=== cgra_operand_mux ===
File: config.mk
export PLATFORM = sky130hd
export DESIGN_NAME = cgra_operand_mux
export DESIGN_NICKNAME = d
export VERILOG_FILES = /design/src/rtl/cgra_operand_mux.sv
export SDC_FILE = /design/constraint.sdc
export NUM_CORES = 1
export LEC_CHECK = 0
export ABC_CLOCK_PERIOD_IN_PS = 2700
export CORE_MARGIN = 2
export CORE_UTILIZATION = 47
export DETAILED_ROUTE_END_ITERATION = 7
export PLACE_DENSITY = 0.95
export SLEW_MARGIN = 20
export SYNTH_ARGS = -nofsm -noshare
export SYNTH_HDL_FRONTEND = slang
export SYNTH_SLANG_ARGS = --single-unit
File: constraint.sdc
create_clock -name clk -period 2.7 [get_ports clk]
set_input_delay 0.54 -clock clk [delete_from_list [all_inputs] [get_ports clk]]
set_output_delay 0.54 -clock clk [all_outputs]
set_load 0.1 [all_outputs]
File: src/rtl/cgra_operand_mux.sv
// NUM_IN:1 operand selector for CGRA PE inputs. A select token picks one channel; the consumed
// beat goes through a 2-entry skid buffer (main + skid register) to a valid/ready output.
module cgra_operand_mux #(
    parameter int unsigned WIDTH  = 32,
    parameter int unsigned NUM_IN = 4,
    parameter int unsigned SEL_W  = 2
) (
    input  logic                    clk,
    input  logic                    rst,
    input  logic [NUM_IN*WIDTH-1:0] in_data,
    input  logic [NUM_IN-1:0]       in_valid,
    output logic [NUM_IN-1:0]       in_ready,
    input  logic [SEL_W-1:0]        sel,
    input  logic                    sel_valid,
    output logic                    sel_ready,
    output logic [WIDTH-1:0]        out_data,
    output logic                    out_err,
    output logic                    out_valid,
    input  logic                    out_ready,
    output logic                    err_sticky
);

    typedef enum logic [1:0] {
        EMPTY,
        ONE,
        TWO
    } state_t;

    state_t           state, state_nxt;
    logic [WIDTH-1:0] main_data, skid_data, sel_data;
    logic             main_err, skid_err;
    logic             sel_hit, sel_in_valid;
    logic             acc, drn;
    logic             load_main, load_skid, main_from_skid;

    // sel_hit clear means sel is out of range; sel_data then stays zero, which is the error beat.
    always_comb begin
        sel_hit      = 1'b0;
        sel_in_valid = 1'b0;
        sel_data     = '0;
        for (int unsigned i = 0; i < NUM_IN; i++) begin
            if (sel == SEL_W'(i)) begin
                sel_hit      = 1'b1;
                sel_in_valid = in_valid[i];
                sel_data     = in_data[i*WIDTH +: WIDTH];
            end
        end
    end

    assign sel_ready = !rst && (state != TWO);
    assign acc       = sel_valid && sel_ready && (!sel_hit || sel_in_valid);
    assign out_valid = (state != EMPTY);
    assign drn       = out_valid && out_ready;
    assign out_data  = main_data;
    assign out_err   = main_err;

    always_comb begin
        in_ready = '0;
        for (int unsigned i = 0; i < NUM_IN; i++) begin
            in_ready[i] = acc && (sel == SEL_W'(i));
        end
    end

    always_comb begin
        state_nxt      = state;
        load_main      = 1'b0;
        load_skid      = 1'b0;
        main_from_skid = 1'b0;
        case (state)
            EMPTY: begin
                if (acc) begin
                    state_nxt = ONE;
                    load_main = 1'b1;
                end
            end
            ONE: begin
                if (acc && !drn) begin
                    state_nxt = TWO;
                    load_skid = 1'b1;
                end else if (acc && drn) begin
                    load_main = 1'b1;
                end else if (drn) begin
                    state_nxt = EMPTY;
                end
            end
            TWO: begin
                if (drn) begin
                    state_nxt      = ONE;
                    main_from_skid = 1'b1;
                end
            end
            default: state_nxt = EMPTY;
        endcase
    end

    always_ff @(posedge clk) begin
        if (rst) begin
            state      <= EMPTY;
            main_data  <= '0;
            main_err   <= 1'b0;
            skid_data  <= '0;
            skid_err   <= 1'b0;
            err_sticky <= 1'b0;
        end else begin
            state <= state_nxt;
            if (load_main) begin
                main_data <= sel_data;
                main_err  <= !sel_hit;
            end else if (main_from_skid) begin
                main_data <= skid_data;
                main_err  <= skid_err;
            end
            if (load_skid) begin
                skid_data <= sel_data;
                skid_err  <= !sel_hit;
            end
            if (acc && !sel_hit) begin
                err_sticky <= 1'b1;
            end
        end
    end

endmodule

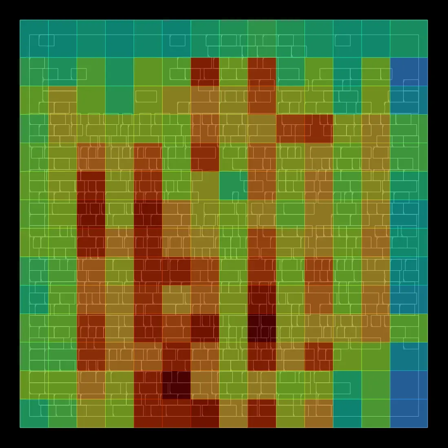
Figure 1: cgra_operand_mux, congestion heat map.
utilization after layout: 71.2%
met2 Use GR: 47.5%
GRT met1 Usage: 29.6%
met3 usage: 5.18%

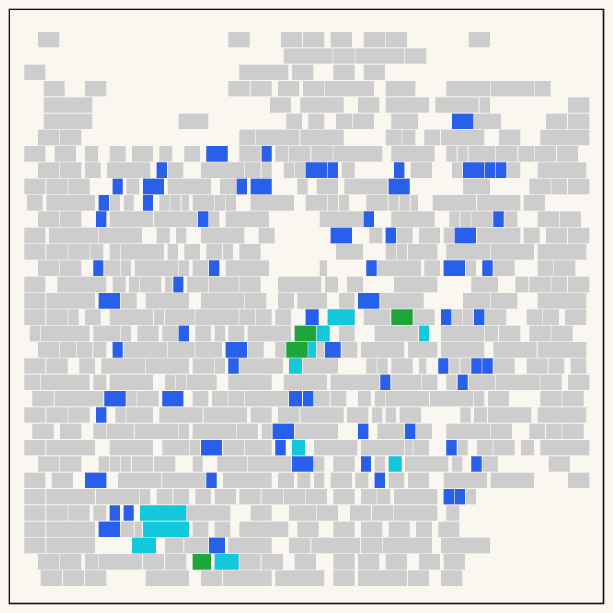
Figure 2: cgra_operand_mux, gate families picked out.
(6 px per µm)
- nand cells: blue (cells 68; most used nand3_1)
- nor cells: cyan (cells 11)
- non-inverting ao/oa cells: green (cells 4; most used o211a_1; where middle)
Comb area share: 41.9%
top logic cell by instance count in the layout: clkdlybuf4s50_1
fin cells: 676

-- cells by family (layout without fill, tap and decap cells) --
| group | count (synthesis) | count (layout) |
|---|---|---|
| simple gates | 111 | 111 |
| compound gates | 102 | 102 |
| flops | 69 | 69 |
| mux | 67 | 67 |
| buf+inv | 49 | 219 |
-- where the power goes --
| part | switching (mW) | internal (mW) |
|---|---|---|
| sequential | 0.0177 | 1.05 |
| combinational | 0.442 | 0.364 |
| clock | 0.364 | 0.333 |
| total | 0.824 | 1.74 |
-- sequential cells by signal (all words and copies together), names as in the netlist --
register    cells
out_err         1
out_data       32
skid_err        1
skid_data      32
err_sticky      1
state           2
==> results.py <==
# Physical implementation metrics
metrics = {
    "critical_path": {
        "path_cells": "clkdlybuf4s50_1 -> or3b_4 -> or2_4 -> nor4_4 -> buf_12",
        "r2r-end": "out_data[15]",
        "path_class": "in2out",
    },
    "final_timing": {
        "rsz0062_at_grt": "false",
        "hold_ws_ns": 0.462,
        "timing.final.crit_share_pct": 96.9,
        "timing.fmax_mhz": 382,
    },
    "clock_tree": {
        "cts_buffers": 9,
        "cts_sinks": 69,
        "cts_hold_buf": 0,
    },
    "yosys": {
        "synthXorXnorAreaFrac_pct": 0,
        "ys_types": 35,
        "synth_adder_area_share_pct": 0,
        "compound_area_share_pct": 17.0,
        "yosysWarnings": 0,
        "edf_count": 0,
    },
    "route": {
        "ant_nets": 0,
        "route.detailed.drc": 0,
    },
    "cells_and_area": {
        "fillCellCount": 608,
        "inv_count": 3,
        "n_clock_buffer": 14,
        "final_cell_mix": "clkdlybuf4s50_1 (134), dfxtp_1 (69), buf_4 (55), nand3_1 (44), mux2i_1 (33)",
    },
    "power_and_ir_drop": {
        "leakage_nw": 2.42,
    },
    "die": {
        "tapCellCount": 108,
    },
    "run": {
        "warnings": 27,
    },
    "status": {
        "status": "finished clean",
    },
}

=== multicycle_control_flat ===
<file path="config.mk">
export PLATFORM = sky130hd
export DESIGN_NAME = multicycle_control_flat
export DESIGN_NICKNAME = d
export VERILOG_FILES = /design/src/rtl/multicycle_control_if.sv /design/src/rtl/multicycle_control.sv /design/src/flat_wrapper.sv
export SDC_FILE = /design/constraint.sdc
export NUM_CORES = 1
export LEC_CHECK = 0
export ABC_AREA = 0
export CAP_MARGIN = 20
export CORE_ASPECT_RATIO = 0.8
export CORE_MARGIN = 8
export CORE_UTILIZATION = 30
export DETAILED_ROUTE_END_ITERATION = 7
export HOLD_SLACK_MARGIN = 0.15
export PLACE_DENSITY = 0.52
export SLEW_MARGIN = 0
export SYNTH_ARGS = -nofsm -noshare
export SYNTH_HDL_FRONTEND = slang
export SYNTH_SLANG_ARGS = --single-unit
</file>
<file path="constraint.sdc">
create_clock -name clk -period 2.5 [get_ports clk]
set_input_delay 0.25 -clock clk [delete_from_list [all_inputs] [get_ports clk]]
set_output_delay 0.25 -clock clk [all_outputs]
set_load 0.05 [all_outputs]
</file>
<file path="src/rtl/multicycle_control_if.sv">
// Control bundle between the multicycle MIPS sequencer (master) and its datapath (slave).
// MULTICYCLE_PERF_EN adds the cycle_count / instr_retired counter outputs.
interface multicycle_control_if #(
    parameter int OPCODE_W = 6,
    parameter int STATE_W  = 4
`ifdef MULTICYCLE_PERF_EN
  , parameter int CNT_W    = 32
`endif
);
    logic                en;
    logic [OPCODE_W-1:0] opcode;
    logic                mem_ready;
    logic                IorD;
    logic                MemRead;
    logic                MemWrite;
    logic                IRWrite;
    logic                PCWrite;
    logic                PCWriteCond;
    logic [1:0]          PCSource;
    logic                ALUSrcA;
    logic [1:0]          ALUSrcB;
    logic [1:0]          ALUOp;
    logic                RegDst;
    logic                MemtoReg;
    logic                RegWrite;
    logic                illegal;
    logic [STATE_W-1:0]  state;
`ifdef MULTICYCLE_PERF_EN
    logic [CNT_W-1:0]    cycle_count;
    logic [CNT_W-1:0]    instr_retired;
`endif

    modport master (
        input  en, opcode, mem_ready,
        output IorD, MemRead, MemWrite, IRWrite, PCWrite, PCWriteCond, PCSource,
               ALUSrcA, ALUSrcB, ALUOp, RegDst, MemtoReg, RegWrite, illegal, state
`ifdef MULTICYCLE_PERF_EN
             , cycle_count, instr_retired
`endif
    );

    modport slave (
        output en, opcode, mem_ready,
        input  IorD, MemRead, MemWrite, IRWrite, PCWrite, PCWriteCond, PCSource,
               ALUSrcA, ALUSrcB, ALUOp, RegDst, MemtoReg, RegWrite, illegal, state
`ifdef MULTICYCLE_PERF_EN
             , cycle_count, instr_retired
`endif
    );
endinterface

</file>
<file path="src/rtl/multicycle_control.sv">
// Multicycle MIPS control FSM: fetch/decode/execute/memory/write-back with memory ready stalls.
// Optional performance counters are built when MULTICYCLE_PERF_EN is defined.
module multicycle_control #(
    parameter int OPCODE_W = 6,
    parameter int STATE_W  = 4
`ifdef MULTICYCLE_PERF_EN
  , parameter int CNT_W    = 32
`endif
) (
    input  logic                 clk,
    input  logic                 rst,
    multicycle_control_if.master bus
);

    typedef enum logic [3:0] {
        S_IDLE      = 4'd0,
        S_FETCH     = 4'd1,
        S_DECODE    = 4'd2,
        S_MEM_ADDR  = 4'd3,
        S_MEM_READ  = 4'd4,
        S_MEM_WB    = 4'd5,
        S_MEM_WRITE = 4'd6,
        S_EXEC_R    = 4'd7,
        S_R_WB      = 4'd8,
        S_EXEC_I    = 4'd9,
        S_I_WB      = 4'd10,
        S_BRANCH    = 4'd11,
        S_JUMP      = 4'd12,
        S_TRAP      = 4'd13
    } state_t;

    typedef struct packed {
        logic       iord;
        logic       mem_read;
        logic       mem_write;
        logic       fetch;
        logic       pc_write;
        logic       pc_write_cond;
        logic [1:0] pc_source;
        logic       alu_src_a;
        logic [1:0] alu_src_b;
        logic [1:0] alu_op;
        logic       reg_dst;
        logic       mem_to_reg;
        logic       reg_write;
    } ctrl_t;

    localparam logic [OPCODE_W-1:0] OP_RTYPE = OPCODE_W'(6'b000000);
    localparam logic [OPCODE_W-1:0] OP_J     = OPCODE_W'(6'b000010);
    localparam logic [OPCODE_W-1:0] OP_BEQ   = OPCODE_W'(6'b000100);
    localparam logic [OPCODE_W-1:0] OP_ADDI  = OPCODE_W'(6'b001000);
    localparam logic [OPCODE_W-1:0] OP_ANDI  = OPCODE_W'(6'b001100);
    localparam logic [OPCODE_W-1:0] OP_ORI   = OPCODE_W'(6'b001101);
    localparam logic [OPCODE_W-1:0] OP_LW    = OPCODE_W'(6'b100011);
    localparam logic [OPCODE_W-1:0] OP_SW    = OPCODE_W'(6'b101011);

    // Moore control word for a state; fetch marks the state whose IR/PC loads wait on mem_ready.
    function automatic ctrl_t decode_ctrl(input state_t s);
        ctrl_t c;
        c = {$bits(ctrl_t){1'b0}};
        case (s)
            S_FETCH: begin
                c.mem_read  = 1'b1;
                c.fetch     = 1'b1;
                c.alu_src_b = 2'b01;
            end
            S_DECODE:    c.alu_src_b = 2'b11;
            S_MEM_ADDR: begin
                c.alu_src_a = 1'b1;
                c.alu_src_b = 2'b10;
            end
            S_MEM_READ: begin
                c.iord     = 1'b1;
                c.mem_read = 1'b1;
            end
            S_MEM_WB: begin
                c.mem_to_reg = 1'b1;
                c.reg_write  = 1'b1;
            end
            S_MEM_WRITE: begin
                c.iord      = 1'b1;
                c.mem_write = 1'b1;
            end
            S_EXEC_R: begin
                c.alu_src_a = 1'b1;
                c.alu_op    = 2'b10;
            end
            S_R_WB: begin
                c.reg_dst   = 1'b1;
                c.reg_write = 1'b1;
            end
            S_EXEC_I: begin
                c.alu_src_a = 1'b1;
                c.alu_src_b = 2'b10;
                c.alu_op    = 2'b11;
            end
            S_I_WB:      c.reg_write = 1'b1;
            S_BRANCH: begin
                c.alu_src_a     = 1'b1;
                c.alu_op        = 2'b01;
                c.pc_write_cond = 1'b1;
                c.pc_source     = 2'b01;
            end
            S_JUMP: begin
                c.pc_write  = 1'b1;
                c.pc_source = 2'b10;
            end
            default:     c = {$bits(ctrl_t){1'b0}};
        endcase
        return c;
    endfunction

    state_t state_q;
    state_t state_d;
    ctrl_t  ctrl_q;
    logic   illegal_q;
    logic   boundary_next_s;

    // Next state; en is only consulted in IDLE and when an instruction retires.
    always_comb begin
        state_d         = state_q;
        boundary_next_s = 1'b0;
        case (state_q)
            S_IDLE:      state_d = bus.en ? S_FETCH : S_IDLE;
            S_FETCH:     state_d = bus.mem_ready ? S_DECODE : S_FETCH;
            S_DECODE: begin
                case (bus.opcode)
                    OP_LW, OP_SW:             state_d = S_MEM_ADDR;
                    OP_RTYPE:                 state_d = S_EXEC_R;
                    OP_ADDI, OP_ANDI, OP_ORI: state_d = S_EXEC_I;
                    OP_BEQ:                   state_d = S_BRANCH;
                    OP_J:                     state_d = S_JUMP;
                    default:                  state_d = S_TRAP;
                endcase
            end
            S_MEM_ADDR:  state_d = (bus.opcode == OP_SW) ? S_MEM_WRITE : S_MEM_READ;
            S_MEM_READ:  state_d = bus.mem_ready ? S_MEM_WB : S_MEM_READ;
            S_MEM_WRITE: begin
                if (bus.mem_ready) begin
                    boundary_next_s = 1'b1;
                    state_d         = bus.en ? S_FETCH : S_IDLE;
                end else begin
                    state_d = S_MEM_WRITE;
                end
            end
            S_EXEC_R:    state_d = S_R_WB;
            S_EXEC_I:    state_d = S_I_WB;
            S_MEM_WB, S_R_WB, S_I_WB, S_BRANCH, S_JUMP: begin
                boundary_next_s = 1'b1;
                state_d         = bus.en ? S_FETCH : S_IDLE;
            end
            S_TRAP:      state_d = S_TRAP;
            default:     state_d = S_IDLE;
        endcase
    end

    // State, registered control word and sticky illegal flag.
    always_ff @(posedge clk or negedge rst) begin
        if (!rst) begin
            state_q   <= S_IDLE;
            ctrl_q    <= {$bits(ctrl_t){1'b0}};
            illegal_q <= 1'b0;
        end else begin
            state_q   <= state_d;
            ctrl_q    <= decode_ctrl(state_d);
            illegal_q <= illegal_q | (state_d == S_TRAP);
        end
    end

    // IR load and PC increment are gated by mem_ready so a stalled fetch bumps the PC once.
    assign bus.IorD        = ctrl_q.iord;
    assign bus.MemRead     = ctrl_q.mem_read;
    assign bus.MemWrite    = ctrl_q.mem_write;
    assign bus.IRWrite     = ctrl_q.fetch & bus.mem_ready;
    assign bus.PCWrite     = ctrl_q.pc_write | (ctrl_q.fetch & bus.mem_ready);
    assign bus.PCWriteCond = ctrl_q.pc_write_cond;
    assign bus.PCSource    = ctrl_q.pc_source;
    assign bus.ALUSrcA     = ctrl_q.alu_src_a;
    assign bus.ALUSrcB     = ctrl_q.alu_src_b;
    assign bus.ALUOp       = ctrl_q.alu_op;
    assign bus.RegDst      = ctrl_q.reg_dst;
    assign bus.MemtoReg    = ctrl_q.mem_to_reg;
    assign bus.RegWrite    = ctrl_q.reg_write;
    assign bus.illegal     = illegal_q;
    assign bus.state       = STATE_W'(state_q);

`ifdef MULTICYCLE_PERF_EN
    logic [CNT_W-1:0] cycle_count_q;
    logic [CNT_W-1:0] instr_retired_q;

    // Free-running performance counters; both wrap silently.
    always_ff @(posedge clk or negedge rst) begin
        if (!rst) begin
            cycle_count_q   <= {CNT_W{1'b0}};
            instr_retired_q <= {CNT_W{1'b0}};
        end else begin
            if ((state_q != S_IDLE) && (state_q != S_TRAP)) begin
                cycle_count_q <= cycle_count_q + {{(CNT_W-1){1'b0}}, 1'b1};
            end else begin
                cycle_count_q <= cycle_count_q;
            end
            if (boundary_next_s) begin
                instr_retired_q <= instr_retired_q + {{(CNT_W-1){1'b0}}, 1'b1};
            end else begin
                instr_retired_q <= instr_retired_q;
            end
        end
    end

    assign bus.cycle_count   = cycle_count_q;
    assign bus.instr_retired = instr_retired_q;
`else
    logic unused_boundary_s;
    assign unused_boundary_s = boundary_next_s;
`endif

endmodule

</file>
<file path="src/flat_wrapper.sv">
// flat-port wrapper written by rule: the top's interface ports become plain ports
module multicycle_control_flat 
#(
    parameter int OPCODE_W = 6,
    parameter int STATE_W  = 4

)
  (clk, rst, bus_en, bus_opcode, bus_mem_ready, bus_IorD, bus_MemRead, bus_MemWrite, bus_IRWrite, bus_PCWrite, bus_PCWriteCond, bus_PCSource, bus_ALUSrcA, bus_ALUSrcB, bus_ALUOp, bus_RegDst, bus_MemtoReg, bus_RegWrite, bus_illegal, bus_state);
  multicycle_control_if #(.OPCODE_W(OPCODE_W), .STATE_W(STATE_W)) bus_i ();
  input  logic clk;
  input  logic rst;
  input wire logic [$bits(bus_i.en)-1:0] bus_en;
  input wire logic [$bits(bus_i.opcode)-1:0] bus_opcode;
  input wire logic [$bits(bus_i.mem_ready)-1:0] bus_mem_ready;
  output wire logic [$bits(bus_i.IorD)-1:0] bus_IorD;
  output wire logic [$bits(bus_i.MemRead)-1:0] bus_MemRead;
  output wire logic [$bits(bus_i.MemWrite)-1:0] bus_MemWrite;
  output wire logic [$bits(bus_i.IRWrite)-1:0] bus_IRWrite;
  output wire logic [$bits(bus_i.PCWrite)-1:0] bus_PCWrite;
  output wire logic [$bits(bus_i.PCWriteCond)-1:0] bus_PCWriteCond;
  output wire logic [$bits(bus_i.PCSource)-1:0] bus_PCSource;
  output wire logic [$bits(bus_i.ALUSrcA)-1:0] bus_ALUSrcA;
  output wire logic [$bits(bus_i.ALUSrcB)-1:0] bus_ALUSrcB;
  output wire logic [$bits(bus_i.ALUOp)-1:0] bus_ALUOp;
  output wire logic [$bits(bus_i.RegDst)-1:0] bus_RegDst;
  output wire logic [$bits(bus_i.MemtoReg)-1:0] bus_MemtoReg;
  output wire logic [$bits(bus_i.RegWrite)-1:0] bus_RegWrite;
  output wire logic [$bits(bus_i.illegal)-1:0] bus_illegal;
  output wire logic [$bits(bus_i.state)-1:0] bus_state;
  assign bus_i.en = bus_en;
  assign bus_i.opcode = bus_opcode;
  assign bus_i.mem_ready = bus_mem_ready;
  assign bus_IorD = bus_i.IorD;
  assign bus_MemRead = bus_i.MemRead;
  assign bus_MemWrite = bus_i.MemWrite;
  assign bus_IRWrite = bus_i.IRWrite;
  assign bus_PCWrite = bus_i.PCWrite;
  assign bus_PCWriteCond = bus_i.PCWriteCond;
  assign bus_PCSource = bus_i.PCSource;
  assign bus_ALUSrcA = bus_i.ALUSrcA;
  assign bus_ALUSrcB = bus_i.ALUSrcB;
  assign bus_ALUOp = bus_i.ALUOp;
  assign bus_RegDst = bus_i.RegDst;
  assign bus_MemtoReg = bus_i.MemtoReg;
  assign bus_RegWrite = bus_i.RegWrite;
  assign bus_illegal = bus_i.illegal;
  assign bus_state = bus_i.state;
  multicycle_control #(.OPCODE_W(OPCODE_W), .STATE_W(STATE_W)) u_core (.clk(clk), .rst(rst), .bus(bus_i));
endmodule
</file>
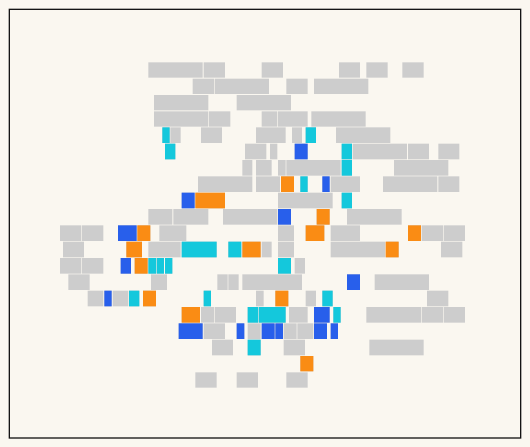
Figure 3: multicycle_control_flat, gate families picked out.
(6 px per µm)
- nor cells: cyan (cells 20; most used nor3_1)
- nand cells: blue (cells 15)
- and/or cells: orange (cells 14; where middle)

==> results.py <==
# Physical implementation metrics
metrics = {
    "status": {
        "status": "finished clean",
    },
    "die": {
        "die_area_mm2": 0.00605,
        "tapCellCount": 44,
        "ioPinCount": 31,
    },
    "power_and_ir_drop": {
        "powerSeq_uw": 529,
        "pwr_density_cell_mw_per_mm2": 1250,
    },
    "cells_and_area": {
        "clk_share_pct": 3.74,
        "area_growth_pct": 28.7,
    },
    "run": {
        "warnings": 26,
    },
    "route": {
        "num_vias": 913,
        "route.detailed.drc": 0,
        "highest_layer": "met4",
    },
    "yosys": {
        "ys_types": 43,
        "yosys_area_mm2": 0.00114,
        "syn_inst": 111,
    },
    "critical_path": {
        "reg2reg_setup_slack_ns": 0.45,
        "cp-end-kind": "output pin",
    },
    "clock_tree": {
        "clk_pin_slew_ns": 0.07,
        "cts_tree": "built",
        "htree_levels": 1,
    },
}
synthesized netlist by cell type (all sizes together) (3+ instances only):
cell type	count	share of area, %
nor3	8	3.5
o211ai	3	2.0
a21oi	3	1.3
and2	3	1.6
dfrtp	20	44
a211oi	3	2.4
nand2	6	2.2
nand2b	5	2.7
and3	3	1.6
inv	3	0.99
buf	11	7.2
nor2b	3	1.6
nor2	7	2.3
or2	3	1.6
o21ai	6	3.6
worst max-delay path, cell delays in order:
cell and delay (ns):
clkdlybuf4s50_1 0.54, and2_1 0.21, or2_2 0.26, clkdlybuf4s50_1 0.70

=== serial_plane_receiver ===
Figure 4. A small window of the routed layout (serial_plane_receiver).
Region (23, 8) to (53, 38) µm. Cells in gray, sequential cells in the stronger gray; small squares are vias.
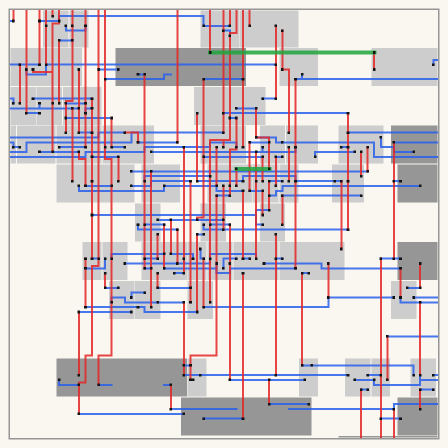
Figure 5. Clock network drawn from the DEF (serial_plane_receiver).
(4 px per µm)
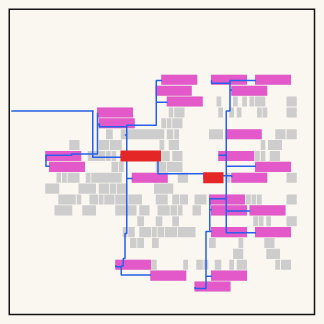
$ cat src/rtl/serial_plane_receiver.sv
// Deserialises {plane, 18 data bits} frames from the sen/sd link into 1-bit RB2 writes.
// Latency: one cycle from sd sample to rb2_*; no backpressure, a sen=1 cycle aborts the frame.
module serial_plane_receiver #(
  parameter int ADDR_BITS = 3,
  parameter int DATA_BITS = 18,
  parameter int IDX_W     = 5
) (
  input  logic                       clk,
  input  logic                       rst,
  input  logic                       sen,
  input  logic                       sd,
  output logic                       rb2_we,
  output logic [ADDR_BITS+IDX_W-1:0] rb2_a,
  output logic                       rb2_d,
  output logic                       frame_done,
  output logic                       done
);

  localparam int BCNT_W = (ADDR_BITS > 1) ? $clog2(ADDR_BITS) : 1;
  localparam logic [BCNT_W-1:0] BCNT_LAST = BCNT_W'(ADDR_BITS - 1);
  localparam logic [IDX_W-1:0]  IDX_FIRST = IDX_W'(DATA_BITS - 1);

  typedef enum logic [1:0] {
    S_IDLE = 2'd0,
    S_ADDR = 2'd1,
    S_DATA = 2'd2
  } state_t;

  state_t                     r_state, w_state_nxt;
  logic [ADDR_BITS-1:0]       r_hdr, w_hdr_nxt;
  logic [BCNT_W-1:0]          r_bcnt, w_bcnt_nxt;
  logic [IDX_W-1:0]           r_idx, w_idx_nxt;
  logic                       r_we, w_we_nxt;
  logic [ADDR_BITS+IDX_W-1:0] r_a, w_a_nxt;
  logic                       r_d, w_d_nxt;
  logic                       r_fd, w_fd_nxt;
  logic                       r_done, w_done_nxt;
  logic [ADDR_BITS-1:0]       w_hdr_shift;

  assign w_hdr_shift = ADDR_BITS'({r_hdr, sd});

  always_ff @(posedge clk or posedge rst) begin
    if (rst) begin
      r_state <= S_IDLE;
    end else begin
      r_state <= w_state_nxt;
    end
  end

  always_ff @(posedge clk or posedge rst) begin
    if (rst) begin
      r_hdr  <= '0;
      r_bcnt <= '0;
      r_idx  <= '0;
      r_we   <= 1'b0;
      r_a    <= '0;
      r_d    <= 1'b0;
      r_fd   <= 1'b0;
      r_done <= 1'b0;
    end else begin
      r_hdr  <= w_hdr_nxt;
      r_bcnt <= w_bcnt_nxt;
      r_idx  <= w_idx_nxt;
      r_we   <= w_we_nxt;
      r_a    <= w_a_nxt;
      r_d    <= w_d_nxt;
      r_fd   <= w_fd_nxt;
      r_done <= w_done_nxt;
    end
  end

  always_comb begin
    w_state_nxt = r_state;
    w_hdr_nxt   = r_hdr;
    w_bcnt_nxt  = r_bcnt;
    w_idx_nxt   = r_idx;
    w_we_nxt    = 1'b0;
    w_a_nxt     = r_a;
    w_d_nxt     = r_d;
    w_fd_nxt    = 1'b0;
    w_done_nxt  = r_done;

    if (sen) begin
      // Idle or abort: drop any partial header/index so the next sen=0 starts clean.
      w_state_nxt = S_IDLE;
      w_hdr_nxt   = '0;
      w_bcnt_nxt  = '0;
      w_idx_nxt   = '0;
    end else begin
      unique case (r_state)
        S_IDLE: begin
          w_hdr_nxt = ADDR_BITS'(sd);
          if (ADDR_BITS == 1) begin
            w_bcnt_nxt  = '0;
            w_idx_nxt   = IDX_FIRST;
            w_state_nxt = S_DATA;
          end else begin
            w_bcnt_nxt  = BCNT_W'(1);
            w_state_nxt = S_ADDR;
          end
        end
        S_ADDR: begin
          w_hdr_nxt = w_hdr_shift;
          if (r_bcnt == BCNT_LAST) begin
            w_bcnt_nxt  = '0;
            w_idx_nxt   = IDX_FIRST;
            w_state_nxt = S_DATA;
          end else begin
            w_bcnt_nxt = r_bcnt + BCNT_W'(1);
          end
        end
        S_DATA: begin
          w_we_nxt = 1'b1;
          w_a_nxt  = {r_hdr, r_idx};
          w_d_nxt  = sd;
          if (r_idx == '0) begin
            // Frames are back-to-back: the next sen=0 bit is already the next header MSB.
            w_fd_nxt    = 1'b1;
            w_bcnt_nxt  = '0;
            w_state_nxt = S_ADDR;
            if (&r_hdr) begin
              w_done_nxt = 1'b1;
            end
          end else begin
            w_idx_nxt = r_idx - IDX_W'(1);
          end
        end
        default: begin
          w_state_nxt = S_IDLE;
          w_hdr_nxt   = '0;
          w_bcnt_nxt  = '0;
          w_idx_nxt   = '0;
        end
      endcase
    end
  end

  assign rb2_we     = r_we;
  assign rb2_a      = r_a;
  assign rb2_d      = r_d;
  assign frame_done = r_fd;
  assign done       = r_done;

endmodule

$ cat config.mk
export PLATFORM = sky130hd
export DESIGN_NAME = serial_plane_receiver
export DESIGN_NICKNAME = d
export VERILOG_FILES = /design/src/rtl/serial_plane_receiver.sv
export SDC_FILE = /design/constraint.sdc
export NUM_CORES = 1
export LEC_CHECK = 0
export ABC_CLOCK_PERIOD_IN_PS = 1990
export CAP_MARGIN = 20
export CELL_PAD_IN_SITES_DETAIL_PLACEMENT = 0
export CELL_PAD_IN_SITES_GLOBAL_PLACEMENT = 1
export CORE_MARGIN = 4
export CORE_UTILIZATION = 25
export CTS_CLUSTER_SIZE = 8
export DETAILED_ROUTE_END_ITERATION = 7
export PLACE_DENSITY = 0.64
export SLEW_MARGIN = 25
export SYNTH_ARGS = -nofsm -noshare
export SYNTH_HDL_FRONTEND = slang
export SYNTH_SLANG_ARGS = --single-unit
$ cat constraint.sdc
create_clock -name clk -period 1.99 [get_ports clk]
set_input_delay 0.199 -clock clk [delete_from_list [all_inputs] [get_ports clk]]
set_output_delay 0.199 -clock clk [all_outputs]
set_load 0.1 [all_outputs]
==> results.py <==
# Physical implementation metrics
metrics = {
    "critical_path": {
        "crit_path_top_delay_cell": "a2111oi_2",
        "r2r_start": "r_state[0]",
        "worstPathMaxFanout": 6,
    },
    "yosys": {
        "most_common_cell": "dfrtp_1",
        "synth_top_cell_by_area": "dfrtp_1",
        "synthXorXnorAreaFrac_pct": 0.759,
        "compound_area_share_pct": 14.6,
        "top_logic_kind": "simple AND/OR/NAND/NOR gates",
        "syn_area_mm2": 0.00115,
    },
    "final_timing": {
        "final.setup.tns_ns": 0,
        "timing_hold_violations_final": 0,
    },
    "cells_and_area": {
        "drive_gt1_share_pct": 21.0,
        "sh_comb_area_pct": 34.9,
        "num-nets-final": 148,
        "nNonClkBuffers": 22,
    },
    "route": {
        "met3_length_um": 124,
    },
    "power_and_ir_drop": {
        "p_seq_share_pct": 31.8,
        "powerComb_uw": 975,
        "maxPowerGroup": "combinational cells",
    },
    "clock_tree": {
        "htree_levels": 1,
    },
    "status": {
        "status": "finished clean",
    },
    "placed_design": {
        "place.gp.congestion": 0.762,
    },
    "die": {
        "die_x_um": 75.9,
    },
}
About Figure 4:
- M1: blue
- M2: red
- M3: green
- sequential cells in the window: 3
- most frequent: o21ai_0 (7), buf_4 (4)
- cells with their middle in the window: 46
- netlist names of flops here include: r_idx (3)

About Figure 5:
- clock-net drivers: red (count 3)
- clock wires: blue (length 290 µm)
- flip-flops: magenta (count 24)
- routed clock nets: 4

-- sequential cells by signal (all words and copies together) (netlist names) --
signal	flops
r_hdr	3
rb2_a	8
rb2_we	1
r_state	2
frame_done	1
r_idx	5
done	1
rb2_d	1
r_bcnt	2
-- stage by stage --
step	hold slack [ns]	total power [mW]	util, %	setup WS (ns)
detailed placement	0.464	1.65	31.1	0.126
floorplan	0.214	1.42	-	0.330
finish	0.277	2.04	32.7	0.165
global placement	0.462	1.64	31.1	0.119
CTS	0.284	2.07	32.7	0.158
global route	0.317	2.18	32.7	0.0405

=== control_pipeline_flat ===
Figure 6. Gate families picked out (control_pipeline_flat).
(6 px per µm)
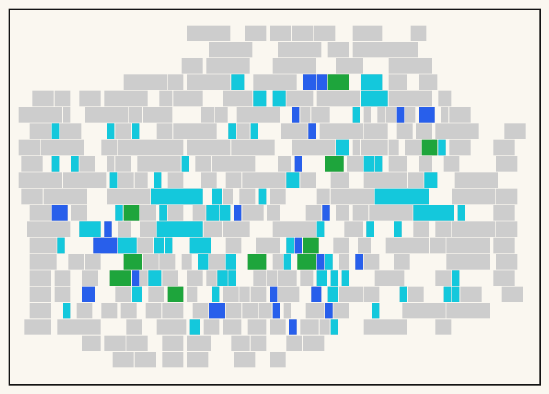
[src/rtl/ctrl_pkg.sv]
// Shared control types and encodings for the decode/EX/MEM/WB control pipeline.
// Holds the per-stage control structs, opcode and ALU code constants (base and
// M-extension range), immediate/mask/result selectors and the bubble values.
package ctrl_pkg;

  localparam int ALU_CODE_W = 5;

  localparam logic [6:0] OP_LUI    = 7'b0110111;
  localparam logic [6:0] OP_AUIPC  = 7'b0010111;
  localparam logic [6:0] OP_JAL    = 7'b1101111;
  localparam logic [6:0] OP_JALR   = 7'b1100111;
  localparam logic [6:0] OP_BRANCH = 7'b1100011;
  localparam logic [6:0] OP_LOAD   = 7'b0000011;
  localparam logic [6:0] OP_STORE  = 7'b0100011;
  localparam logic [6:0] OP_IMM    = 7'b0010011;
  localparam logic [6:0] OP_REG    = 7'b0110011;

  localparam logic [6:0] F7_BASE = 7'b0000000;
  localparam logic [6:0] F7_ALT  = 7'b0100000;
  localparam logic [6:0] F7_MEXT = 7'b0000001;

  localparam logic [ALU_CODE_W-1:0] ALU_ADD  = 5'd0;
  localparam logic [ALU_CODE_W-1:0] ALU_SUB  = 5'd1;
  localparam logic [ALU_CODE_W-1:0] ALU_AND  = 5'd2;
  localparam logic [ALU_CODE_W-1:0] ALU_OR   = 5'd3;
  localparam logic [ALU_CODE_W-1:0] ALU_XOR  = 5'd4;
  localparam logic [ALU_CODE_W-1:0] ALU_SLT  = 5'd5;
  localparam logic [ALU_CODE_W-1:0] ALU_SLTU = 5'd6;
  localparam logic [ALU_CODE_W-1:0] ALU_SLL  = 5'd7;
  localparam logic [ALU_CODE_W-1:0] ALU_SRL  = 5'd8;
  localparam logic [ALU_CODE_W-1:0] ALU_SRA  = 5'd9;
  localparam logic [ALU_CODE_W-1:0] ALU_LUI  = 5'd10;
  // M ops occupy 16..23: MUL, MULH, MULHSU, MULHU, DIV, DIVU, REM, REMU
  localparam logic [ALU_CODE_W-1:0] ALU_M_BASE = 5'd16;

  localparam logic [2:0] IMM_I = 3'd0;
  localparam logic [2:0] IMM_S = 3'd1;
  localparam logic [2:0] IMM_B = 3'd2;
  localparam logic [2:0] IMM_J = 3'd3;
  localparam logic [2:0] IMM_U = 3'd4;

  localparam logic [1:0] RES_ALU = 2'd0;
  localparam logic [1:0] RES_MEM = 2'd1;
  localparam logic [1:0] RES_PC4 = 2'd2;

  typedef struct packed {
    logic [ALU_CODE_W-1:0] alu_control;
    logic                  alu_src_a;
    logic                  alu_src_b;
    logic [2:0]            immext_src;
    logic                  pc_adder_src;
    logic                  branch;
    logic                  jump;
    logic                  valid;
  } ex_ctrl_t;

  typedef struct packed {
    logic       datamem_write;
    logic [1:0] mask_type;
    logic       ext_type;
    logic       valid;
  } mem_ctrl_t;

  typedef struct packed {
    logic       regfile_write;
    logic [1:0] final_result_src;
    logic       valid;
  } wb_ctrl_t;

  typedef struct packed {
    ex_ctrl_t  ex;
    mem_ctrl_t mem;
    wb_ctrl_t  wb;
    logic      illegal;
    logic      is_div;
  } id_ex_t;

  typedef struct packed {
    mem_ctrl_t mem;
    wb_ctrl_t  wb;
  } ex_mem_t;

  localparam ex_ctrl_t  EX_BUBBLE     = '0;
  localparam mem_ctrl_t MEM_BUBBLE    = '0;
  localparam wb_ctrl_t  WB_BUBBLE     = '0;
  localparam id_ex_t    ID_EX_BUBBLE  = '0;
  localparam ex_mem_t   EX_MEM_BUBBLE = '0;

  function automatic logic [ALU_CODE_W-1:0] alu_base(input logic [2:0] f3, input logic alt);
    case (f3)
      3'b000:  alu_base = alt ? ALU_SUB : ALU_ADD;
      3'b001:  alu_base = ALU_SLL;
      3'b010:  alu_base = ALU_SLT;
      3'b011:  alu_base = ALU_SLTU;
      3'b100:  alu_base = ALU_XOR;
      3'b101:  alu_base = alt ? ALU_SRA : ALU_SRL;
      3'b110:  alu_base = ALU_OR;
      default: alu_base = ALU_AND;
    endcase
  endfunction

endpackage

[src/rtl/control_pipeline_if.sv]
// Bus between the instruction source / datapath and control_pipeline.
//   i_instr, i_valid, i_stall_d, i_flush_e : decode-side inputs
//   o_ex_*, o_mem_*, o_wb_*                : per-stage control outputs
//   o_busy, o_illegal                      : multicycle hold, EX illegal flag
// master: instruction source side; slave: control_pipeline.
interface control_pipeline_if #(parameter int P_ALU_CTRL_W = 5);
  logic [31:0]             i_instr;
  logic                    i_valid;
  logic                    i_stall_d;
  logic                    i_flush_e;
  logic [P_ALU_CTRL_W-1:0] o_ex_alu_control;
  logic                    o_ex_alu_src_a;
  logic                    o_ex_alu_src_b;
  logic [2:0]              o_ex_immext_src;
  logic                    o_ex_pc_adder_src;
  logic                    o_ex_branch;
  logic                    o_ex_jump;
  logic                    o_ex_valid;
  logic                    o_mem_datamem_write;
  logic [1:0]              o_mem_mask_type;
  logic                    o_mem_ext_type;
  logic                    o_mem_valid;
  logic                    o_wb_regfile_write;
  logic [1:0]              o_wb_final_result_src;
  logic                    o_wb_valid;
  logic                    o_busy;
  logic                    o_illegal;

  modport master (
    output i_instr, i_valid, i_stall_d, i_flush_e,
    input  o_ex_alu_control, o_ex_alu_src_a, o_ex_alu_src_b, o_ex_immext_src,
           o_ex_pc_adder_src, o_ex_branch, o_ex_jump, o_ex_valid,
           o_mem_datamem_write, o_mem_mask_type, o_mem_ext_type, o_mem_valid,
           o_wb_regfile_write, o_wb_final_result_src, o_wb_valid, o_busy, o_illegal
  );

  modport slave (
    input  i_instr, i_valid, i_stall_d, i_flush_e,
    output o_ex_alu_control, o_ex_alu_src_a, o_ex_alu_src_b, o_ex_immext_src,
           o_ex_pc_adder_src, o_ex_branch, o_ex_jump, o_ex_valid,
           o_mem_datamem_write, o_mem_mask_type, o_mem_ext_type, o_mem_valid,
           o_wb_regfile_write, o_wb_final_result_src, o_wb_valid, o_busy, o_illegal
  );
endinterface

[src/rtl/control_decode.sv]
// Combinational RV32I(+M) control decode.
//   i_instr   : instruction word
//   o_ex/o_mem/o_wb : stage control structs (valid set for legal encodings)
//   o_illegal : unsupported encoding; o_ex carries only valid=1
//   o_is_div  : DIV/DIVU/REM/REMU (needs the multicycle EX slot)
module control_decode import ctrl_pkg::*; #(
  parameter int P_EN_M_EXT = 1
) (
  input  logic [31:0] i_instr,
  output ex_ctrl_t    o_ex,
  output mem_ctrl_t   o_mem,
  output wb_ctrl_t    o_wb,
  output logic        o_illegal,
  output logic        o_is_div
);

  logic [6:0] opcode;
  logic [2:0] funct3;
  logic [6:0] funct7;
  logic       legal;
  logic       unused_fields;

  assign opcode = i_instr[6:0];
  assign funct3 = i_instr[14:12];
  assign funct7 = i_instr[31:25];
  // register indices and immediate bits are datapath concerns
  assign unused_fields = ^{i_instr[24:15], i_instr[11:7]};

  always_comb begin
    o_ex      = EX_BUBBLE;
    o_mem     = MEM_BUBBLE;
    o_wb      = WB_BUBBLE;
    o_illegal = 1'b0;
    o_is_div  = 1'b0;
    legal     = 1'b1;
    case (opcode)
      OP_REG: begin
        o_wb.regfile_write = 1'b1;
        if (funct7 == F7_MEXT) begin
          if (P_EN_M_EXT != 0) begin
            o_ex.alu_control = ALU_M_BASE + {2'b00, funct3};
            o_is_div         = funct3[2];
          end else begin
            legal = 1'b0;
          end
        end else if (funct7 == F7_BASE ||
                     (funct7 == F7_ALT && (funct3 == 3'b000 || funct3 == 3'b101))) begin
          o_ex.alu_control = alu_base(funct3, funct7[5]);
        end else begin
          legal = 1'b0;
        end
      end
      OP_IMM: begin
        o_ex.alu_src_b     = 1'b1;
        o_ex.immext_src    = IMM_I;
        // bit 30 only selects SRAI; for ADDI it is immediate data
        o_ex.alu_control   = alu_base(funct3, (funct3 == 3'b101) & i_instr[30]);
        o_wb.regfile_write = 1'b1;
      end
      OP_LOAD: begin
        o_ex.alu_src_b        = 1'b1;
        o_ex.immext_src       = IMM_I;
        o_ex.alu_control      = ALU_ADD;
        o_mem.mask_type       = funct3[1:0];
        o_mem.ext_type        = funct3[2];
        o_wb.regfile_write    = 1'b1;
        o_wb.final_result_src = RES_MEM;
        legal = (funct3[1:0] != 2'b11) && !(funct3[2] && funct3[1]);
      end
      OP_STORE: begin
        o_ex.alu_src_b      = 1'b1;
        o_ex.immext_src     = IMM_S;
        o_ex.alu_control    = ALU_ADD;
        o_mem.datamem_write = 1'b1;
        o_mem.mask_type     = funct3[1:0];
        legal = !funct3[2] && (funct3[1:0] != 2'b11);
      end
      OP_BRANCH: begin
        o_ex.branch     = 1'b1;
        o_ex.immext_src = IMM_B;
        case (funct3[2:1])
          2'b00:   o_ex.alu_control = ALU_SUB;
          2'b10:   o_ex.alu_control = ALU_SLT;
          2'b11:   o_ex.alu_control = ALU_SLTU;
          default: legal = 1'b0;
        endcase
      end
      OP_JAL: begin
        o_ex.jump             = 1'b1;
        o_ex.immext_src       = IMM_J;
        o_wb.regfile_write    = 1'b1;
        o_wb.final_result_src = RES_PC4;
      end
      OP_JALR: begin
        o_ex.jump             = 1'b1;
        o_ex.pc_adder_src     = 1'b1;
        o_ex.alu_src_b        = 1'b1;
        o_ex.immext_src       = IMM_I;
        o_wb.regfile_write    = 1'b1;
        o_wb.final_result_src = RES_PC4;
        legal = (funct3 == 3'b000);
      end
      OP_LUI: begin
        o_ex.alu_src_b     = 1'b1;
        o_ex.immext_src    = IMM_U;
        o_ex.alu_control   = ALU_LUI;
        o_wb.regfile_write = 1'b1;
      end
      OP_AUIPC: begin
        o_ex.alu_src_a     = 1'b1;
        o_ex.alu_src_b     = 1'b1;
        o_ex.immext_src    = IMM_U;
        o_wb.regfile_write = 1'b1;
      end
      default: legal = 1'b0;
    endcase

    if (legal) begin
      o_ex.valid  = 1'b1;
      o_mem.valid = 1'b1;
      o_wb.valid  = 1'b1;
    end else begin
      // marker bubble: occupies EX for one slot, never reaches MEM/WB
      o_ex       = EX_BUBBLE;
      o_ex.valid = 1'b1;
      o_mem      = MEM_BUBBLE;
      o_wb       = WB_BUBBLE;
      o_illegal  = 1'b1;
      o_is_div   = 1'b0;
    end
  end

endmodule

[src/rtl/control_pipeline.sv]
// ID/EX, EX/MEM and MEM/WB control registers plus the divide hold FSM.
//   i_clk, i_rst : clock, synchronous active-high reset
//   bus (slave)  : decode inputs, per-stage control outputs, o_busy, o_illegal
//
//   state      | meaning
//   S_IDLE     | single-cycle flow, ID/EX loads every cycle
//   S_DIV_BUSY | divide occupying EX, ID/EX held, EX/MEM fed bubbles
module control_pipeline import ctrl_pkg::*; #(
  parameter int P_EN_M_EXT   = 1,
  parameter int P_DIV_CYCLES = 32,
  parameter int P_ALU_CTRL_W = 5
) (
  input logic          i_clk,
  input logic          i_rst,
  control_pipeline_if.slave bus
);

  localparam int CNT_W = $clog2(P_DIV_CYCLES + 1);

  typedef enum logic {S_IDLE = 1'b0, S_DIV_BUSY = 1'b1} state_t;

  state_t           state_q, state_d;
  logic [CNT_W-1:0] cnt_q, cnt_d;
  id_ex_t           id_ex_q, id_ex_d;
  ex_mem_t          ex_mem_q, ex_mem_d;
  wb_ctrl_t         mem_wb_q, mem_wb_d;
  ex_ctrl_t         dec_ex;
  mem_ctrl_t        dec_mem;
  wb_ctrl_t         dec_wb;
  logic             dec_illegal, dec_is_div;
  logic             busy;

  control_decode #(.P_EN_M_EXT(P_EN_M_EXT)) u_decode (
    .i_instr   (bus.i_instr),
    .o_ex      (dec_ex),
    .o_mem     (dec_mem),
    .o_wb      (dec_wb),
    .o_illegal (dec_illegal),
    .o_is_div  (dec_is_div)
  );

  assign busy = (state_q == S_DIV_BUSY);

  always_comb begin
    id_ex_d = id_ex_q;
    if (bus.i_flush_e) begin
      id_ex_d = ID_EX_BUBBLE;
    end else if (busy) begin
      id_ex_d = id_ex_q;
    end else if (!bus.i_valid || bus.i_stall_d) begin
      id_ex_d = ID_EX_BUBBLE;
    end else begin
      id_ex_d = '{ex: dec_ex, mem: dec_mem, wb: dec_wb,
                  illegal: dec_illegal, is_div: dec_is_div};
    end
    ex_mem_d = busy ? EX_MEM_BUBBLE : '{mem: id_ex_q.mem, wb: id_ex_q.wb};
    mem_wb_d = ex_mem_q.wb;
  end

  // counter holds remaining EX cycles after the current one; exit at 1
  always_comb begin
    state_d = state_q;
    cnt_d   = cnt_q;
    case (state_q)
      S_IDLE: begin
        if (id_ex_d.is_div && (P_DIV_CYCLES > 1)) begin
          state_d = S_DIV_BUSY;
          cnt_d   = CNT_W'(P_DIV_CYCLES - 1);
        end
      end
      S_DIV_BUSY: begin
        if (bus.i_flush_e || cnt_q == CNT_W'(1)) begin
          state_d = S_IDLE;
          cnt_d   = '0;
        end else begin
          cnt_d = cnt_q - CNT_W'(1);
        end
      end
      default: begin
        state_d = S_IDLE;
        cnt_d   = '0;
      end
    endcase
  end

  always_ff @(posedge i_clk) begin
    if (i_rst) begin
      state_q  <= S_IDLE;
      cnt_q    <= '0;
      id_ex_q  <= ID_EX_BUBBLE;
      ex_mem_q <= EX_MEM_BUBBLE;
      mem_wb_q <= WB_BUBBLE;
    end else begin
      state_q  <= state_d;
      cnt_q    <= cnt_d;
      id_ex_q  <= id_ex_d;
      ex_mem_q <= ex_mem_d;
      mem_wb_q <= mem_wb_d;
    end
  end

  assign bus.o_ex_alu_control      = P_ALU_CTRL_W'(id_ex_q.ex.alu_control);
  assign bus.o_ex_alu_src_a        = id_ex_q.ex.alu_src_a;
  assign bus.o_ex_alu_src_b        = id_ex_q.ex.alu_src_b;
  assign bus.o_ex_immext_src       = id_ex_q.ex.immext_src;
  assign bus.o_ex_pc_adder_src     = id_ex_q.ex.pc_adder_src;
  assign bus.o_ex_branch           = id_ex_q.ex.branch;
  assign bus.o_ex_jump             = id_ex_q.ex.jump;
  assign bus.o_ex_valid            = id_ex_q.ex.valid;
  assign bus.o_illegal             = id_ex_q.illegal;
  assign bus.o_mem_datamem_write   = ex_mem_q.mem.datamem_write;
  assign bus.o_mem_mask_type       = ex_mem_q.mem.mask_type;
  assign bus.o_mem_ext_type        = ex_mem_q.mem.ext_type;
  assign bus.o_mem_valid           = ex_mem_q.mem.valid;
  assign bus.o_wb_regfile_write    = mem_wb_q.regfile_write;
  assign bus.o_wb_final_result_src = mem_wb_q.final_result_src;
  assign bus.o_wb_valid            = mem_wb_q.valid;
  assign bus.o_busy                = busy;

endmodule

[src/flat_wrapper.sv]
// flat-port wrapper written by rule: the top's interface ports become plain ports
module control_pipeline_flat import ctrl_pkg::*;
#(
  parameter int P_EN_M_EXT   = 1,
  parameter int P_DIV_CYCLES = 32,
  parameter int P_ALU_CTRL_W = 5
)
  (i_clk, i_rst, bus_i_instr, bus_i_valid, bus_i_stall_d, bus_i_flush_e, bus_o_ex_alu_control, bus_o_ex_alu_src_a, bus_o_ex_alu_src_b, bus_o_ex_immext_src, bus_o_ex_pc_adder_src, bus_o_ex_branch, bus_o_ex_jump, bus_o_ex_valid, bus_o_mem_datamem_write, bus_o_mem_mask_type, bus_o_mem_ext_type, bus_o_mem_valid, bus_o_wb_regfile_write, bus_o_wb_final_result_src, bus_o_wb_valid, bus_o_busy, bus_o_illegal);
  control_pipeline_if #(.P_ALU_CTRL_W(P_ALU_CTRL_W)) bus_i ();
  input logic i_clk;
  input logic i_rst;
  input wire logic [$bits(bus_i.i_instr)-1:0] bus_i_instr;
  input wire logic [$bits(bus_i.i_valid)-1:0] bus_i_valid;
  input wire logic [$bits(bus_i.i_stall_d)-1:0] bus_i_stall_d;
  input wire logic [$bits(bus_i.i_flush_e)-1:0] bus_i_flush_e;
  output wire logic [$bits(bus_i.o_ex_alu_control)-1:0] bus_o_ex_alu_control;
  output wire logic [$bits(bus_i.o_ex_alu_src_a)-1:0] bus_o_ex_alu_src_a;
  output wire logic [$bits(bus_i.o_ex_alu_src_b)-1:0] bus_o_ex_alu_src_b;
  output wire logic [$bits(bus_i.o_ex_immext_src)-1:0] bus_o_ex_immext_src;
  output wire logic [$bits(bus_i.o_ex_pc_adder_src)-1:0] bus_o_ex_pc_adder_src;
  output wire logic [$bits(bus_i.o_ex_branch)-1:0] bus_o_ex_branch;
  output wire logic [$bits(bus_i.o_ex_jump)-1:0] bus_o_ex_jump;
  output wire logic [$bits(bus_i.o_ex_valid)-1:0] bus_o_ex_valid;
  output wire logic [$bits(bus_i.o_mem_datamem_write)-1:0] bus_o_mem_datamem_write;
  output wire logic [$bits(bus_i.o_mem_mask_type)-1:0] bus_o_mem_mask_type;
  output wire logic [$bits(bus_i.o_mem_ext_type)-1:0] bus_o_mem_ext_type;
  output wire logic [$bits(bus_i.o_mem_valid)-1:0] bus_o_mem_valid;
  output wire logic [$bits(bus_i.o_wb_regfile_write)-1:0] bus_o_wb_regfile_write;
  output wire logic [$bits(bus_i.o_wb_final_result_src)-1:0] bus_o_wb_final_result_src;
  output wire logic [$bits(bus_i.o_wb_valid)-1:0] bus_o_wb_valid;
  output wire logic [$bits(bus_i.o_busy)-1:0] bus_o_busy;
  output wire logic [$bits(bus_i.o_illegal)-1:0] bus_o_illegal;
  assign bus_i.i_instr = bus_i_instr;
  assign bus_i.i_valid = bus_i_valid;
  assign bus_i.i_stall_d = bus_i_stall_d;
  assign bus_i.i_flush_e = bus_i_flush_e;
  assign bus_o_ex_alu_control = bus_i.o_ex_alu_control;
  assign bus_o_ex_alu_src_a = bus_i.o_ex_alu_src_a;
  assign bus_o_ex_alu_src_b = bus_i.o_ex_alu_src_b;
  assign bus_o_ex_immext_src = bus_i.o_ex_immext_src;
  assign bus_o_ex_pc_adder_src = bus_i.o_ex_pc_adder_src;
  assign bus_o_ex_branch = bus_i.o_ex_branch;
  assign bus_o_ex_jump = bus_i.o_ex_jump;
  assign bus_o_ex_valid = bus_i.o_ex_valid;
  assign bus_o_mem_datamem_write = bus_i.o_mem_datamem_write;
  assign bus_o_mem_mask_type = bus_i.o_mem_mask_type;
  assign bus_o_mem_ext_type = bus_i.o_mem_ext_type;
  assign bus_o_mem_valid = bus_i.o_mem_valid;
  assign bus_o_wb_regfile_write = bus_i.o_wb_regfile_write;
  assign bus_o_wb_final_result_src = bus_i.o_wb_final_result_src;
  assign bus_o_wb_valid = bus_i.o_wb_valid;
  assign bus_o_busy = bus_i.o_busy;
  assign bus_o_illegal = bus_i.o_illegal;
  control_pipeline #(.P_EN_M_EXT(P_EN_M_EXT), .P_DIV_CYCLES(P_DIV_CYCLES), .P_ALU_CTRL_W(P_ALU_CTRL_W)) u_core (.i_clk(i_clk), .i_rst(i_rst), .bus(bus_i));
endmodule
[config.mk]
export PLATFORM = sky130hd
export DESIGN_NAME = control_pipeline_flat
export DESIGN_NICKNAME = d
export VERILOG_FILES = /design/src/rtl/ctrl_pkg.sv /design/src/rtl/control_pipeline_if.sv /design/src/rtl/control_decode.sv /design/src/rtl/control_pipeline.sv /design/src/flat_wrapper.sv
export SDC_FILE = /design/constraint.sdc
export NUM_CORES = 1
export LEC_CHECK = 0
export CORE_ASPECT_RATIO = 0.7
export CORE_UTILIZATION = 45
export CTS_BUF_LIST = sky130_fd_sc_hd__clkbuf_8
export CTS_CLUSTER_SIZE = 12
export DETAILED_ROUTE_END_ITERATION = 12
export GPL_TIMING_DRIVEN = 1
export PLACE_DENSITY = 0.86
export SLEW_MARGIN = 20
export SYNTH_ARGS = -nofsm -noshare
export SYNTH_HDL_FRONTEND = slang
export SYNTH_HIERARCHICAL = 1
export SYNTH_SLANG_ARGS = --single-unit
[constraint.sdc]
create_clock -name i_clk -period 2.07 [get_ports i_clk]
set_input_delay 0.207 -clock i_clk [delete_from_list [all_inputs] [get_ports i_clk]]
set_output_delay 0.207 -clock i_clk [all_outputs]
set_load 0.01 [all_outputs]
==> results.py <==
# Physical implementation metrics
metrics = {
    "final_timing": {
        "fin_crit_ns": 1.94,
        "worst_slack_ns": 0.128,
        "slew_violations": 0,
        "hold_ws_ns": 0.449,
        "setup_violations": 0,
    },
    "yosys": {
        "top_area_share_pct": 37.6,
        "numSynthFlops": 44,
        "simple_gate_area_share_pct": 28.9,
        "synthXorXnorAreaFrac_pct": 0.374,
        "synth_top_cell_by_area": "dfxtp_1",
        "syn_inst": 267,
    },
    "critical_path": {
        "cp.arrival_ns": 2.16,
        "r2r_start": "u_core/bus.o_busy",
    },
    "status": {
        "status": "finished clean",
    },
    "route": {
        "wl_per_cell_um": 14.3,
        "ant_nets": 0,
    },
    "min_path": {
        "hold_path_depth": 1,
    },
    "cells_and_area": {
        "fillCellCount": 418,
        "top_register": "u_core/id_ex_q",
    },
    "placed_design": {
        "post-place-cells": 384,
        "place_area_mm2": 0.00291,
        "detailedPlace.worstSlack_ns": -0.528,
    },
    "grt": {
        "grt_pass1_wl_mm": 9.26,
    },
    "clock_tree": {
        "cts_tree": "built",
    },
}
## Picture notes: Figure 6
- nand cells: blue (cells 23; most used nand2_1)
- non-inverting ao/oa cells: green (cells 10)
- nor cells: cyan (cells 64; most used nor2_1)

==> per-layer routing <==
layer / vias to the layer above / part of all wire (%) / GRT usage [%]
met4: 0 / 0.75 / 4.23
met5: - / 0 / 0
met1: 992 / 46 / 30.7
met2: 92 / 46 / 33.3
li1: 1037 / - / -
met3: 5 / 7.4 / 4.39
==> cell type report <==
cell class	instances	area, µm²	share of cell area, %
Inverter	7	26.3	0.849
Multi-Input combinational cell	183	1230	39.8
Sequential cell	44	881	28.5
Tap cell	69	86.3	2.79
Clock inverter	2	60.1	1.94
Clock buffer	5	68.8	2.22
Timing Repair Buffer	83	739	23.9

=== serial_subtractor ===
$ cat config.mk
export PLATFORM = sky130hd
export DESIGN_NAME = serial_subtractor
export DESIGN_NICKNAME = d
export VERILOG_FILES = /design/src/rtl/serial_sub_pkg.sv /design/src/rtl/full_adder.sv /design/src/rtl/serial_subtractor.sv
export SDC_FILE = /design/constraint.sdc
export NUM_CORES = 1
export LEC_CHECK = 0
export ABC_AREA = 1
export CAP_MARGIN = 0
export CORE_MARGIN = 5
export CORE_UTILIZATION = 58
export CTS_BUF_LIST = sky130_fd_sc_hd__clkbuf_4 sky130_fd_sc_hd__clkbuf_8
export DETAILED_ROUTE_END_ITERATION = 6
export PLACE_DENSITY = 0.86
export SYNTH_ARGS = -nofsm -noshare
export SYNTH_HDL_FRONTEND = slang
export SYNTH_HIERARCHICAL = 1
export SYNTH_SLANG_ARGS = --single-unit
$ cat constraint.sdc
create_clock -name clk -period 3 [get_ports clk]
set_input_delay 0.75 -clock clk [delete_from_list [all_inputs] [get_ports clk]]
set_output_delay 0.75 -clock clk [all_outputs]
set_load 0.05 [all_outputs]
$ cat src/rtl/serial_sub_pkg.sv
// rtl/serial_sub_pkg.sv - shared types and defaults for the bit-serial subtractor
package serial_sub_pkg;

    localparam int WIDTH_DEFAULT = 6;

    typedef enum logic [1:0] {
        IDLE  = 2'd0,
        SHIFT = 2'd1,
        DONE  = 2'd2
    } state_t;

endpackage

$ cat src/rtl/full_adder.sv
// rtl/full_adder.sv - single-bit full adder used as the serial bit-slice
module full_adder (
    output logic S,
    output logic Cout,
    input  logic A,
    input  logic B,
    input  logic Cin
);

    assign S    = A ^ B ^ Cin;
    assign Cout = (A & B) | (Cin & (A ^ B));

endmodule

$ cat src/rtl/serial_subtractor.sv
// rtl/serial_subtractor.sv - bit-serial D = A - B, LSB first, one full adder reused over WIDTH cycles
module serial_subtractor
    import serial_sub_pkg::*;
#(
    parameter int WIDTH = WIDTH_DEFAULT
) (
    input  logic             clk,
    input  logic             rst_n,
    input  logic             in_valid,
    output logic             in_ready,
    input  logic [WIDTH-1:0] A,
    input  logic [WIDTH-1:0] B,
    output logic             out_valid,
    input  logic             out_ready,
    output logic [WIDTH:0]   D
);

    localparam int CW = $clog2(WIDTH + 1);

    state_t           state;
    state_t           next_state;
    logic [CW-1:0]    cnt;
    logic [WIDTH-1:0] a_sh;
    logic [WIDTH-1:0] b_sh;
    logic [WIDTH-1:0] d_sh;
    logic             carry;
    logic             sum;
    logic             cout;
    logic             last_bit;

    full_adder u_fa (
        .S    (sum),
        .Cout (cout),
        .A    (a_sh[0]),
        .B    (b_sh[0]),
        .Cin  (carry)
    );

    assign last_bit = (cnt == CW'(WIDTH - 1));
    assign in_ready = (state == IDLE);

    always_ff @(posedge clk or negedge rst_n) begin
        if (!rst_n) begin
            state <= IDLE;
        end else begin
            state <= next_state;
        end
    end

    always_comb begin
        next_state = state;
        case (state)
            IDLE:    if (in_valid)  next_state = SHIFT;
            SHIFT:   if (last_bit)  next_state = DONE;
            DONE:    if (out_ready) next_state = IDLE;
            default: next_state = IDLE;
        endcase
    end

    // Subtraction as A + ~B + 1; the final carry-out is the inverted borrow.
    always_ff @(posedge clk or negedge rst_n) begin
        if (!rst_n) begin
            cnt       <= '0;
            a_sh      <= '0;
            b_sh      <= '0;
            d_sh      <= '0;
            carry     <= 1'b0;
            out_valid <= 1'b0;
            D         <= '0;
        end else begin
            case (state)
                IDLE: begin
                    if (in_valid) begin
                        a_sh  <= A;
                        b_sh  <= ~B;
                        carry <= 1'b1;
                        cnt   <= '0;
                    end
                end
                SHIFT: begin
                    a_sh  <= a_sh >> 1;
                    b_sh  <= b_sh >> 1;
                    d_sh  <= {sum, d_sh[WIDTH-1:1]};
                    carry <= cout;
                    cnt   <= cnt + CW'(1);
                    // Final bit is folded in directly so out_valid rises on the WIDTH-th shift edge.
                    if (last_bit) begin
                        D         <= {~cout, sum, d_sh[WIDTH-1:1]};
                        out_valid <= 1'b1;
                    end
                end
                DONE: begin
                    if (out_ready) out_valid <= 1'b0;
                end
                default: begin
                    out_valid <= 1'b0;
                end
            endcase
        end
    end

endmodule
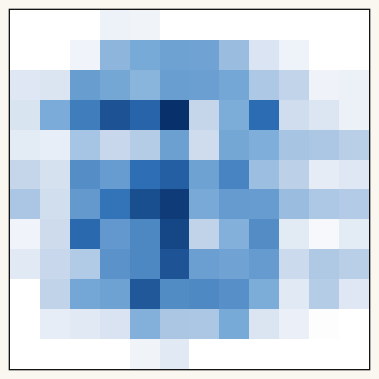
Figure 7: serial_subtractor, wiring heat map.
(6 px per µm) The die is cut into 12 by 12 equal tiles; white is low, dark blue is high, scaled to the fullest tile. Values are wire area over tile area, all layers added.
- fullest tile: 0.38
- densest ninth of the die: middle
- mean over tiles: 0.12
- emptiest ninth of the die: top right
- nearly empty tiles: 19%

==> results.py <==
# Physical implementation metrics
metrics = {
    "status": {
        "status": "finished clean",
    },
    "yosys": {
        "compound_area_share_pct": 9.99,
        "yosysWarnings": 6,
        "top_logic_kind": "simple AND/OR/NAND/NOR gates",
        "floorplan.nets": 188,
    },
    "power_and_ir_drop": {
        "ir_worst_vdd_mv": 0.682,
        "finalPower_mw": 1.93,
        "p_clk_share_pct": 13.0,
        "powerComb_uw": 924,
        "p_comb_share_pct": 48.0,
    },
    "critical_path": {
        "crit_path_max_incr_delay_ns": 0.85,
        "path_class": "reg2out",
    },
    "route": {
        "wl_per_cell_um": 11.8,
        "via_per_inst": 5.04,
    },
    "cells_and_area": {
        "dominant_cells": "flip-flops and latches",
        "flops": 31,
        "diodes": 0,
        "num-nets-final": 214,
    },
    "die": {
        "core.rowCount": 18,
        "die_y_um": 59.8,
    },
    "final_timing": {
        "fin_crit_ns": 2.80,
        "timing_hold_violations_final": 0,
    },
    "grt": {
        "use_met1_pct": 23.7,
        "grt_use_total_pct": 18.6,
        "grt_overflow": 0,
    },
    "run": {
        "warnings": 27,
    },
}
[synth_stat cells]
cell,n
a21oi_2,2
buf_2,2
buf_4,2
buf_6,1
clkbuf_1,1
dfrtp_1,31
fa_1,1
ha_1,2
inv_1,24
inv_2,1
nand2_1,61
nand2_2,3
nand3_1,12
nor2_1,6
nor2_4,1
o21a_1,1
o21ai_0,10
o21ai_2,7
o31ai_1,1
[registers in the layout, summed over array words and instances (netlist names)]
signal     cells
cnt            3
state          2
a_sh           6
d_sh           5
out_valid      1
D              7
b_sh           6
carry          1

=== mix_columns_seq ===
Figure 8. Congestion heat map (mix_columns_seq).
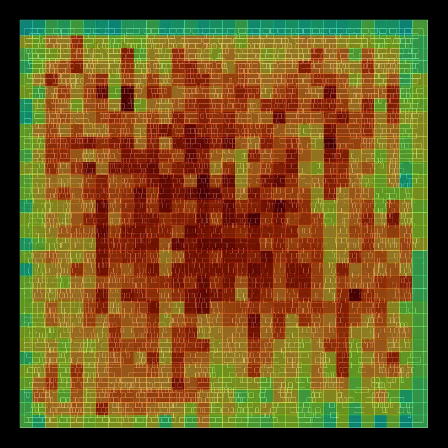
Figure 9. Wiring heat map (mix_columns_seq).
(1.5 px per µm) The die is cut into 22 by 22 equal tiles; white is low, dark blue is high, scaled to the fullest tile. Values are wire area over tile area, all layers added.
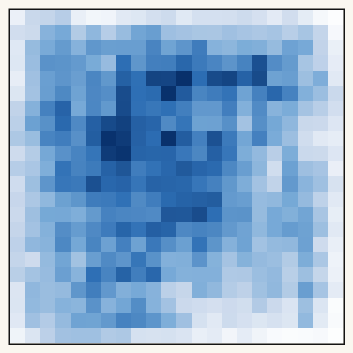
Figure 10. M4 wires (mix_columns_seq).
(2 px per µm) Supply wires on this layer in gray.
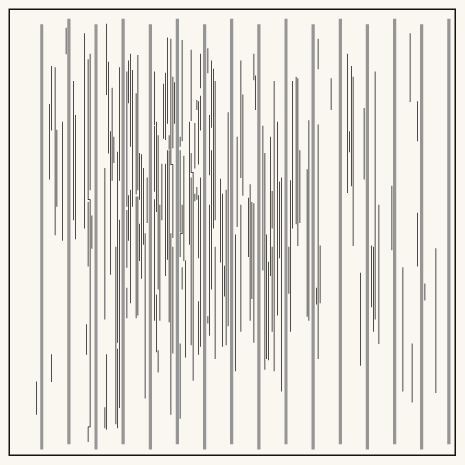
### config.mk
export PLATFORM = sky130hd
export DESIGN_NAME = mix_columns_seq
export DESIGN_NICKNAME = d
export VERILOG_FILES = /design/src/rtl/mix_columns_seq.sv
export SDC_FILE = /design/constraint.sdc
export NUM_CORES = 1
export LEC_CHECK = 0
export ABC_AREA = 1
export CAP_MARGIN = 30
export CELL_PAD_IN_SITES_DETAIL_PLACEMENT = 0
export CELL_PAD_IN_SITES_GLOBAL_PLACEMENT = 1
export CORE_MARGIN = 2
export CORE_UTILIZATION = 40
export CTS_BUF_LIST = sky130_fd_sc_hd__clkbuf_8
export DETAILED_ROUTE_END_ITERATION = 8
export GPL_TIMING_DRIVEN = 1
export PLACE_DENSITY_LB_ADDON = 0.1
export SLEW_MARGIN = 20
export SYNTH_ARGS = -nofsm -noshare
export SYNTH_HDL_FRONTEND = slang
export SYNTH_SLANG_ARGS = --single-unit
### constraint.sdc
create_clock -name clk -period 2.7 [get_ports clk]
set_input_delay 0.54 -clock clk [delete_from_list [all_inputs] [get_ports clk]]
set_output_delay 0.54 -clock clk [all_outputs]
set_load 0.02 [all_outputs]
### src/rtl/mix_columns_seq.sv
// Sequential AES MixColumns / InvMixColumns: a 128-bit state is accepted over a
// valid/ready handshake and transformed COLS_PER_CYCLE columns per clock.

module mix_columns_lane #(
  parameter bit INVERSE_EN = 1'b1
) (
  input  logic        inv,
  input  logic [31:0] col_in,
  output logic [31:0] col_out
);
  function automatic logic [7:0] xt(input logic [7:0] x);
    return {x[6:0], 1'b0} ^ (x[7] ? 8'h1B : 8'h00);
  endfunction

  // Row 0 lives in the top byte, so row r sits at byte index 3-r.
  logic [3:0][7:0] a, x2, x4, x8, ob;
  logic [1:0] j0, j1, j2, j3;

  assign a       = col_in;
  assign col_out = ob;

  always_comb begin
    for (int k = 0; k < 4; k++) begin
      x2[k] = xt(a[k]);
      x4[k] = xt(x2[k]);
      x8[k] = xt(x4[k]);
    end
  end

  always_comb begin
    ob = '0;
    j0 = '0; j1 = '0; j2 = '0; j3 = '0;
    for (int r = 0; r < 4; r++) begin
      j0 = 2'(3 - r);
      j1 = j0 - 2'd1;
      j2 = j0 - 2'd2;
      j3 = j0 - 2'd3;
      if (INVERSE_EN && inv)
        ob[j0] = (x8[j0] ^ x4[j0] ^ x2[j0]) ^ (x8[j1] ^ x2[j1] ^ a[j1]) ^
                 (x8[j2] ^ x4[j2] ^ a[j2]) ^ (x8[j3] ^ a[j3]);
      else
        ob[j0] = x2[j0] ^ x2[j1] ^ a[j1] ^ a[j2] ^ a[j3];
    end
  end
endmodule

module mix_columns_seq #(
  parameter int COLS_PER_CYCLE = 1,
  parameter bit INVERSE_EN     = 1'b1
) (
  input  logic         clk,
  input  logic         rst,
  input  logic         in_valid,
  output logic         in_ready,
  input  logic         inverse,
  input  logic [127:0] state_in,
  output logic         out_valid,
  input  logic         out_ready,
  output logic [127:0] state_out,
  output logic         busy
);
  if (COLS_PER_CYCLE != 1 && COLS_PER_CYCLE != 2 && COLS_PER_CYCLE != 4) begin : g_bad_cfg
    $error("mix_columns_seq: COLS_PER_CYCLE must be 1, 2 or 4");
  end

  localparam logic [1:0] STEP = 2'(COLS_PER_CYCLE);
  localparam logic [1:0] LAST = 2'(4 - COLS_PER_CYCLE);

  typedef enum logic [1:0] {IDLE, RUN, DONE} state_t;
  state_t st, st_nxt;

  // Column c of the state is work[3-c], i.e. work[~c] for a 2-bit column number.
  logic [3:0][31:0] work, work_nxt;
  logic [1:0]       cnt;
  logic             mode, accept, last;
  logic [COLS_PER_CYCLE-1:0][1:0]  idx;
  logic [COLS_PER_CYCLE-1:0][31:0] lane_in, lane_out;

  assign in_ready  = (st == IDLE) || (st == DONE && out_ready);
  assign accept    = in_valid && in_ready;
  assign last      = (cnt == LAST);
  assign out_valid = (st == DONE);
  assign busy      = (st != IDLE);

  for (genvar l = 0; l < COLS_PER_CYCLE; l++) begin : g_lane
    assign idx[l]     = cnt + 2'(l);
    assign lane_in[l] = work[~idx[l]];
    mix_columns_lane #(.INVERSE_EN(INVERSE_EN)) u_lane (
      .inv    (mode),
      .col_in (lane_in[l]),
      .col_out(lane_out[l])
    );
  end

  always_comb begin
    work_nxt = work;
    for (int l = 0; l < COLS_PER_CYCLE; l++)
      work_nxt[~idx[l]] = lane_out[l];
  end

  always_ff @(posedge clk) begin
    if (rst) st <= IDLE;
    else     st <= st_nxt;
  end

  always_comb begin
    st_nxt = st;
    case (st)
      IDLE:    if (in_valid) st_nxt = RUN;
      RUN:     if (last) st_nxt = DONE;
      DONE:    if (out_ready) st_nxt = in_valid ? RUN : IDLE;
      default: st_nxt = IDLE;
    endcase
  end

  always_ff @(posedge clk) begin
    if (rst) begin
      work      <= '0;
      cnt       <= '0;
      mode      <= 1'b0;
      state_out <= '0;
    end else if (accept) begin
      work <= state_in;
      mode <= inverse & INVERSE_EN;
      cnt  <= '0;
    end else if (st == RUN) begin
      work <= work_nxt;
      cnt  <= cnt + STEP;
      if (last) state_out <= work_nxt;
    end
  end
endmodule

==> results.py <==
# Physical implementation metrics
metrics = {
    "cells_and_area": {
        "flops": 261,
        "layout_top_cell": "nand2_1",
        "logic_gates": 2262,
    },
    "final_timing": {
        "final.setup.tns_ns": -35.36,
        "worst_slack_ns": -0.311,
        "fin_crit_ns": 3.01,
        "setup_violations": 254,
        "slew-limit-headroom_pct": 38.5,
    },
    "grt": {
        "grt-busiest-layer": "met2",
        "grt_use_total_pct": 40.1,
    },
    "power_and_ir_drop": {
        "powerSeq_mw": 4.28,
        "powerComb_mw": 17.7,
        "power_clock_mw": 4.03,
        "p_seq_share_pct": 16.4,
    },
    "min_path": {
        "min_path_type": "in2reg",
    },
    "die": {
        "core.rowCount": 79,
    },
    "run": {
        "max_cap_violations": 0,
    },
    "status": {
        "failed_checks": "setup timing",
        "status": "complete, but fails checks",
    },
    "critical_path": {
        "path_buffers": 6,
    },
    "yosys": {
        "syn_inst": 3060,
    },
    "route": {
        "drt-initial-drc-count": 2704,
    },
}
## Picture notes: Figure 8
drt wl/cell: 23.7 µm
GRT met1 Usage: 51.8%
utilization after layout: 62.8%

## Picture notes: Figure 9
- mean over tiles: 0.36
- emptiest ninth of the die: bottom right
- tiles over half the peak: 49%

## Picture notes: Figure 10
- longest straight run: 145 µm
- main direction: vertical
- nets with wire on the layer: 131
vias: 23900
Routed WL: 102 mm

==> worst paths after layout <==
kind / startpoint / to / slack (ns) / depth (start not counted)
max: cnt[0] / work[104] / -0.31 / 16
min: rst / work[63] / 0.43 / 3
max reg2reg: cnt[0] / work[104] / -0.31 / 16
min reg2reg: state_out[16] / state_out[16] / 0.50 / 2
==> flip-flops by register name (all words and copies together), names as in the netlist <==
signal     count
cnt            2
mode           1
st             2
state_out    128
work         128

=== instr_fetch_stage_flat ===
Figure 11. Wiring heat map (instr_fetch_stage_flat).
(3 px per µm) The die is cut into 23 by 25 equal tiles; white is low, dark blue is high, scaled to the fullest tile. Values are wire area over tile area, all layers added.
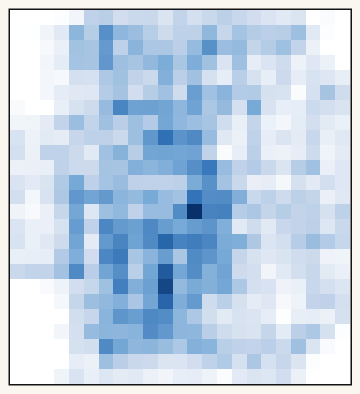
Figure 12. Congestion heat map (instr_fetch_stage_flat).
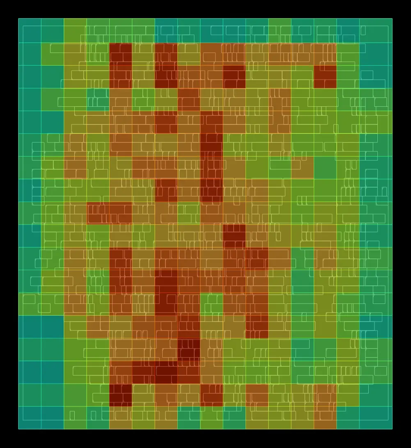
Figure 13. M4 wires (instr_fetch_stage_flat).
(4 px per µm) Supply wires on this layer in gray.
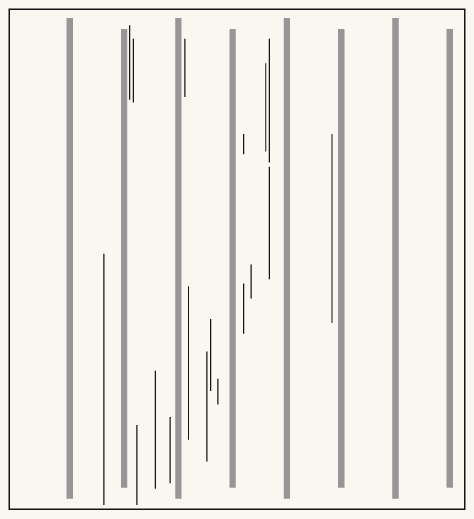
--- src/rtl/fetch_pkg.sv ---
// fetch_pkg: shared state encoding and field constants for the fetch stage
package fetch_pkg;
  typedef enum logic [1:0] {IDLE, FETCH, VALID, DRAIN} fetchState_e;
  localparam int OPCODE_MSB = 31;
  localparam int OPCODE_LSB = 26;
  localparam int OPCODE_W = OPCODE_MSB - OPCODE_LSB + 1;
  localparam logic [OPCODE_W-1:0] NOP_OPCODE = 6'b111111;
  localparam logic [31:0] RESET_PC_DEFAULT = 32'h0000_0000;
endpackage

--- src/rtl/instr_fetch_stage_if.sv ---
// instr_fetch_stage_if: instruction memory req/ack bus between fetch stage and imem
interface instr_fetch_stage_if #(parameter int ADDR_W = 32, parameter int DATA_W = 32);
  logic req;
  logic [ADDR_W-1:0] addr;
  logic [DATA_W-1:0] rdata;
  logic ack;
  modport master (output req, addr, input rdata, ack);
  modport slave (input req, addr, output rdata, ack);
endinterface

--- src/rtl/fetch_pc_reg.sv ---
// fetch_pc_reg: program counter with load, wrapping increment and async reset
module fetch_pc_reg #(
  parameter int ADDR_W = 32,
  parameter logic [ADDR_W-1:0] RESET_PC = '0,
  parameter int PC_STEP = 4
) (
  input  logic clk,
  input  logic rst,
  input  logic load,
  input  logic [ADDR_W-1:0] loadVal,
  input  logic inc,
  output logic [ADDR_W-1:0] pc
);
  // load has priority over increment; the add wraps naturally at ADDR_W bits
  always_ff @(posedge clk or posedge rst)
    if (rst) pc <= RESET_PC;
    else pc <= load ? loadVal : inc ? pc + ADDR_W'(PC_STEP) : pc;
endmodule

--- src/rtl/instr_fetch_stage.sv ---
// instr_fetch_stage: fetches one instruction per req/ack and presents it to decode
module instr_fetch_stage
  import fetch_pkg::*;
#(
  parameter int ADDR_W = 32,
  parameter int DATA_W = 32,
  parameter logic [ADDR_W-1:0] RESET_PC = RESET_PC_DEFAULT,
  parameter int PC_STEP = 4
) (
  input  logic clk,
  input  logic rst,
  instr_fetch_stage_if.master imem,
  input  logic stall,
  input  logic redirect_en,
  input  logic [ADDR_W-1:0] redirect_pc,
  output logic [DATA_W-1:0] instr,
  output logic [OPCODE_W-1:0] opcode,
  output logic [ADDR_W-1:0] instr_pc,
  output logic instr_valid
);
  fetchState_e state, nextState;
  logic [ADDR_W-1:0] pc, tgt, redirTgt, pcLoadVal;
  logic pcLoad, pcInc, tgtLoad, capture;
  assign redirTgt = {redirect_pc[ADDR_W-1:2], 2'b00};
  assign imem.req = (state == FETCH) || (state == DRAIN);
  assign imem.addr = pc;
  assign instr_valid = state == VALID;
  assign opcode = instr_valid ? instr[DATA_W-1 -: OPCODE_W] : NOP_OPCODE;
  fetch_pc_reg #(.ADDR_W(ADDR_W), .RESET_PC(RESET_PC), .PC_STEP(PC_STEP)) pcReg (
    .clk(clk), .rst(rst), .load(pcLoad), .loadVal(pcLoadVal), .inc(pcInc), .pc(pc)
  );
  // state register
  always_ff @(posedge clk or posedge rst)
    if (rst) state <= IDLE;
    else state <= nextState;
  // next state and PC control; a redirect during an outstanding request waits in DRAIN for its ack
  always_comb begin
    nextState = state;
    pcLoad = 1'b0;
    pcLoadVal = redirTgt;
    pcInc = 1'b0;
    tgtLoad = 1'b0;
    capture = 1'b0;
    case (state)
      IDLE: nextState = FETCH;
      FETCH:
        if (imem.ack && redirect_en) pcLoad = 1'b1;
        else if (imem.ack) begin
          capture = 1'b1;
          pcInc = 1'b1;
          nextState = VALID;
        end else if (redirect_en) begin
          tgtLoad = 1'b1;
          nextState = DRAIN;
        end
      VALID:
        if (redirect_en) begin
          pcLoad = 1'b1;
          nextState = FETCH;
        end else if (!stall) nextState = FETCH;
      DRAIN: begin
        tgtLoad = redirect_en;
        if (imem.ack) begin
          pcLoad = 1'b1;
          pcLoadVal = redirect_en ? redirTgt : tgt;
          nextState = FETCH;
        end
      end
      default: nextState = IDLE;
    endcase
  end
  // instruction register and pending redirect target
  always_ff @(posedge clk or posedge rst)
    if (rst) begin
      instr <= '0;
      instr_pc <= '0;
      tgt <= '0;
    end else begin
      if (capture) begin
        instr <= imem.rdata;
        instr_pc <= pc;
      end
      if (tgtLoad) tgt <= redirTgt;
    end
endmodule
--- src/flat_wrapper.sv ---
// flat-port wrapper written by rule: the top's interface ports become plain ports
module instr_fetch_stage_flat import fetch_pkg::*;
#(
  parameter int ADDR_W = 32,
  parameter int DATA_W = 32,
  parameter logic [ADDR_W-1:0] RESET_PC = RESET_PC_DEFAULT,
  parameter int PC_STEP = 4
)
  (clk, rst, stall, redirect_en, redirect_pc, instr, opcode, instr_pc, instr_valid, imem_req, imem_addr, imem_rdata, imem_ack);
  instr_fetch_stage_if #(.ADDR_W(ADDR_W), .DATA_W(DATA_W)) imem_i ();
  input  logic clk;
  input  logic rst;
  input  logic stall;
  input  logic redirect_en;
  input  logic [ADDR_W-1:0] redirect_pc;
  output logic [DATA_W-1:0] instr;
  output logic [OPCODE_W-1:0] opcode;
  output logic [ADDR_W-1:0] instr_pc;
  output logic instr_valid;
  output wire logic [$bits(imem_i.req)-1:0] imem_req;
  output wire logic [$bits(imem_i.addr)-1:0] imem_addr;
  input wire logic [$bits(imem_i.rdata)-1:0] imem_rdata;
  input wire logic [$bits(imem_i.ack)-1:0] imem_ack;
  assign imem_req = imem_i.req;
  assign imem_addr = imem_i.addr;
  assign imem_i.rdata = imem_rdata;
  assign imem_i.ack = imem_ack;
  instr_fetch_stage #(.ADDR_W(ADDR_W), .DATA_W(DATA_W), .RESET_PC(RESET_PC), .PC_STEP(PC_STEP)) u_core (.clk(clk), .rst(rst), .imem(imem_i), .stall(stall), .redirect_en(redirect_en), .redirect_pc(redirect_pc), .instr(instr), .opcode(opcode), .instr_pc(instr_pc), .instr_valid(instr_valid));
endmodule
--- config.mk ---
export PLATFORM = sky130hd
export DESIGN_NAME = instr_fetch_stage_flat
export DESIGN_NICKNAME = d
export VERILOG_FILES = /design/src/rtl/fetch_pkg.sv /design/src/rtl/instr_fetch_stage_if.sv /design/src/rtl/fetch_pc_reg.sv /design/src/rtl/instr_fetch_stage.sv /design/src/flat_wrapper.sv
export SDC_FILE = /design/constraint.sdc
export NUM_CORES = 1
export LEC_CHECK = 0
export CAP_MARGIN = 0
export CORE_ASPECT_RATIO = 1.1
export CORE_MARGIN = 1
export CORE_UTILIZATION = 43
export CTS_BUF_LIST = sky130_fd_sc_hd__clkbuf_8 sky130_fd_sc_hd__clkbuf_16
export CTS_CLUSTER_SIZE = 20
export DETAILED_ROUTE_END_ITERATION = 12
export PLACE_DENSITY = 0.74
export SYNTH_ARGS = -nofsm -noshare
export SYNTH_HDL_FRONTEND = slang
export SYNTH_SLANG_ARGS = --single-unit
--- constraint.sdc ---
create_clock -name clk -period 6.28 [get_ports clk]
set_input_delay 0.942 -clock clk [delete_from_list [all_inputs] [get_ports clk]]
set_output_delay 0.942 -clock clk [all_outputs]
set_load 0.01 [all_outputs]
==> results.py <==
# Physical implementation metrics
metrics = {
    "status": {
        "status": "finished clean",
    },
    "critical_path": {
        "path_cells": "clkdlybuf4s50_1 -> nor2_1 -> a2bb2oi_2 -> a21oi_1 -> or3_1",
        "crit_end": "u_core.pcReg.pc[21]",
        "crit_required_ns": 6.58,
    },
    "clock_tree": {
        "htree_levels": 4,
        "cts_hold_buf": 0,
        "post_cts_buffers": 0,
        "cts_tree": "built",
    },
    "yosys": {
        "ys_top_cells_by_area": "dfrtp_1 (53%), nand2_1 (14%), mux2_2 (5.9%), a21oi_1 (3.4%), o21ai_0 (2.0%)",
        "top_area_share_pct": 52.8,
    },
    "grt": {
        "grt_max_degree": 82,
    },
    "final_timing": {
        "timing.final.crit_share_pct": 56.2,
        "final.setup.tns_ns": 0,
    },
    "cells_and_area": {
        "num-nets-final": 862,
        "clk_share_pct": 7.48,
        "dominant_cells": "flip-flops and latches",
    },
    "min_path": {
        "hold_path_depth": 2,
        "min_from": "u_core.instr_pc[22]",
    },
    "power_and_ir_drop": {
        "ir_worst_vdd_mv": 0.170,
        "pwr_density_cell_mw_per_mm2": 390,
        "p_seq_share_pct": 38.7,
    },
    "die": {
        "die_x_um": 114,
    },
}
## Picture notes: Figure 11
- emptiest ninth of the die: bottom right
- densest ninth of the die: middle
- fullest tile: 0.68
- nearly empty tiles: 9.7%

## Picture notes: Figure 12
overall routing resource usage: 23.8%
gr busiest metal: met2
GRT met1 Usage: 31.1%
utilization after layout: 62.1%

## Picture notes: Figure 13
- main direction: vertical
- nets with wire on the layer: 15
- share of all routed wire: 2.6%
- wire length on this layer: 418 µm
- longest straight run: 62.6 µm

==> per-stage QoR <==
stage	power (mW)	hold WS [ns]	std cells	setup slack [ns]	utilization (%)
finish	3.22	0.473	989	2.75	62.1
detailed placement	2.22	0.461	957	2.41	57.5
global route	3.38	0.487	989	2.63	62.1
floorplan	1.65	0.479	644	2.04	-
CTS	3.24	0.475	989	2.77	62.1
global placement	2.18	0.457	957	2.43	57.5

=== bias_conv2_seq ===
==> src/rtl/bias_conv2_seq.sv <==
// bias_conv2_seq: walks conv2 output batches, fetches one bias word per batch from ROM and holds it for PIX_PER_BATCH pixels
module bias_conv2_seq #(
   parameter int OUTPUT_BATCH  = 1,
   parameter int OUTPUT_NUM    = 16,
   parameter int WDP_BIAS      = 34,
   parameter int PIX_PER_BATCH = 100,
   parameter int W_ADDR        = 1,
   parameter int W_PIX         = 7
) (
   input  logic                           clk,
   input  logic                           rstn,
   input  logic                           start,
   output logic                           busy,
   output logic                           done,
   output logic                           err,
   output logic [W_ADDR-1:0]              rom_aa,
   output logic                           rom_cena,
   input  logic [WDP_BIAS*OUTPUT_NUM-1:0] rom_qa,
   input  logic                           pix_done,
   output logic [WDP_BIAS*OUTPUT_NUM-1:0] bias_vec,
   output logic                           bias_valid,
   output logic [W_ADDR-1:0]              batch_idx
);
   localparam logic [W_PIX-1:0]  PIX_LAST   = W_PIX'(PIX_PER_BATCH - 1);
   localparam logic [W_ADDR-1:0] BATCH_LAST = W_ADDR'(OUTPUT_BATCH - 1);

   typedef enum logic [2:0] {IDLE, FETCH, LATCH, RUN, DONE} state_t;

   state_t                          state_q;
   logic                            busy_q, done_q, err_q, cena_q, valid_q;
   logic [W_ADDR-1:0]               aa_q, batch_q;
   logic [W_PIX-1:0]                cnt_q;
   logic [WDP_BIAS*OUTPUT_NUM-1:0]  vec_q;
   logic                            err_d;
   logic [W_ADDR-1:0]               batch_d;

   // accepted start clears err; a stray pixel outside RUN sets it in the same cycle
   always_comb begin
      err_d   = ((state_q == IDLE && start) ? 1'b0 : err_q) | (pix_done & ~valid_q);
      batch_d = batch_q + W_ADDR'(1);
   end

   // sequencer FSM with all outputs registered
   always_ff @(posedge clk) begin
      if (!rstn) begin
         state_q <= IDLE;
         busy_q  <= 1'b0;
         done_q  <= 1'b0;
         err_q   <= 1'b0;
         cena_q  <= 1'b1;
         valid_q <= 1'b0;
         aa_q    <= '0;
         batch_q <= '0;
         cnt_q   <= '0;
         vec_q   <= '0;
      end else begin
         err_q <= err_d;
         case (state_q)
            IDLE: if (start) begin
               busy_q  <= 1'b1;
               batch_q <= '0;
               aa_q    <= '0;
               cena_q  <= 1'b0;
               state_q <= FETCH;
            end
            FETCH: begin
               cena_q  <= 1'b1;
               state_q <= LATCH;
            end
            LATCH: begin
               vec_q   <= rom_qa;
               cnt_q   <= '0;
               valid_q <= 1'b1;
               state_q <= RUN;
            end
            RUN: if (pix_done) begin
               if (cnt_q == PIX_LAST) begin
                  valid_q <= 1'b0;
                  if (batch_q == BATCH_LAST) begin
                     done_q  <= 1'b1;
                     state_q <= DONE;
                  end else begin
                     batch_q <= batch_d;
                     aa_q    <= batch_d;
                     cena_q  <= 1'b0;
                     state_q <= FETCH;
                  end
               end else begin
                  cnt_q <= cnt_q + W_PIX'(1);
               end
            end
            DONE: begin
               done_q  <= 1'b0;
               busy_q  <= 1'b0;
               state_q <= IDLE;
            end
            default: state_q <= IDLE;
         endcase
      end
   end

   assign busy       = busy_q;
   assign done       = done_q;
   assign err        = err_q;
   assign rom_aa     = aa_q;
   assign rom_cena   = cena_q;
   assign bias_vec   = vec_q;
   assign bias_valid = valid_q;
   assign batch_idx  = batch_q;
endmodule

==> config.mk <==
export PLATFORM = sky130hd
export DESIGN_NAME = bias_conv2_seq
export DESIGN_NICKNAME = d
export VERILOG_FILES = /design/src/rtl/bias_conv2_seq.sv
export SDC_FILE = /design/constraint.sdc
export NUM_CORES = 1
export LEC_CHECK = 0
export CORE_AREA = 2 2 423 425
export DETAILED_ROUTE_END_ITERATION = 7
export DIE_AREA = 0 0 425 427
export GPL_TIMING_DRIVEN = 0
export REMOVE_ABC_BUFFERS = 1
export SYNTH_ARGS = -nofsm -noshare
export SYNTH_HDL_FRONTEND = slang
export SYNTH_SLANG_ARGS = --single-unit
==> constraint.sdc <==
create_clock -name clk -period 1.76 [get_ports clk]
set_input_delay 0.264 -clock clk [delete_from_list [all_inputs] [get_ports clk]]
set_output_delay 0.264 -clock clk [all_outputs]
set_load 0.02 [all_outputs]
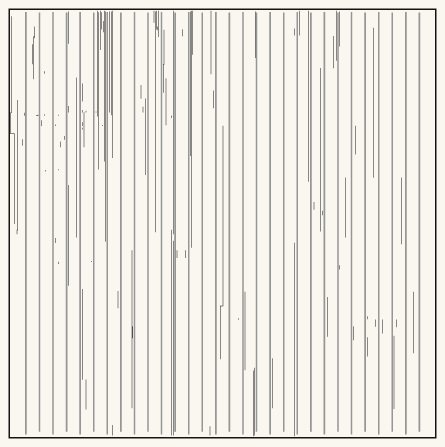
Figure 14: bias_conv2_seq, M4 wires.
(1 px per µm) Supply wires on this layer in gray.
- nets with wire on the layer: 76
- wire length on this layer: 5620 µm
- main direction: vertical
- share of all routed wire: 3.6%
- longest straight run: 237 µm
Routed WL: 157 mm
vias: 22400

[state kept, by name (all words and copies together), names as in the netlist]
name	flops
bias_vec	544
cnt_q	7
state_q	3
bias_valid	1
busy	1
done	1
err	1
rom_aa	1
rom_cena	1
[power breakdown]
| part | leakage, nW | internal, mW | total (mW) | switching, mW |
|---|---|---|---|---|
| clock | 1.29 | 9.93 | 16.9 | 7.01 |
| sequential | 4.57 | 13.4 | 13.8 | 0.400 |
| combinational | 9.65 | 3.62 | 7.96 | 4.34 |
| total | 15.5 | 26.9 | 38.7 | 11.7 |
==> results.py <==
# Physical implementation metrics
metrics = {
    "yosys": {
        "top_area_share_pct": 57.9,
        "syn_area_mm2": 0.0194,
        "flop_cell": "dfxtp_1",
        "most_common_cell": "nand2_1",
        "simple_gate_area_share_pct": 22.5,
        "async_reset_ff_share_pct": 0,
    },
    "power_and_ir_drop": {
        "ir_worst_vdd_mv": 0.672,
    },
    "cells_and_area": {
        "drive_gt1_share_pct": 23.2,
    },
    "critical_path": {
        "cp.depth": 11,
        "r2r_start": "state_q[1]",
    },
    "clock_tree": {
        "cts_buffers": 78,
        "clk_pin_slew_ns": 0.06,
    },
    "route": {
        "via_per_inst": 3.69,
        "highest_layer": "met5",
    },
    "status": {
        "status": "complete, but fails checks",
        "failed_checks": "setup timing",
    },
    "placed_design": {
        "io_buffers": 1097,
    },
    "final_timing": {
        "timing.final.crit_share_pct": 106,
        "setup_violations": 35,
        "worst_slack_ns": -0.106,
    },
    "run": {
        "warnings": 27,
    },
    "grt": {
        "grt_pass1_wl_mm": 195,
        "grt_pass1_vias": 20800,
    },
}

=== pwm_multi ===
File: src/rtl/pwm_pkg.sv
// rtl/pwm_pkg.sv - shared mode encoding and direction constants for pwm_multi
package pwm_pkg;

  typedef enum logic [1:0] {
    MODE_UP     = 2'd0,
    MODE_DOWN   = 2'd1,
    MODE_UPDOWN = 2'd2
  } mode_t;

  localparam logic DIR_UP   = 1'b0;
  localparam logic DIR_DOWN = 1'b1;

endpackage

File: src/rtl/pwm_ch.sv
// rtl/pwm_ch.sv - one PWM channel: shadowed compare/polarity and registered output
module pwm_ch #(
  parameter int W = 5
) (
  input  logic         clk50m,
  input  logic         rst_n,
  input  logic         load,
  input  logic         en,
  input  logic [W-1:0] cnt_next,
  input  logic [W-1:0] cmp,
  input  logic         pol,
  output logic         pwm
);

  logic [W-1:0] cmp_a_q, cmp_a_d;
  logic         pol_a_q, pol_a_d;
  logic         pwm_q, pwm_d;

  // Output is computed from the values the counter is about to take, so it never lags cnt.
  always_comb begin
    cmp_a_d = load ? cmp : cmp_a_q;
    pol_a_d = load ? pol : pol_a_q;
    pwm_d   = pwm_q;
    if (en) begin
      pwm_d = (cnt_next < cmp_a_d) ^ pol_a_d;
    end
  end

  always_ff @(posedge clk50m or negedge rst_n) begin
    if (!rst_n) begin
      cmp_a_q <= '0;
      pol_a_q <= 1'b0;
      pwm_q   <= 1'b0;
    end else begin
      cmp_a_q <= cmp_a_d;
      pol_a_q <= pol_a_d;
      pwm_q   <= pwm_d;
    end
  end

  assign pwm = pwm_q;

endmodule

File: src/rtl/pwm_multi.sv
// rtl/pwm_multi.sv - N-channel PWM on a shared up/down/centre-aligned timebase with boundary-synchronous reload
module pwm_multi
  import pwm_pkg::*;
#(
  parameter int W = 5,
  parameter int N = 4
) (
  input  logic                clk50m,
  input  logic                rst_n,
  input  logic                en,
  input  logic [1:0]          mode,
  input  logic [W-1:0]        per,
  input  logic [N-1:0][W-1:0] cmp,
  input  logic [N-1:0]        pol,
  input  logic                upd,
  output logic [W-1:0]        cnt,
  output logic                dir,
  output logic [N-1:0]        pwm,
  output logic                evt,
  output logic                upd_pend
);

  localparam logic [W-1:0] ZERO = '0;
  localparam logic [W-1:0] ONE  = W'(1);

  logic [W-1:0] cnt_q, cnt_d;
  logic [W-1:0] per_a_q, per_a_d;
  logic [1:0]   mode_a_q, mode_a_d;
  logic         dir_q, dir_d;
  logic         upd_pend_q, upd_pend_d;
  logic         bnd;
  logic         load;

  always_comb begin
    bnd = 1'b0;
    case (mode_t'(mode_a_q))
      MODE_DOWN:   bnd = (cnt_q == ZERO);
      MODE_UPDOWN: bnd = (cnt_q == ZERO) && (dir_q == DIR_DOWN || per_a_q == ZERO);
      default:     bnd = (cnt_q == per_a_q);
    endcase
  end

  assign load = en && bnd && (upd_pend_q || upd);

  always_comb begin
    cnt_d      = cnt_q;
    dir_d      = dir_q;
    per_a_d    = per_a_q;
    mode_a_d   = mode_a_q;
    upd_pend_d = upd_pend_q;
    if (upd) begin
      upd_pend_d = 1'b1;
    end
    if (load) begin
      // New period starts immediately from the freshly loaded shadows.
      upd_pend_d = 1'b0;
      per_a_d    = per;
      mode_a_d   = mode;
      if (mode_t'(mode) == MODE_DOWN) begin
        cnt_d = per;
        dir_d = DIR_DOWN;
      end else begin
        cnt_d = ZERO;
        dir_d = DIR_UP;
      end
    end else if (en) begin
      case (mode_t'(mode_a_q))
        MODE_DOWN: begin
          dir_d = DIR_DOWN;
          cnt_d = bnd ? per_a_q : cnt_q - ONE;
        end
        MODE_UPDOWN: begin
          if (dir_q == DIR_UP && cnt_q == per_a_q) begin
            dir_d = DIR_DOWN;
            cnt_d = (per_a_q == ZERO) ? ZERO : cnt_q - ONE;
          end else if (bnd) begin
            dir_d = DIR_UP;
            cnt_d = (per_a_q == ZERO) ? ZERO : ONE;
          end else begin
            cnt_d = (dir_q == DIR_DOWN) ? cnt_q - ONE : cnt_q + ONE;
          end
        end
        default: begin
          dir_d = DIR_UP;
          cnt_d = bnd ? ZERO : cnt_q + ONE;
        end
      endcase
    end
  end

  always_ff @(posedge clk50m or negedge rst_n) begin
    if (!rst_n) begin
      cnt_q      <= ZERO;
      dir_q      <= DIR_UP;
      per_a_q    <= '1;
      mode_a_q   <= MODE_UP;
      upd_pend_q <= 1'b0;
    end else begin
      cnt_q      <= cnt_d;
      dir_q      <= dir_d;
      per_a_q    <= per_a_d;
      mode_a_q   <= mode_a_d;
      upd_pend_q <= upd_pend_d;
    end
  end

  for (genvar i = 0; i < N; i++) begin : g_ch
    pwm_ch #(.W(W)) u_ch (
      .clk50m   (clk50m),
      .rst_n    (rst_n),
      .load     (load),
      .en       (en),
      .cnt_next (cnt_d),
      .cmp      (cmp[i]),
      .pol      (pol[i]),
      .pwm      (pwm[i])
    );
  end

  assign cnt      = cnt_q;
  assign dir      = dir_q;
  assign evt      = bnd && en;
  assign upd_pend = upd_pend_q;

endmodule

File: config.mk
export PLATFORM = sky130hd
export DESIGN_NAME = pwm_multi
export DESIGN_NICKNAME = d
export VERILOG_FILES = /design/src/rtl/pwm_pkg.sv /design/src/rtl/pwm_ch.sv /design/src/rtl/pwm_multi.sv
export SDC_FILE = /design/constraint.sdc
export NUM_CORES = 1
export LEC_CHECK = 0
export CORE_MARGIN = 2
export CORE_UTILIZATION = 25
export DETAILED_ROUTE_END_ITERATION = 10
export DONT_BUFFER_PORTS = 1
export PLACE_DENSITY_LB_ADDON = 0.12
export SKIP_LAST_GASP = 1
export SYNTH_ARGS = -nofsm -noshare
export SYNTH_HDL_FRONTEND = slang
export SYNTH_SLANG_ARGS = --single-unit
File: constraint.sdc
create_clock -name clk50m -period 7.2 [get_ports clk50m]
set_clock_uncertainty 0.15 [all_clocks]
set_input_delay 1.08 -clock clk50m [delete_from_list [all_inputs] [get_ports clk50m]]
set_output_delay 1.08 -clock clk50m [all_outputs]
set_load 0.05 [all_outputs]
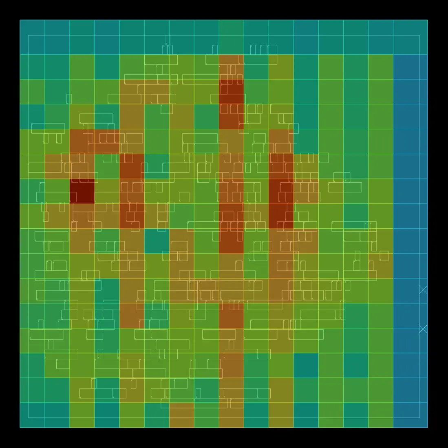
Figure 15: pwm_multi, congestion heat map.
GRT met1 Usage: 19.1%
gr busiest metal: met2
utilization after layout: 27.7%
met2 Use GR: 23.2%
overall routing resource usage: 14.3%

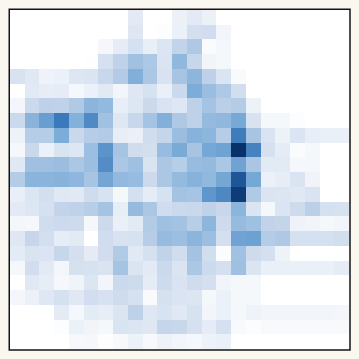
Figure 16: pwm_multi, wiring heat map.
(3 px per µm) The die is cut into 23 by 23 equal tiles; white is low, dark blue is high, scaled to the fullest tile. Values are wire area over tile area, all layers added.
- tiles over half the peak: 4.0%
- densest ninth of the die: middle
- mean over tiles: 0.11
- nearly empty tiles: 26%
drt wl/cell: 18.9 µm
Routed WL: 8.62 mm

==> results.py <==
# Physical implementation metrics
metrics = {
    "status": {
        "status": "complete, but fails checks",
        "failed_checks": "DRC",
    },
    "clock_tree": {
        "clock_latency_ns": 0.29,
        "cts_tree": "built",
        "post_cts_buffers": 0,
        "clk_pin_slew_ns": 0.07,
    },
    "critical_path": {
        "r2r_start": "cnt[0]",
        "crit_family": "AND-OR/OR-AND gates",
    },
    "route": {
        "route.detailed.drc": 2,
        "num_vias": 2350,
        "ant_nets": 0,
    },
    "cells_and_area": {
        "design_area_mm2": 0.00319,
        "stdcell_count": 456,
    },
    "die": {
        "die_area_mm2": 0.0128,
    },
    "grt": {
        "grt_pass1_vias": 2433,
        "grt_max_degree": 43,
    },
    "yosys": {
        "edf_count": 0,
        "ys_types": 56,
    },
}
[cell type report]
cell class,instances,area [µm²]
fill,1247,8330
timing repair buffer,3,22.5
inverter,28,105
clock buffer,5,125
tap,143,179
clock inverter,3,18.8
sequential,42,1060
multi-input combinational,232,1680
[cells in the final DEF (no fill, tap or decap), drive strengths merged, types with 6 or more instances in the layout]
cell type	count
mux2i	16
a21o	13
nand2	37
a31oi	11
ha	20
nor3	6
nand3	8
and3	10
nand4	6
a21oi	12
dfrtp	37
nor2	8
xnor2	9
o21ai	22
inv	29

=== mul_iter_unit ===
Figure 17. M4 wires (mul_iter_unit).
(2 px per µm) Supply wires on this layer in gray.
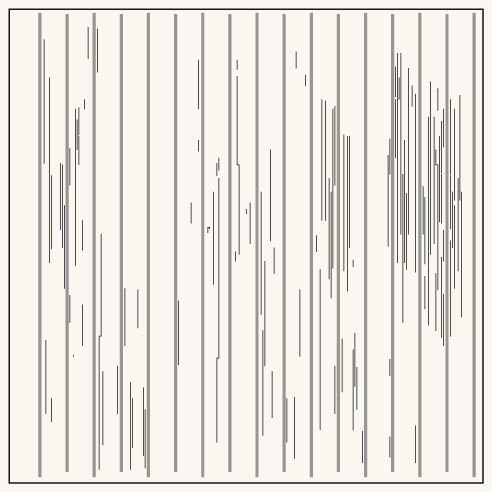
Figure 18. Gate families picked out (mul_iter_unit).
(2 px per µm)
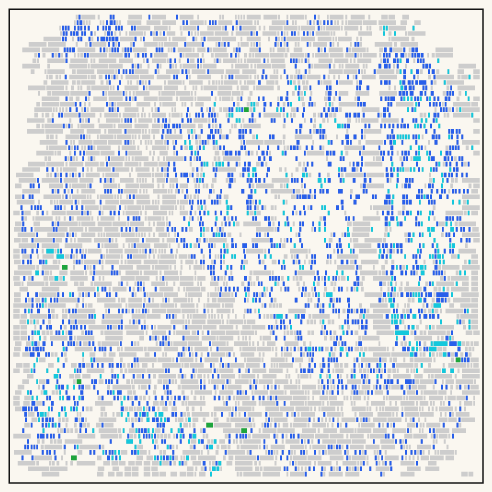
===== src/rtl/mul_pkg.sv =====
// Shared definitions for the iterative RV32M multiplier: op encodings, FSM states
// and the stall length the EX stage and benches rely on.
package mul_pkg;

  localparam int XLEN            = 32;
  localparam int CHUNK_BITS      = 8;
  localparam int NCHUNK          = XLEN / CHUNK_BITS;
  localparam int MUL_BUSY_CYCLES = NCHUNK + 1;

  localparam logic [1:0] MUL_OP_MUL    = 2'b00;
  localparam logic [1:0] MUL_OP_MULH   = 2'b01;
  localparam logic [1:0] MUL_OP_MULHSU = 2'b10;
  localparam logic [1:0] MUL_OP_MULHU  = 2'b11;

  typedef enum logic [1:0] {
    ST_IDLE  = 2'b00,
    ST_ACCUM = 2'b01,
    ST_FINAL = 2'b10
  } mul_state_e;

endpackage


===== src/rtl/mul_operand_prep.sv =====
// Converts RV32M operands into unsigned magnitudes plus the sign of the product,
// so the datapath only ever multiplies unsigned values.
module mul_operand_prep
  import mul_pkg::*;
#(
  parameter int WIDTH = XLEN
) (
  input  logic [1:0]       i_op,
  input  logic [WIDTH-1:0] i_op_a,
  input  logic [WIDTH-1:0] i_op_b,
  output logic [WIDTH-1:0] o_mag_a,
  output logic [WIDTH-1:0] o_mag_b,
  output logic             o_neg
);

  logic w_a_signed;
  logic w_b_signed;
  logic w_a_neg;
  logic w_b_neg;

  // MUL only yields the low word, which is sign-independent, so it stays unsigned.
  assign w_a_signed = (i_op == MUL_OP_MULH) || (i_op == MUL_OP_MULHSU);
  assign w_b_signed = (i_op == MUL_OP_MULH);

  assign w_a_neg = w_a_signed & i_op_a[WIDTH-1];
  assign w_b_neg = w_b_signed & i_op_b[WIDTH-1];

  assign o_mag_a = w_a_neg ? (~i_op_a + 1'b1) : i_op_a;
  assign o_mag_b = w_b_neg ? (~i_op_b + 1'b1) : i_op_b;
  assign o_neg   = w_a_neg ^ w_b_neg;

endmodule


===== src/rtl/mul_iter_unit.sv =====
// Multi-cycle RV32M multiplier: consumes CHUNK_BITS of the multiplier per cycle
// into a double-width accumulator and applies the sign in a final cycle.
module mul_iter_unit
  import mul_pkg::*;
#(
  parameter int XLEN_P       = XLEN,
  parameter int CHUNK_BITS_P = CHUNK_BITS
) (
  input  logic              i_clk,
  input  logic              i_reset,
  input  logic              i_mul_start,
  input  logic [1:0]        i_mul_op,
  input  logic [XLEN_P-1:0] i_op_a,
  input  logic [XLEN_P-1:0] i_op_b,
  input  logic [4:0]        i_rd_in,
  input  logic              i_flush,
  output logic              o_mul_busy,
  output logic              o_mul_done,
  output logic [XLEN_P-1:0] o_mul_result,
  output logic [4:0]        o_rd_out
);

  localparam int NCHUNK_P = XLEN_P / CHUNK_BITS_P;
  localparam int CNT_W    = (NCHUNK_P > 1) ? $clog2(NCHUNK_P) : 1;

  mul_state_e          r_state;
  logic [XLEN_P-1:0]   r_mag_b;
  logic [2*XLEN_P-1:0] r_shift_a;
  logic [2*XLEN_P-1:0] r_acc;
  logic                r_neg;
  logic [1:0]          r_op;
  logic [4:0]          r_rd;
  logic [CNT_W-1:0]    r_cnt;

  logic [XLEN_P-1:0]   w_mag_a;
  logic [XLEN_P-1:0]   w_mag_b;
  logic                w_neg;
  logic [2*XLEN_P-1:0] w_pp;
  logic [2*XLEN_P-1:0] w_prod;

  mul_operand_prep #(.WIDTH(XLEN_P)) u_prep (
    .i_op    (i_mul_op),
    .i_op_a  (i_op_a),
    .i_op_b  (i_op_b),
    .o_mag_a (w_mag_a),
    .o_mag_b (w_mag_b),
    .o_neg   (w_neg)
  );

  // r_shift_a already carries the k*CHUNK_BITS weight; r_mag_b shifts down so its low chunk is current.
  assign w_pp   = r_shift_a * {{(2*XLEN_P-CHUNK_BITS_P){1'b0}}, r_mag_b[CHUNK_BITS_P-1:0]};
  assign w_prod = r_neg ? (~r_acc + 1'b1) : r_acc;

  always_ff @(posedge i_clk or posedge i_reset) begin
    if (i_reset) begin
      r_state      <= ST_IDLE;
      r_mag_b      <= '0;
      r_shift_a    <= '0;
      r_acc        <= '0;
      r_neg        <= 1'b0;
      r_op         <= MUL_OP_MUL;
      r_rd         <= '0;
      r_cnt        <= '0;
      o_mul_busy   <= 1'b0;
      o_mul_done   <= 1'b0;
      o_mul_result <= '0;
      o_rd_out     <= '0;
    end else if (i_flush) begin
      r_state    <= ST_IDLE;
      o_mul_busy <= 1'b0;
      o_mul_done <= 1'b0;
    end else begin
      case (r_state)
        ST_IDLE: begin
          o_mul_done <= 1'b0;
          if (i_mul_start) begin
            r_shift_a  <= {{XLEN_P{1'b0}}, w_mag_a};
            r_mag_b    <= w_mag_b;
            r_neg      <= w_neg;
            r_op       <= i_mul_op;
            r_rd       <= i_rd_in;
            r_acc      <= '0;
            r_cnt      <= '0;
            o_mul_busy <= 1'b1;
            r_state    <= ST_ACCUM;
          end
        end
        ST_ACCUM: begin
          r_acc     <= r_acc + w_pp;
          r_shift_a <= r_shift_a << CHUNK_BITS_P;
          r_mag_b   <= r_mag_b >> CHUNK_BITS_P;
          r_cnt     <= r_cnt + CNT_W'(1);
          if (r_cnt == CNT_W'(NCHUNK_P - 1)) begin
            r_state <= ST_FINAL;
          end
        end
        ST_FINAL: begin
          o_mul_result <= (r_op == MUL_OP_MUL) ? w_prod[XLEN_P-1:0] : w_prod[2*XLEN_P-1:XLEN_P];
          o_rd_out     <= r_rd;
          o_mul_done   <= 1'b1;
          o_mul_busy   <= 1'b0;
          r_state      <= ST_IDLE;
        end
        default: begin
          r_state    <= ST_IDLE;
          o_mul_busy <= 1'b0;
          o_mul_done <= 1'b0;
        end
      endcase
    end
  end

endmodule


===== config.mk =====
export PLATFORM = sky130hd
export DESIGN_NAME = mul_iter_unit
export DESIGN_NICKNAME = d
export VERILOG_FILES = /design/src/rtl/mul_pkg.sv /design/src/rtl/mul_operand_prep.sv /design/src/rtl/mul_iter_unit.sv
export SDC_FILE = /design/constraint.sdc
export NUM_CORES = 2
export LEC_CHECK = 0
export ABC_AREA = 1
export CORE_MARGIN = 1
export CORE_UTILIZATION = 58
export DETAILED_ROUTE_END_ITERATION = 10
export PLACE_DENSITY = 0.79
export SYNTH_ARGS = -nofsm -noshare
export SYNTH_HDL_FRONTEND = slang
export SYNTH_SLANG_ARGS = --single-unit

===== constraint.sdc =====
create_clock -name i_clk -period 7.6 [get_ports i_clk]
set_input_delay 2.28 -clock i_clk [delete_from_list [all_inputs] [get_ports i_clk]]
set_output_delay 2.28 -clock i_clk [all_outputs]
set_load 0.05 [all_outputs]

==> results.py <==
# Physical implementation metrics
metrics = {
    "status": {
        "status": "finished clean",
    },
    "placed_design": {
        "detailedPlace.worstSlack_ns": 1.94,
        "place.gp.congestion": 1.04,
    },
    "clock_tree": {
        "cts_tree": "built",
        "clock_latency_ns": 0.61,
    },
    "route": {
        "via_per_inst": 5.47,
        "wl_per_cell_um": 18.6,
        "met1Wirelength_mm": 42.0,
    },
    "final_timing": {
        "timing_hold_violations_final": 0,
        "timing.final.crit_share_pct": 76.0,
    },
    "critical_path": {
        "crit_path_frequent_cell": "fa_1",
        "r2r_cells": 18,
        "r2r-end": "r_acc[36]",
    },
    "die": {
        "die_y_um": 236,
    },
    "yosys": {
        "async_reset_ff_share_pct": 100,
        "synth_adder_area_share_pct": 28.9,
    },
    "grt": {
        "grt_use_total_pct": 38.4,
    },
}
Notes on Figure 17 above:
- nets with wire on the layer: 100
- longest straight run: 105 µm
vias: 30600
Routed WL: 104 mm

Notes on Figure 18 above:
- nor cells: cyan (cells 415; most used nor2_1; where spread over the die)
- nand cells: blue (cells 1880; most used nand2_1; where spread over the die)
- non-inverting ao/oa cells: green (cells 7; most used a22o_1)
Comb area share: 62.0%
fin cells: 5589
top logic cell by instance count in the layout: nand2_1

## state kept, by name (all words and copies together), names as in the netlist
name / flops
r_acc: 64
r_shift_a: 64
o_mul_result: 32
r_mag_b: 32
o_rd_out: 5
r_rd: 5
r_cnt: 2
r_op: 2
r_state: 2
o_mul_busy: 1
o_mul_done: 1
r_neg: 1

=== sprite_loader ===
Figure 19. Congestion heat map (sprite_loader).
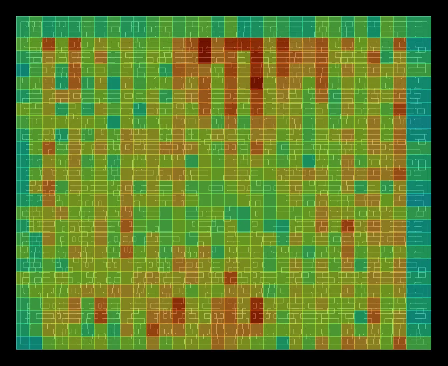
===== src/rtl/sprite_loader.sv =====
// Sprite block sequencer: bulk bitmap copy from source memory, CPU byte writes, shadowed x/y/scale.
// Latency: copy write 1 cycle after its read, done at n+2; CPU write 1 cycle. CPU writes dropped while busy.
module sprite_loader #(
    parameter int          ADDR_BITS   = 12,
    parameter logic [31:0] SCALE_RESET = 32'd8
) (
    input  logic        clk,
    input  logic        reset,
    input  logic        start,
    input  logic [31:0] src_base,
    input  logic [31:0] length,
    output logic        busy,
    output logic        done,
    output logic        clipped,
    output logic [31:0] src_addr,
    output logic        src_oe,
    input  logic [7:0]  src_din,
    input  logic [31:0] cpu_address,
    input  logic [7:0]  cpu_din,
    input  logic        cpu_we,
    output logic        cpu_stall,
    output logic [31:0] bitmap_address,
    output logic [7:0]  bitmap_din,
    output logic        bitmap_we,
    input  logic [31:0] x_in,
    input  logic [31:0] y_in,
    input  logic [31:0] scale_in,
    input  logic        param_we,
    input  logic        vblank,
    output logic [31:0] x,
    output logic [31:0] y,
    output logic [31:0] scale
);

    localparam logic [1:0]  S_IDLE  = 2'd0;
    localparam logic [1:0]  S_COPY  = 2'd1;
    localparam logic [1:0]  S_FLUSH = 2'd2;
    localparam logic [31:0] MAX_LEN = 32'd1 << ADDR_BITS;

    logic [1:0]           state;
    logic [ADDR_BITS-1:0] idx;
    logic [ADDR_BITS-1:0] last_idx;
    logic [ADDR_BITS-1:0] last_idx_nxt;
    logic                 clip_nxt;
    logic                 copy_wr;
    logic [7:0]           cpu_din_q;
    logic                 vblank_q;
    logic [31:0]          x_sh;
    logic [31:0]          y_sh;
    logic [31:0]          scale_sh;
    logic                 unused_addr_hi;

    assign clip_nxt       = (length > MAX_LEN);
    // An exact full-size length wraps to all ones, same as the clipped case.
    assign last_idx_nxt   = clip_nxt ? '1 : (length[ADDR_BITS-1:0] - ADDR_BITS'(1));
    assign cpu_stall      = busy;
    assign unused_addr_hi = ^cpu_address[31:ADDR_BITS];

    // The source memory registers its read data, so copy data is forwarded straight
    // from src_din to keep the one-cycle read-to-write pipeline.
    assign bitmap_din = copy_wr ? src_din : cpu_din_q;

    always_ff @(posedge clk or negedge reset) begin
        if (!reset) begin
            state          <= S_IDLE;
            busy           <= 1'b0;
            done           <= 1'b0;
            clipped        <= 1'b0;
            src_addr       <= '0;
            src_oe         <= 1'b0;
            idx            <= '0;
            last_idx       <= '0;
            copy_wr        <= 1'b0;
            bitmap_we      <= 1'b0;
            bitmap_address <= '0;
            cpu_din_q      <= '0;
            vblank_q       <= 1'b0;
            x_sh           <= '0;
            y_sh           <= '0;
            scale_sh       <= SCALE_RESET;
            x              <= '0;
            y              <= '0;
            scale          <= SCALE_RESET;
        end else begin
            done      <= 1'b0;
            bitmap_we <= 1'b0;
            copy_wr   <= 1'b0;
            vblank_q  <= vblank;

            if (param_we) begin
                x_sh     <= x_in;
                y_sh     <= y_in;
                scale_sh <= scale_in;
            end
            if (vblank && !vblank_q) begin
                x     <= x_sh;
                y     <= y_sh;
                scale <= scale_sh;
            end

            case (state)
                S_IDLE: begin
                    if (cpu_we) begin
                        bitmap_we      <= 1'b1;
                        bitmap_address <= {{(32-ADDR_BITS){1'b0}}, cpu_address[ADDR_BITS-1:0]};
                        cpu_din_q      <= cpu_din;
                    end
                    if (start) begin
                        clipped <= clip_nxt;
                        if (length == 32'd0) begin
                            done <= 1'b1;
                        end else begin
                            state    <= S_COPY;
                            busy     <= 1'b1;
                            src_oe   <= 1'b1;
                            src_addr <= src_base;
                            idx      <= '0;
                            last_idx <= last_idx_nxt;
                        end
                    end
                end
                S_COPY: begin
                    bitmap_we      <= 1'b1;
                    copy_wr        <= 1'b1;
                    bitmap_address <= {{(32-ADDR_BITS){1'b0}}, idx};
                    if (idx == last_idx) begin
                        state  <= S_FLUSH;
                        src_oe <= 1'b0;
                    end else begin
                        idx      <= idx + ADDR_BITS'(1);
                        src_addr <= src_addr + 32'd1;
                    end
                end
                S_FLUSH: begin
                    state <= S_IDLE;
                    busy  <= 1'b0;
                    done  <= 1'b1;
                end
                default: begin
                    state  <= S_IDLE;
                    busy   <= 1'b0;
                    src_oe <= 1'b0;
                end
            endcase
        end
    end

endmodule


===== config.mk =====
export PLATFORM = sky130hd
export DESIGN_NAME = sprite_loader
export DESIGN_NICKNAME = d
export VERILOG_FILES = /design/src/rtl/sprite_loader.sv
export SDC_FILE = /design/constraint.sdc
export NUM_CORES = 1
export LEC_CHECK = 0
export ABC_AREA = 0
export CELL_PAD_IN_SITES_DETAIL_PLACEMENT = 2
export CELL_PAD_IN_SITES_GLOBAL_PLACEMENT = 2
export CORE_ASPECT_RATIO = 0.8
export CORE_MARGIN = 2
export CORE_UTILIZATION = 32
export CTS_CLUSTER_SIZE = 30
export DETAILED_ROUTE_END_ITERATION = 12
export PLACE_DENSITY_LB_ADDON = 0.1
export SYNTH_ARGS = -nofsm -noshare
export SYNTH_HDL_FRONTEND = slang
export SYNTH_SLANG_ARGS = --single-unit
export TNS_END_PERCENT = 100

===== constraint.sdc =====
create_clock -name clk -period 5 [get_ports clk]
set_clock_uncertainty 0.1 [all_clocks]
set_input_delay 0.75 -clock clk [delete_from_list [all_inputs] [get_ports clk]]
set_output_delay 0.75 -clock clk [all_outputs]
set_load 0.005 [all_outputs]

==> results.py <==
# Physical implementation metrics
metrics = {
    "status": {
        "status": "finished clean",
    },
    "cells_and_area": {
        "num-nets-final": 1504,
        "flops": 277,
        "inv_count": 9,
        "sh_comb_area_pct": 27.6,
        "logic_gates": 608,
        "sh_seq_area_pct": 40.8,
    },
    "route": {
        "highest_layer": "met5",
    },
    "power_and_ir_drop": {
        "p_int_mw": 5.32,
        "p_comb_share_pct": 24.0,
        "powerComb_mw": 1.77,
        "ir_worst_vdd_mv": 0.256,
        "switchingPower_mw": 2.04,
    },
    "final_timing": {
        "timing_hold_violations_final": 0,
        "timing.fmax_mhz": 311,
        "max_slew.worst_pin.slew_ns": 1.08,
    },
    "yosys": {
        "flop_cell": "dfrtp_1",
        "numSynthFlops": 277,
        "syn_area_mm2": 0.0120,
        "ys_types": 56,
    },
    "die": {
        "ioPinCount": 388,
        "die_area_mm2": 0.0389,
    },
    "grt": {
        "grt_pass1_vias": 9725,
        "antenna_found_initial": 8,
    },
    "min_path": {
        "min_path_type": "in2async",
    },
    "placed_design": {
        "hpwlAfterDp_mm": 27.0,
    },
    "clock_tree": {
        "htree_levels": 1,
    },
}
Notes on Figure 19 above:
gr busiest metal: met2
met3 usage: 4.33%

through the flow:
step | area (µm²) | total power, mW | std cells | util, % | setup WS (ns)
2_1_floorplan | 12000 | 3.74 | 968 | - | 2.17
4_1_cts | 17000 | 7.48 | 1798 | 46.0 | 1.79
5_1_grt | 17000 | 7.76 | 1801 | 46.0 | 1.60
3_3_place_gp | 15900 | 4.81 | 1740 | 42.9 | 1.25
6_report | 17000 | 7.36 | 1803 | 46.0 | 1.79
3_5_place_dp | 15900 | 4.88 | 1740 | 42.9 | 1.19

=== de2i_150_qsys_nios2_qsys_oci_dct_packer ===
### src/rtl/de2i_150_qsys_nios2_qsys_oci_dct_packer.sv
// Packs 2-bit DCT trace codes into 30-bit packets of up to 15 codes and hands
// them out through a registered valid/ready slot with flush and drop accounting.
module de2i_150_qsys_nios2_qsys_oci_dct_packer #(
  parameter int unsigned OVF_W = 8
) (
  input  logic             clk,
  input  logic             reset,
  input  logic             dct_valid,
  input  logic [1:0]       dct_code,
  input  logic             flush,
  input  logic             pkt_ready,
  output logic [29:0]      dct_buffer,
  output logic [3:0]       dct_count,
  output logic             pkt_valid,
  output logic [29:0]      pkt_buffer,
  output logic [3:0]       pkt_count,
  output logic             overflow,
  output logic [OVF_W-1:0] ovf_count
);

  localparam int unsigned BUF_W    = 30;
  localparam int unsigned CNT_W    = 4;
  localparam int unsigned MAX_CODES = 15;

  logic [BUF_W-1:0] dct_buffer_q, dct_buffer_d;
  logic [CNT_W-1:0] dct_count_q,  dct_count_d;
  logic             pkt_valid_q,  pkt_valid_d;
  logic [BUF_W-1:0] pkt_buffer_q, pkt_buffer_d;
  logic [CNT_W-1:0] pkt_count_q,  pkt_count_d;
  logic             overflow_q,   overflow_d;
  logic [OVF_W-1:0] ovf_count_q,  ovf_count_d;
  logic             flush_pending_q, flush_pending_d;

  logic out_free_c;
  logic full_c;
  logic empty_c;
  logic load_c;

  always_comb begin
    out_free_c = !pkt_valid_q || pkt_ready;
    full_c     = (dct_count_q == CNT_W'(MAX_CODES));
    empty_c    = (dct_count_q == '0);
    load_c     = out_free_c && (full_c || ((flush || flush_pending_q) && !empty_c));
  end

  // Next-state: load has priority; otherwise drain the slot and append or drop.
  always_comb begin
    dct_buffer_d    = dct_buffer_q;
    dct_count_d     = dct_count_q;
    pkt_valid_d     = pkt_valid_q;
    pkt_buffer_d    = pkt_buffer_q;
    pkt_count_d     = pkt_count_q;
    overflow_d      = overflow_q;
    ovf_count_d     = ovf_count_q;
    flush_pending_d = flush_pending_q;

    if (load_c) begin
      pkt_buffer_d    = dct_buffer_q;
      pkt_count_d     = dct_count_q;
      pkt_valid_d     = 1'b1;
      flush_pending_d = 1'b0;
      // A code arriving with the load starts the next packet so nothing is lost.
      if (dct_valid) begin
        dct_buffer_d = {(BUF_W-2)'(0), dct_code};
        dct_count_d  = CNT_W'(1);
      end else begin
        dct_buffer_d = '0;
        dct_count_d  = '0;
      end
    end else begin
      if (pkt_valid_q && pkt_ready) begin
        pkt_valid_d = 1'b0;
      end
      if (flush && !empty_c) begin
        flush_pending_d = 1'b1;
      end
      if (dct_valid) begin
        if (!full_c) begin
          dct_buffer_d = {dct_buffer_q[BUF_W-3:0], dct_code};
          dct_count_d  = dct_count_q + CNT_W'(1);
        end else begin
          overflow_d = 1'b1;
          if (ovf_count_q != '1) begin
            ovf_count_d = ovf_count_q + OVF_W'(1);
          end
        end
      end
    end
  end

  always_ff @(posedge clk or posedge reset) begin
    if (reset) begin
      dct_buffer_q    <= '0;
      dct_count_q     <= '0;
      pkt_valid_q     <= 1'b0;
      pkt_buffer_q    <= '0;
      pkt_count_q     <= '0;
      overflow_q      <= 1'b0;
      ovf_count_q     <= '0;
      flush_pending_q <= 1'b0;
    end else begin
      dct_buffer_q    <= dct_buffer_d;
      dct_count_q     <= dct_count_d;
      pkt_valid_q     <= pkt_valid_d;
      pkt_buffer_q    <= pkt_buffer_d;
      pkt_count_q     <= pkt_count_d;
      overflow_q      <= overflow_d;
      ovf_count_q     <= ovf_count_d;
      flush_pending_q <= flush_pending_d;
    end
  end

  assign dct_buffer = dct_buffer_q;
  assign dct_count  = dct_count_q;
  assign pkt_valid  = pkt_valid_q;
  assign pkt_buffer = pkt_buffer_q;
  assign pkt_count  = pkt_count_q;
  assign overflow   = overflow_q;
  assign ovf_count  = ovf_count_q;

endmodule

### config.mk
export PLATFORM = sky130hd
export DESIGN_NAME = de2i_150_qsys_nios2_qsys_oci_dct_packer
export DESIGN_NICKNAME = d
export VERILOG_FILES = /design/src/rtl/de2i_150_qsys_nios2_qsys_oci_dct_packer.sv
export SDC_FILE = /design/constraint.sdc
export NUM_CORES = 1
export LEC_CHECK = 0
export CAP_MARGIN = 15
export CORE_ASPECT_RATIO = 0.8
export CORE_MARGIN = 3
export CORE_UTILIZATION = 48
export CTS_CLUSTER_SIZE = 8
export DETAILED_ROUTE_END_ITERATION = 8
export GPL_TIMING_DRIVEN = 1
export PLACE_DENSITY = 0.84
export SLEW_MARGIN = 20
export SYNTH_ARGS = -nofsm -noshare
export SYNTH_HDL_FRONTEND = slang
export SYNTH_SLANG_ARGS = --single-unit
### constraint.sdc
create_clock -name clk -period 2.9 [get_ports clk]
set_input_delay 0.58 -clock clk [delete_from_list [all_inputs] [get_ports clk]]
set_output_delay 0.58 -clock clk [all_outputs]
set_load 0.05 [all_outputs]
==> results.py <==
# Physical implementation metrics
metrics = {
    "status": {
        "status": "finished clean",
    },
    "die": {
        "ioPinCount": 85,
        "die_x_um": 98.7,
    },
    "grt": {
        "antenna_found_initial": 0,
        "use_met2_pct": 29.8,
    },
    "critical_path": {
        "r2r_start": "dct_count[0]",
        "path_cells": "clkdlybuf4s50_1",
        "crit_path_max_incr_delay_ns": 0.87,
        "crit_required_ns": 2.32,
        "cp.depth": 1,
        "cp.arrival_ns": 1.75,
    },
    "min_path": {
        "min_from": "overflow",
        "hold_path_depth": 1,
    },
    "cells_and_area": {
        "combGateArea_mm2": 0.00123,
        "bufAreaShareNonClock_pct": 20.0,
        "drive_gt1_share_pct": 13.5,
        "clk_share_pct": 5.45,
        "seq_area_mm2": 0.00198,
    },
    "yosys": {
        "syn_inst": 279,
        "common_cells": "dfrtp_1 (79), nand2_1 (67), a21oi_1 (33)",
        "floorplan.nets": 289,
        "compound_area_share_pct": 7.02,
    },
    "power_and_ir_drop": {
        "maxPowerGroup": "combinational cells",
        "p_seq_share_pct": 35.2,
        "p_comb_share_pct": 41.5,
    },
    "route": {
        "met3_length_um": 353,
        "route.detailed.drc": 0,
    },
    "clock_tree": {
        "cts_buffers": 9,
        "clock_path_buffers": 2,
    },
    "final_timing": {
        "timing_hold_violations_final": 0,
    },
}
==> stage by stage <==
step           std cells  power [mW]  cell area, µm²  worst slack [ns]  hold WS [ns]
3_3_place_gp         439        3.24            4230             0.655         0.455
4_1_cts              455        4.27            4470             0.540         0.494
6_report             455        4.23            4470             0.569         0.482
2_1_floorplan        279        2.73            3300             0.297         0.506
3_5_place_dp         439        3.28            4230             0.607         0.475
5_1_grt              455        4.44            4470             0.488         0.502
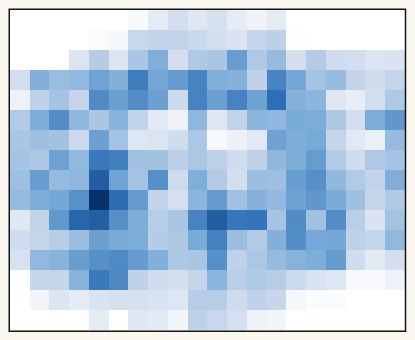
Figure 20: de2i_150_qsys_nios2_qsys_oci_dct_packer, wiring heat map.
(4 px per µm) The die is cut into 20 by 16 equal tiles; white is low, dark blue is high, scaled to the fullest tile. Values are wire area over tile area, all layers added.
- fullest tile: 0.43
- densest ninth of the die: left middle
- nearly empty tiles: 13%
- mean over tiles: 0.14
- tiles over half the peak: 20%
vias: 2331
overall routing resource usage: 18.5%
Routed WL: 6.81 mm

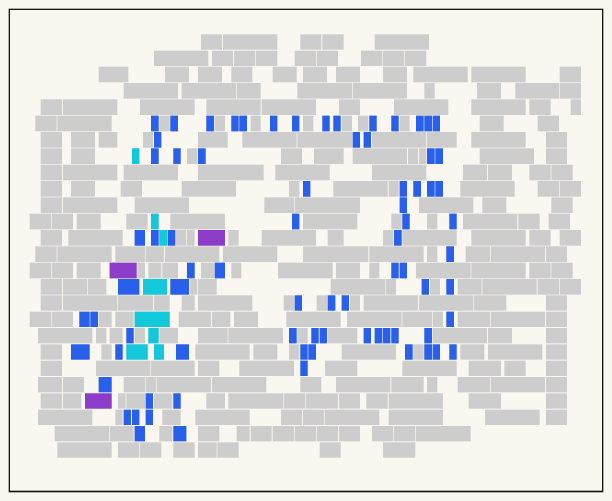
Figure 21: de2i_150_qsys_nios2_qsys_oci_dct_packer, gate families picked out.
(6 px per µm)
- nand cells: blue (cells 77; most used nand2_1)
- nor cells: cyan (cells 8; most used nor2_1)
- fa/ha/maj cells: purple (cells 3; most used ha_1)
Comb area share: 27.5%
fin cells: 455



## Gallery

A small window of the routed layout.
picture 1
Region (29, 4) to (59, 34) µm. Cells in gray, sequential cells in the stronger gray; small squares are vias.
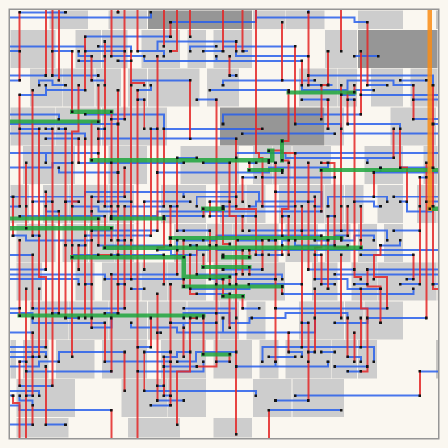
picture 2
Region (27, 6) to (57, 36) µm. Cells in gray, sequential cells in the stronger gray; small squares are vias.
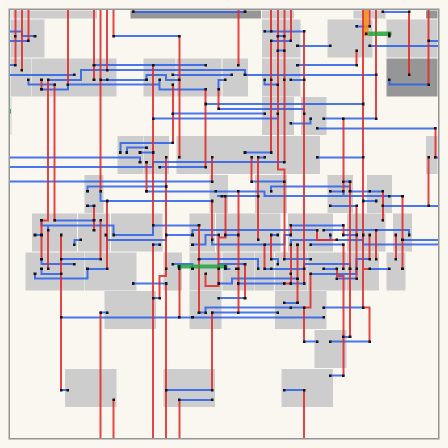
picture 3
Region (42, 22) to (72, 52) µm. Cells in gray, sequential cells in the stronger gray; small squares are vias.
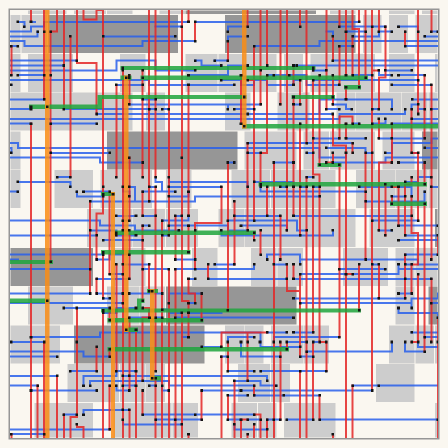
picture 4
Region (198, 113) to (228, 143) µm. Cells in gray, sequential cells in the stronger gray; small squares are vias.
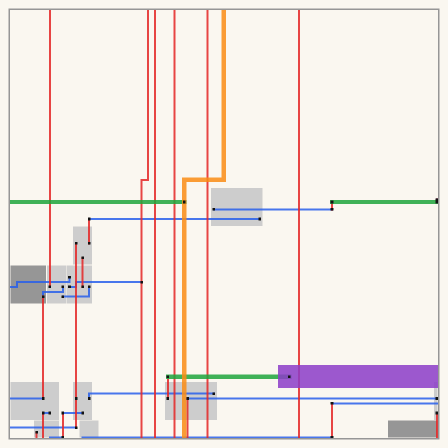
picture 5
Region (15, 3) to (45, 33) µm. Cells in gray, sequential cells in the stronger gray; small squares are vias.
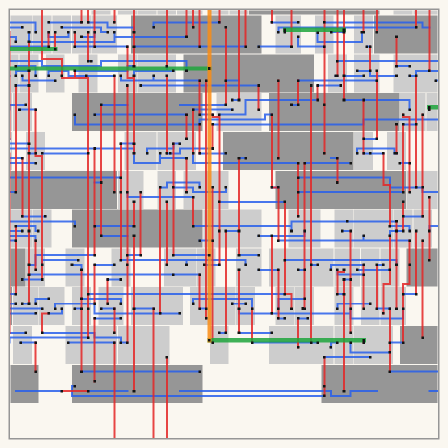
picture 6
Region (42, 19) to (72, 49) µm. Cells in gray, sequential cells in the stronger gray; small squares are vias.
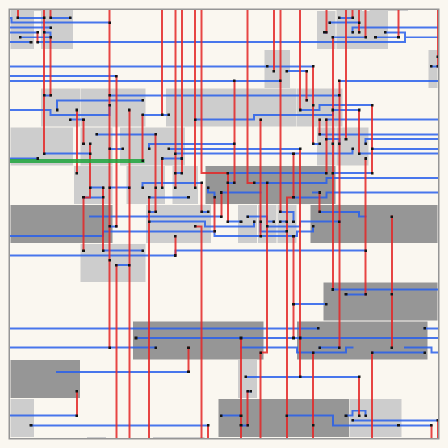
serial_subtractor is picture 5.
bias_conv2_seq is picture 4.
control_pipeline_flat is picture 1.
pwm_multi is picture 6.
multicycle_control_flat is picture 2.
instr_fetch_stage_flat is picture 3.

Key to picture 3:
- M4: orange
- M2: red
- M1: blue
- M3: green
- most frequent: nand2_1 (8), a21oi_1 (8), dfrtp_1 (6)
- sequential cells in the window: 6
- netlist names of flops here include: u_core.pcReg.pc (5), u_core.state (1)
- cells with their middle in the window: 72


==> gallery <==
Congestion heat map.
image #1
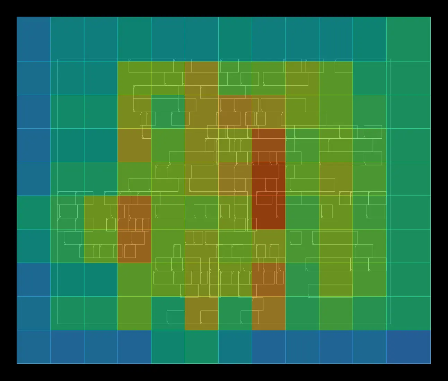
image #2
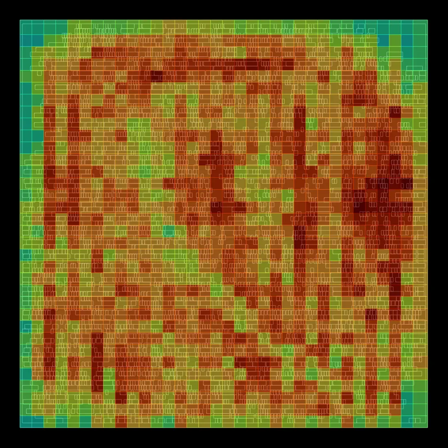
image #3
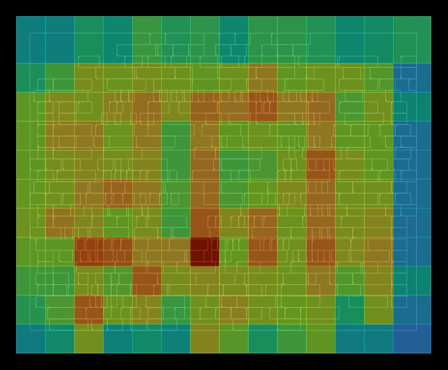
image #4
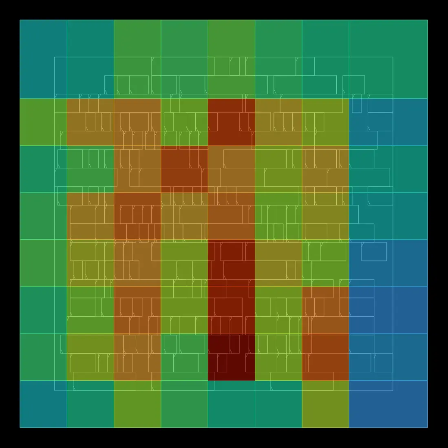
image #5
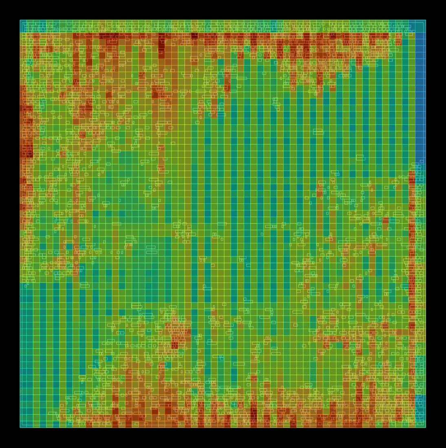
image #6
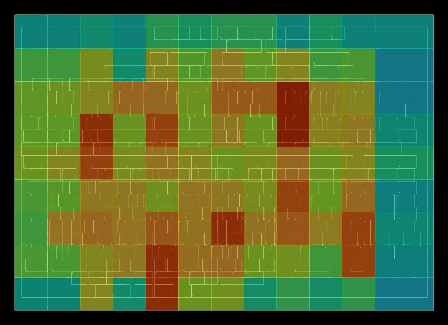
mul_iter_unit is image #2.
de2i_150_qsys_nios2_qsys_oci_dct_packer is image #3.
serial_subtractor is image #4.
bias_conv2_seq is image #5.
multicycle_control_flat is image #1.
control_pipeline_flat is image #6.
- lowest utilization: image #5

Power is estimated from default activity; no workload was simulated.
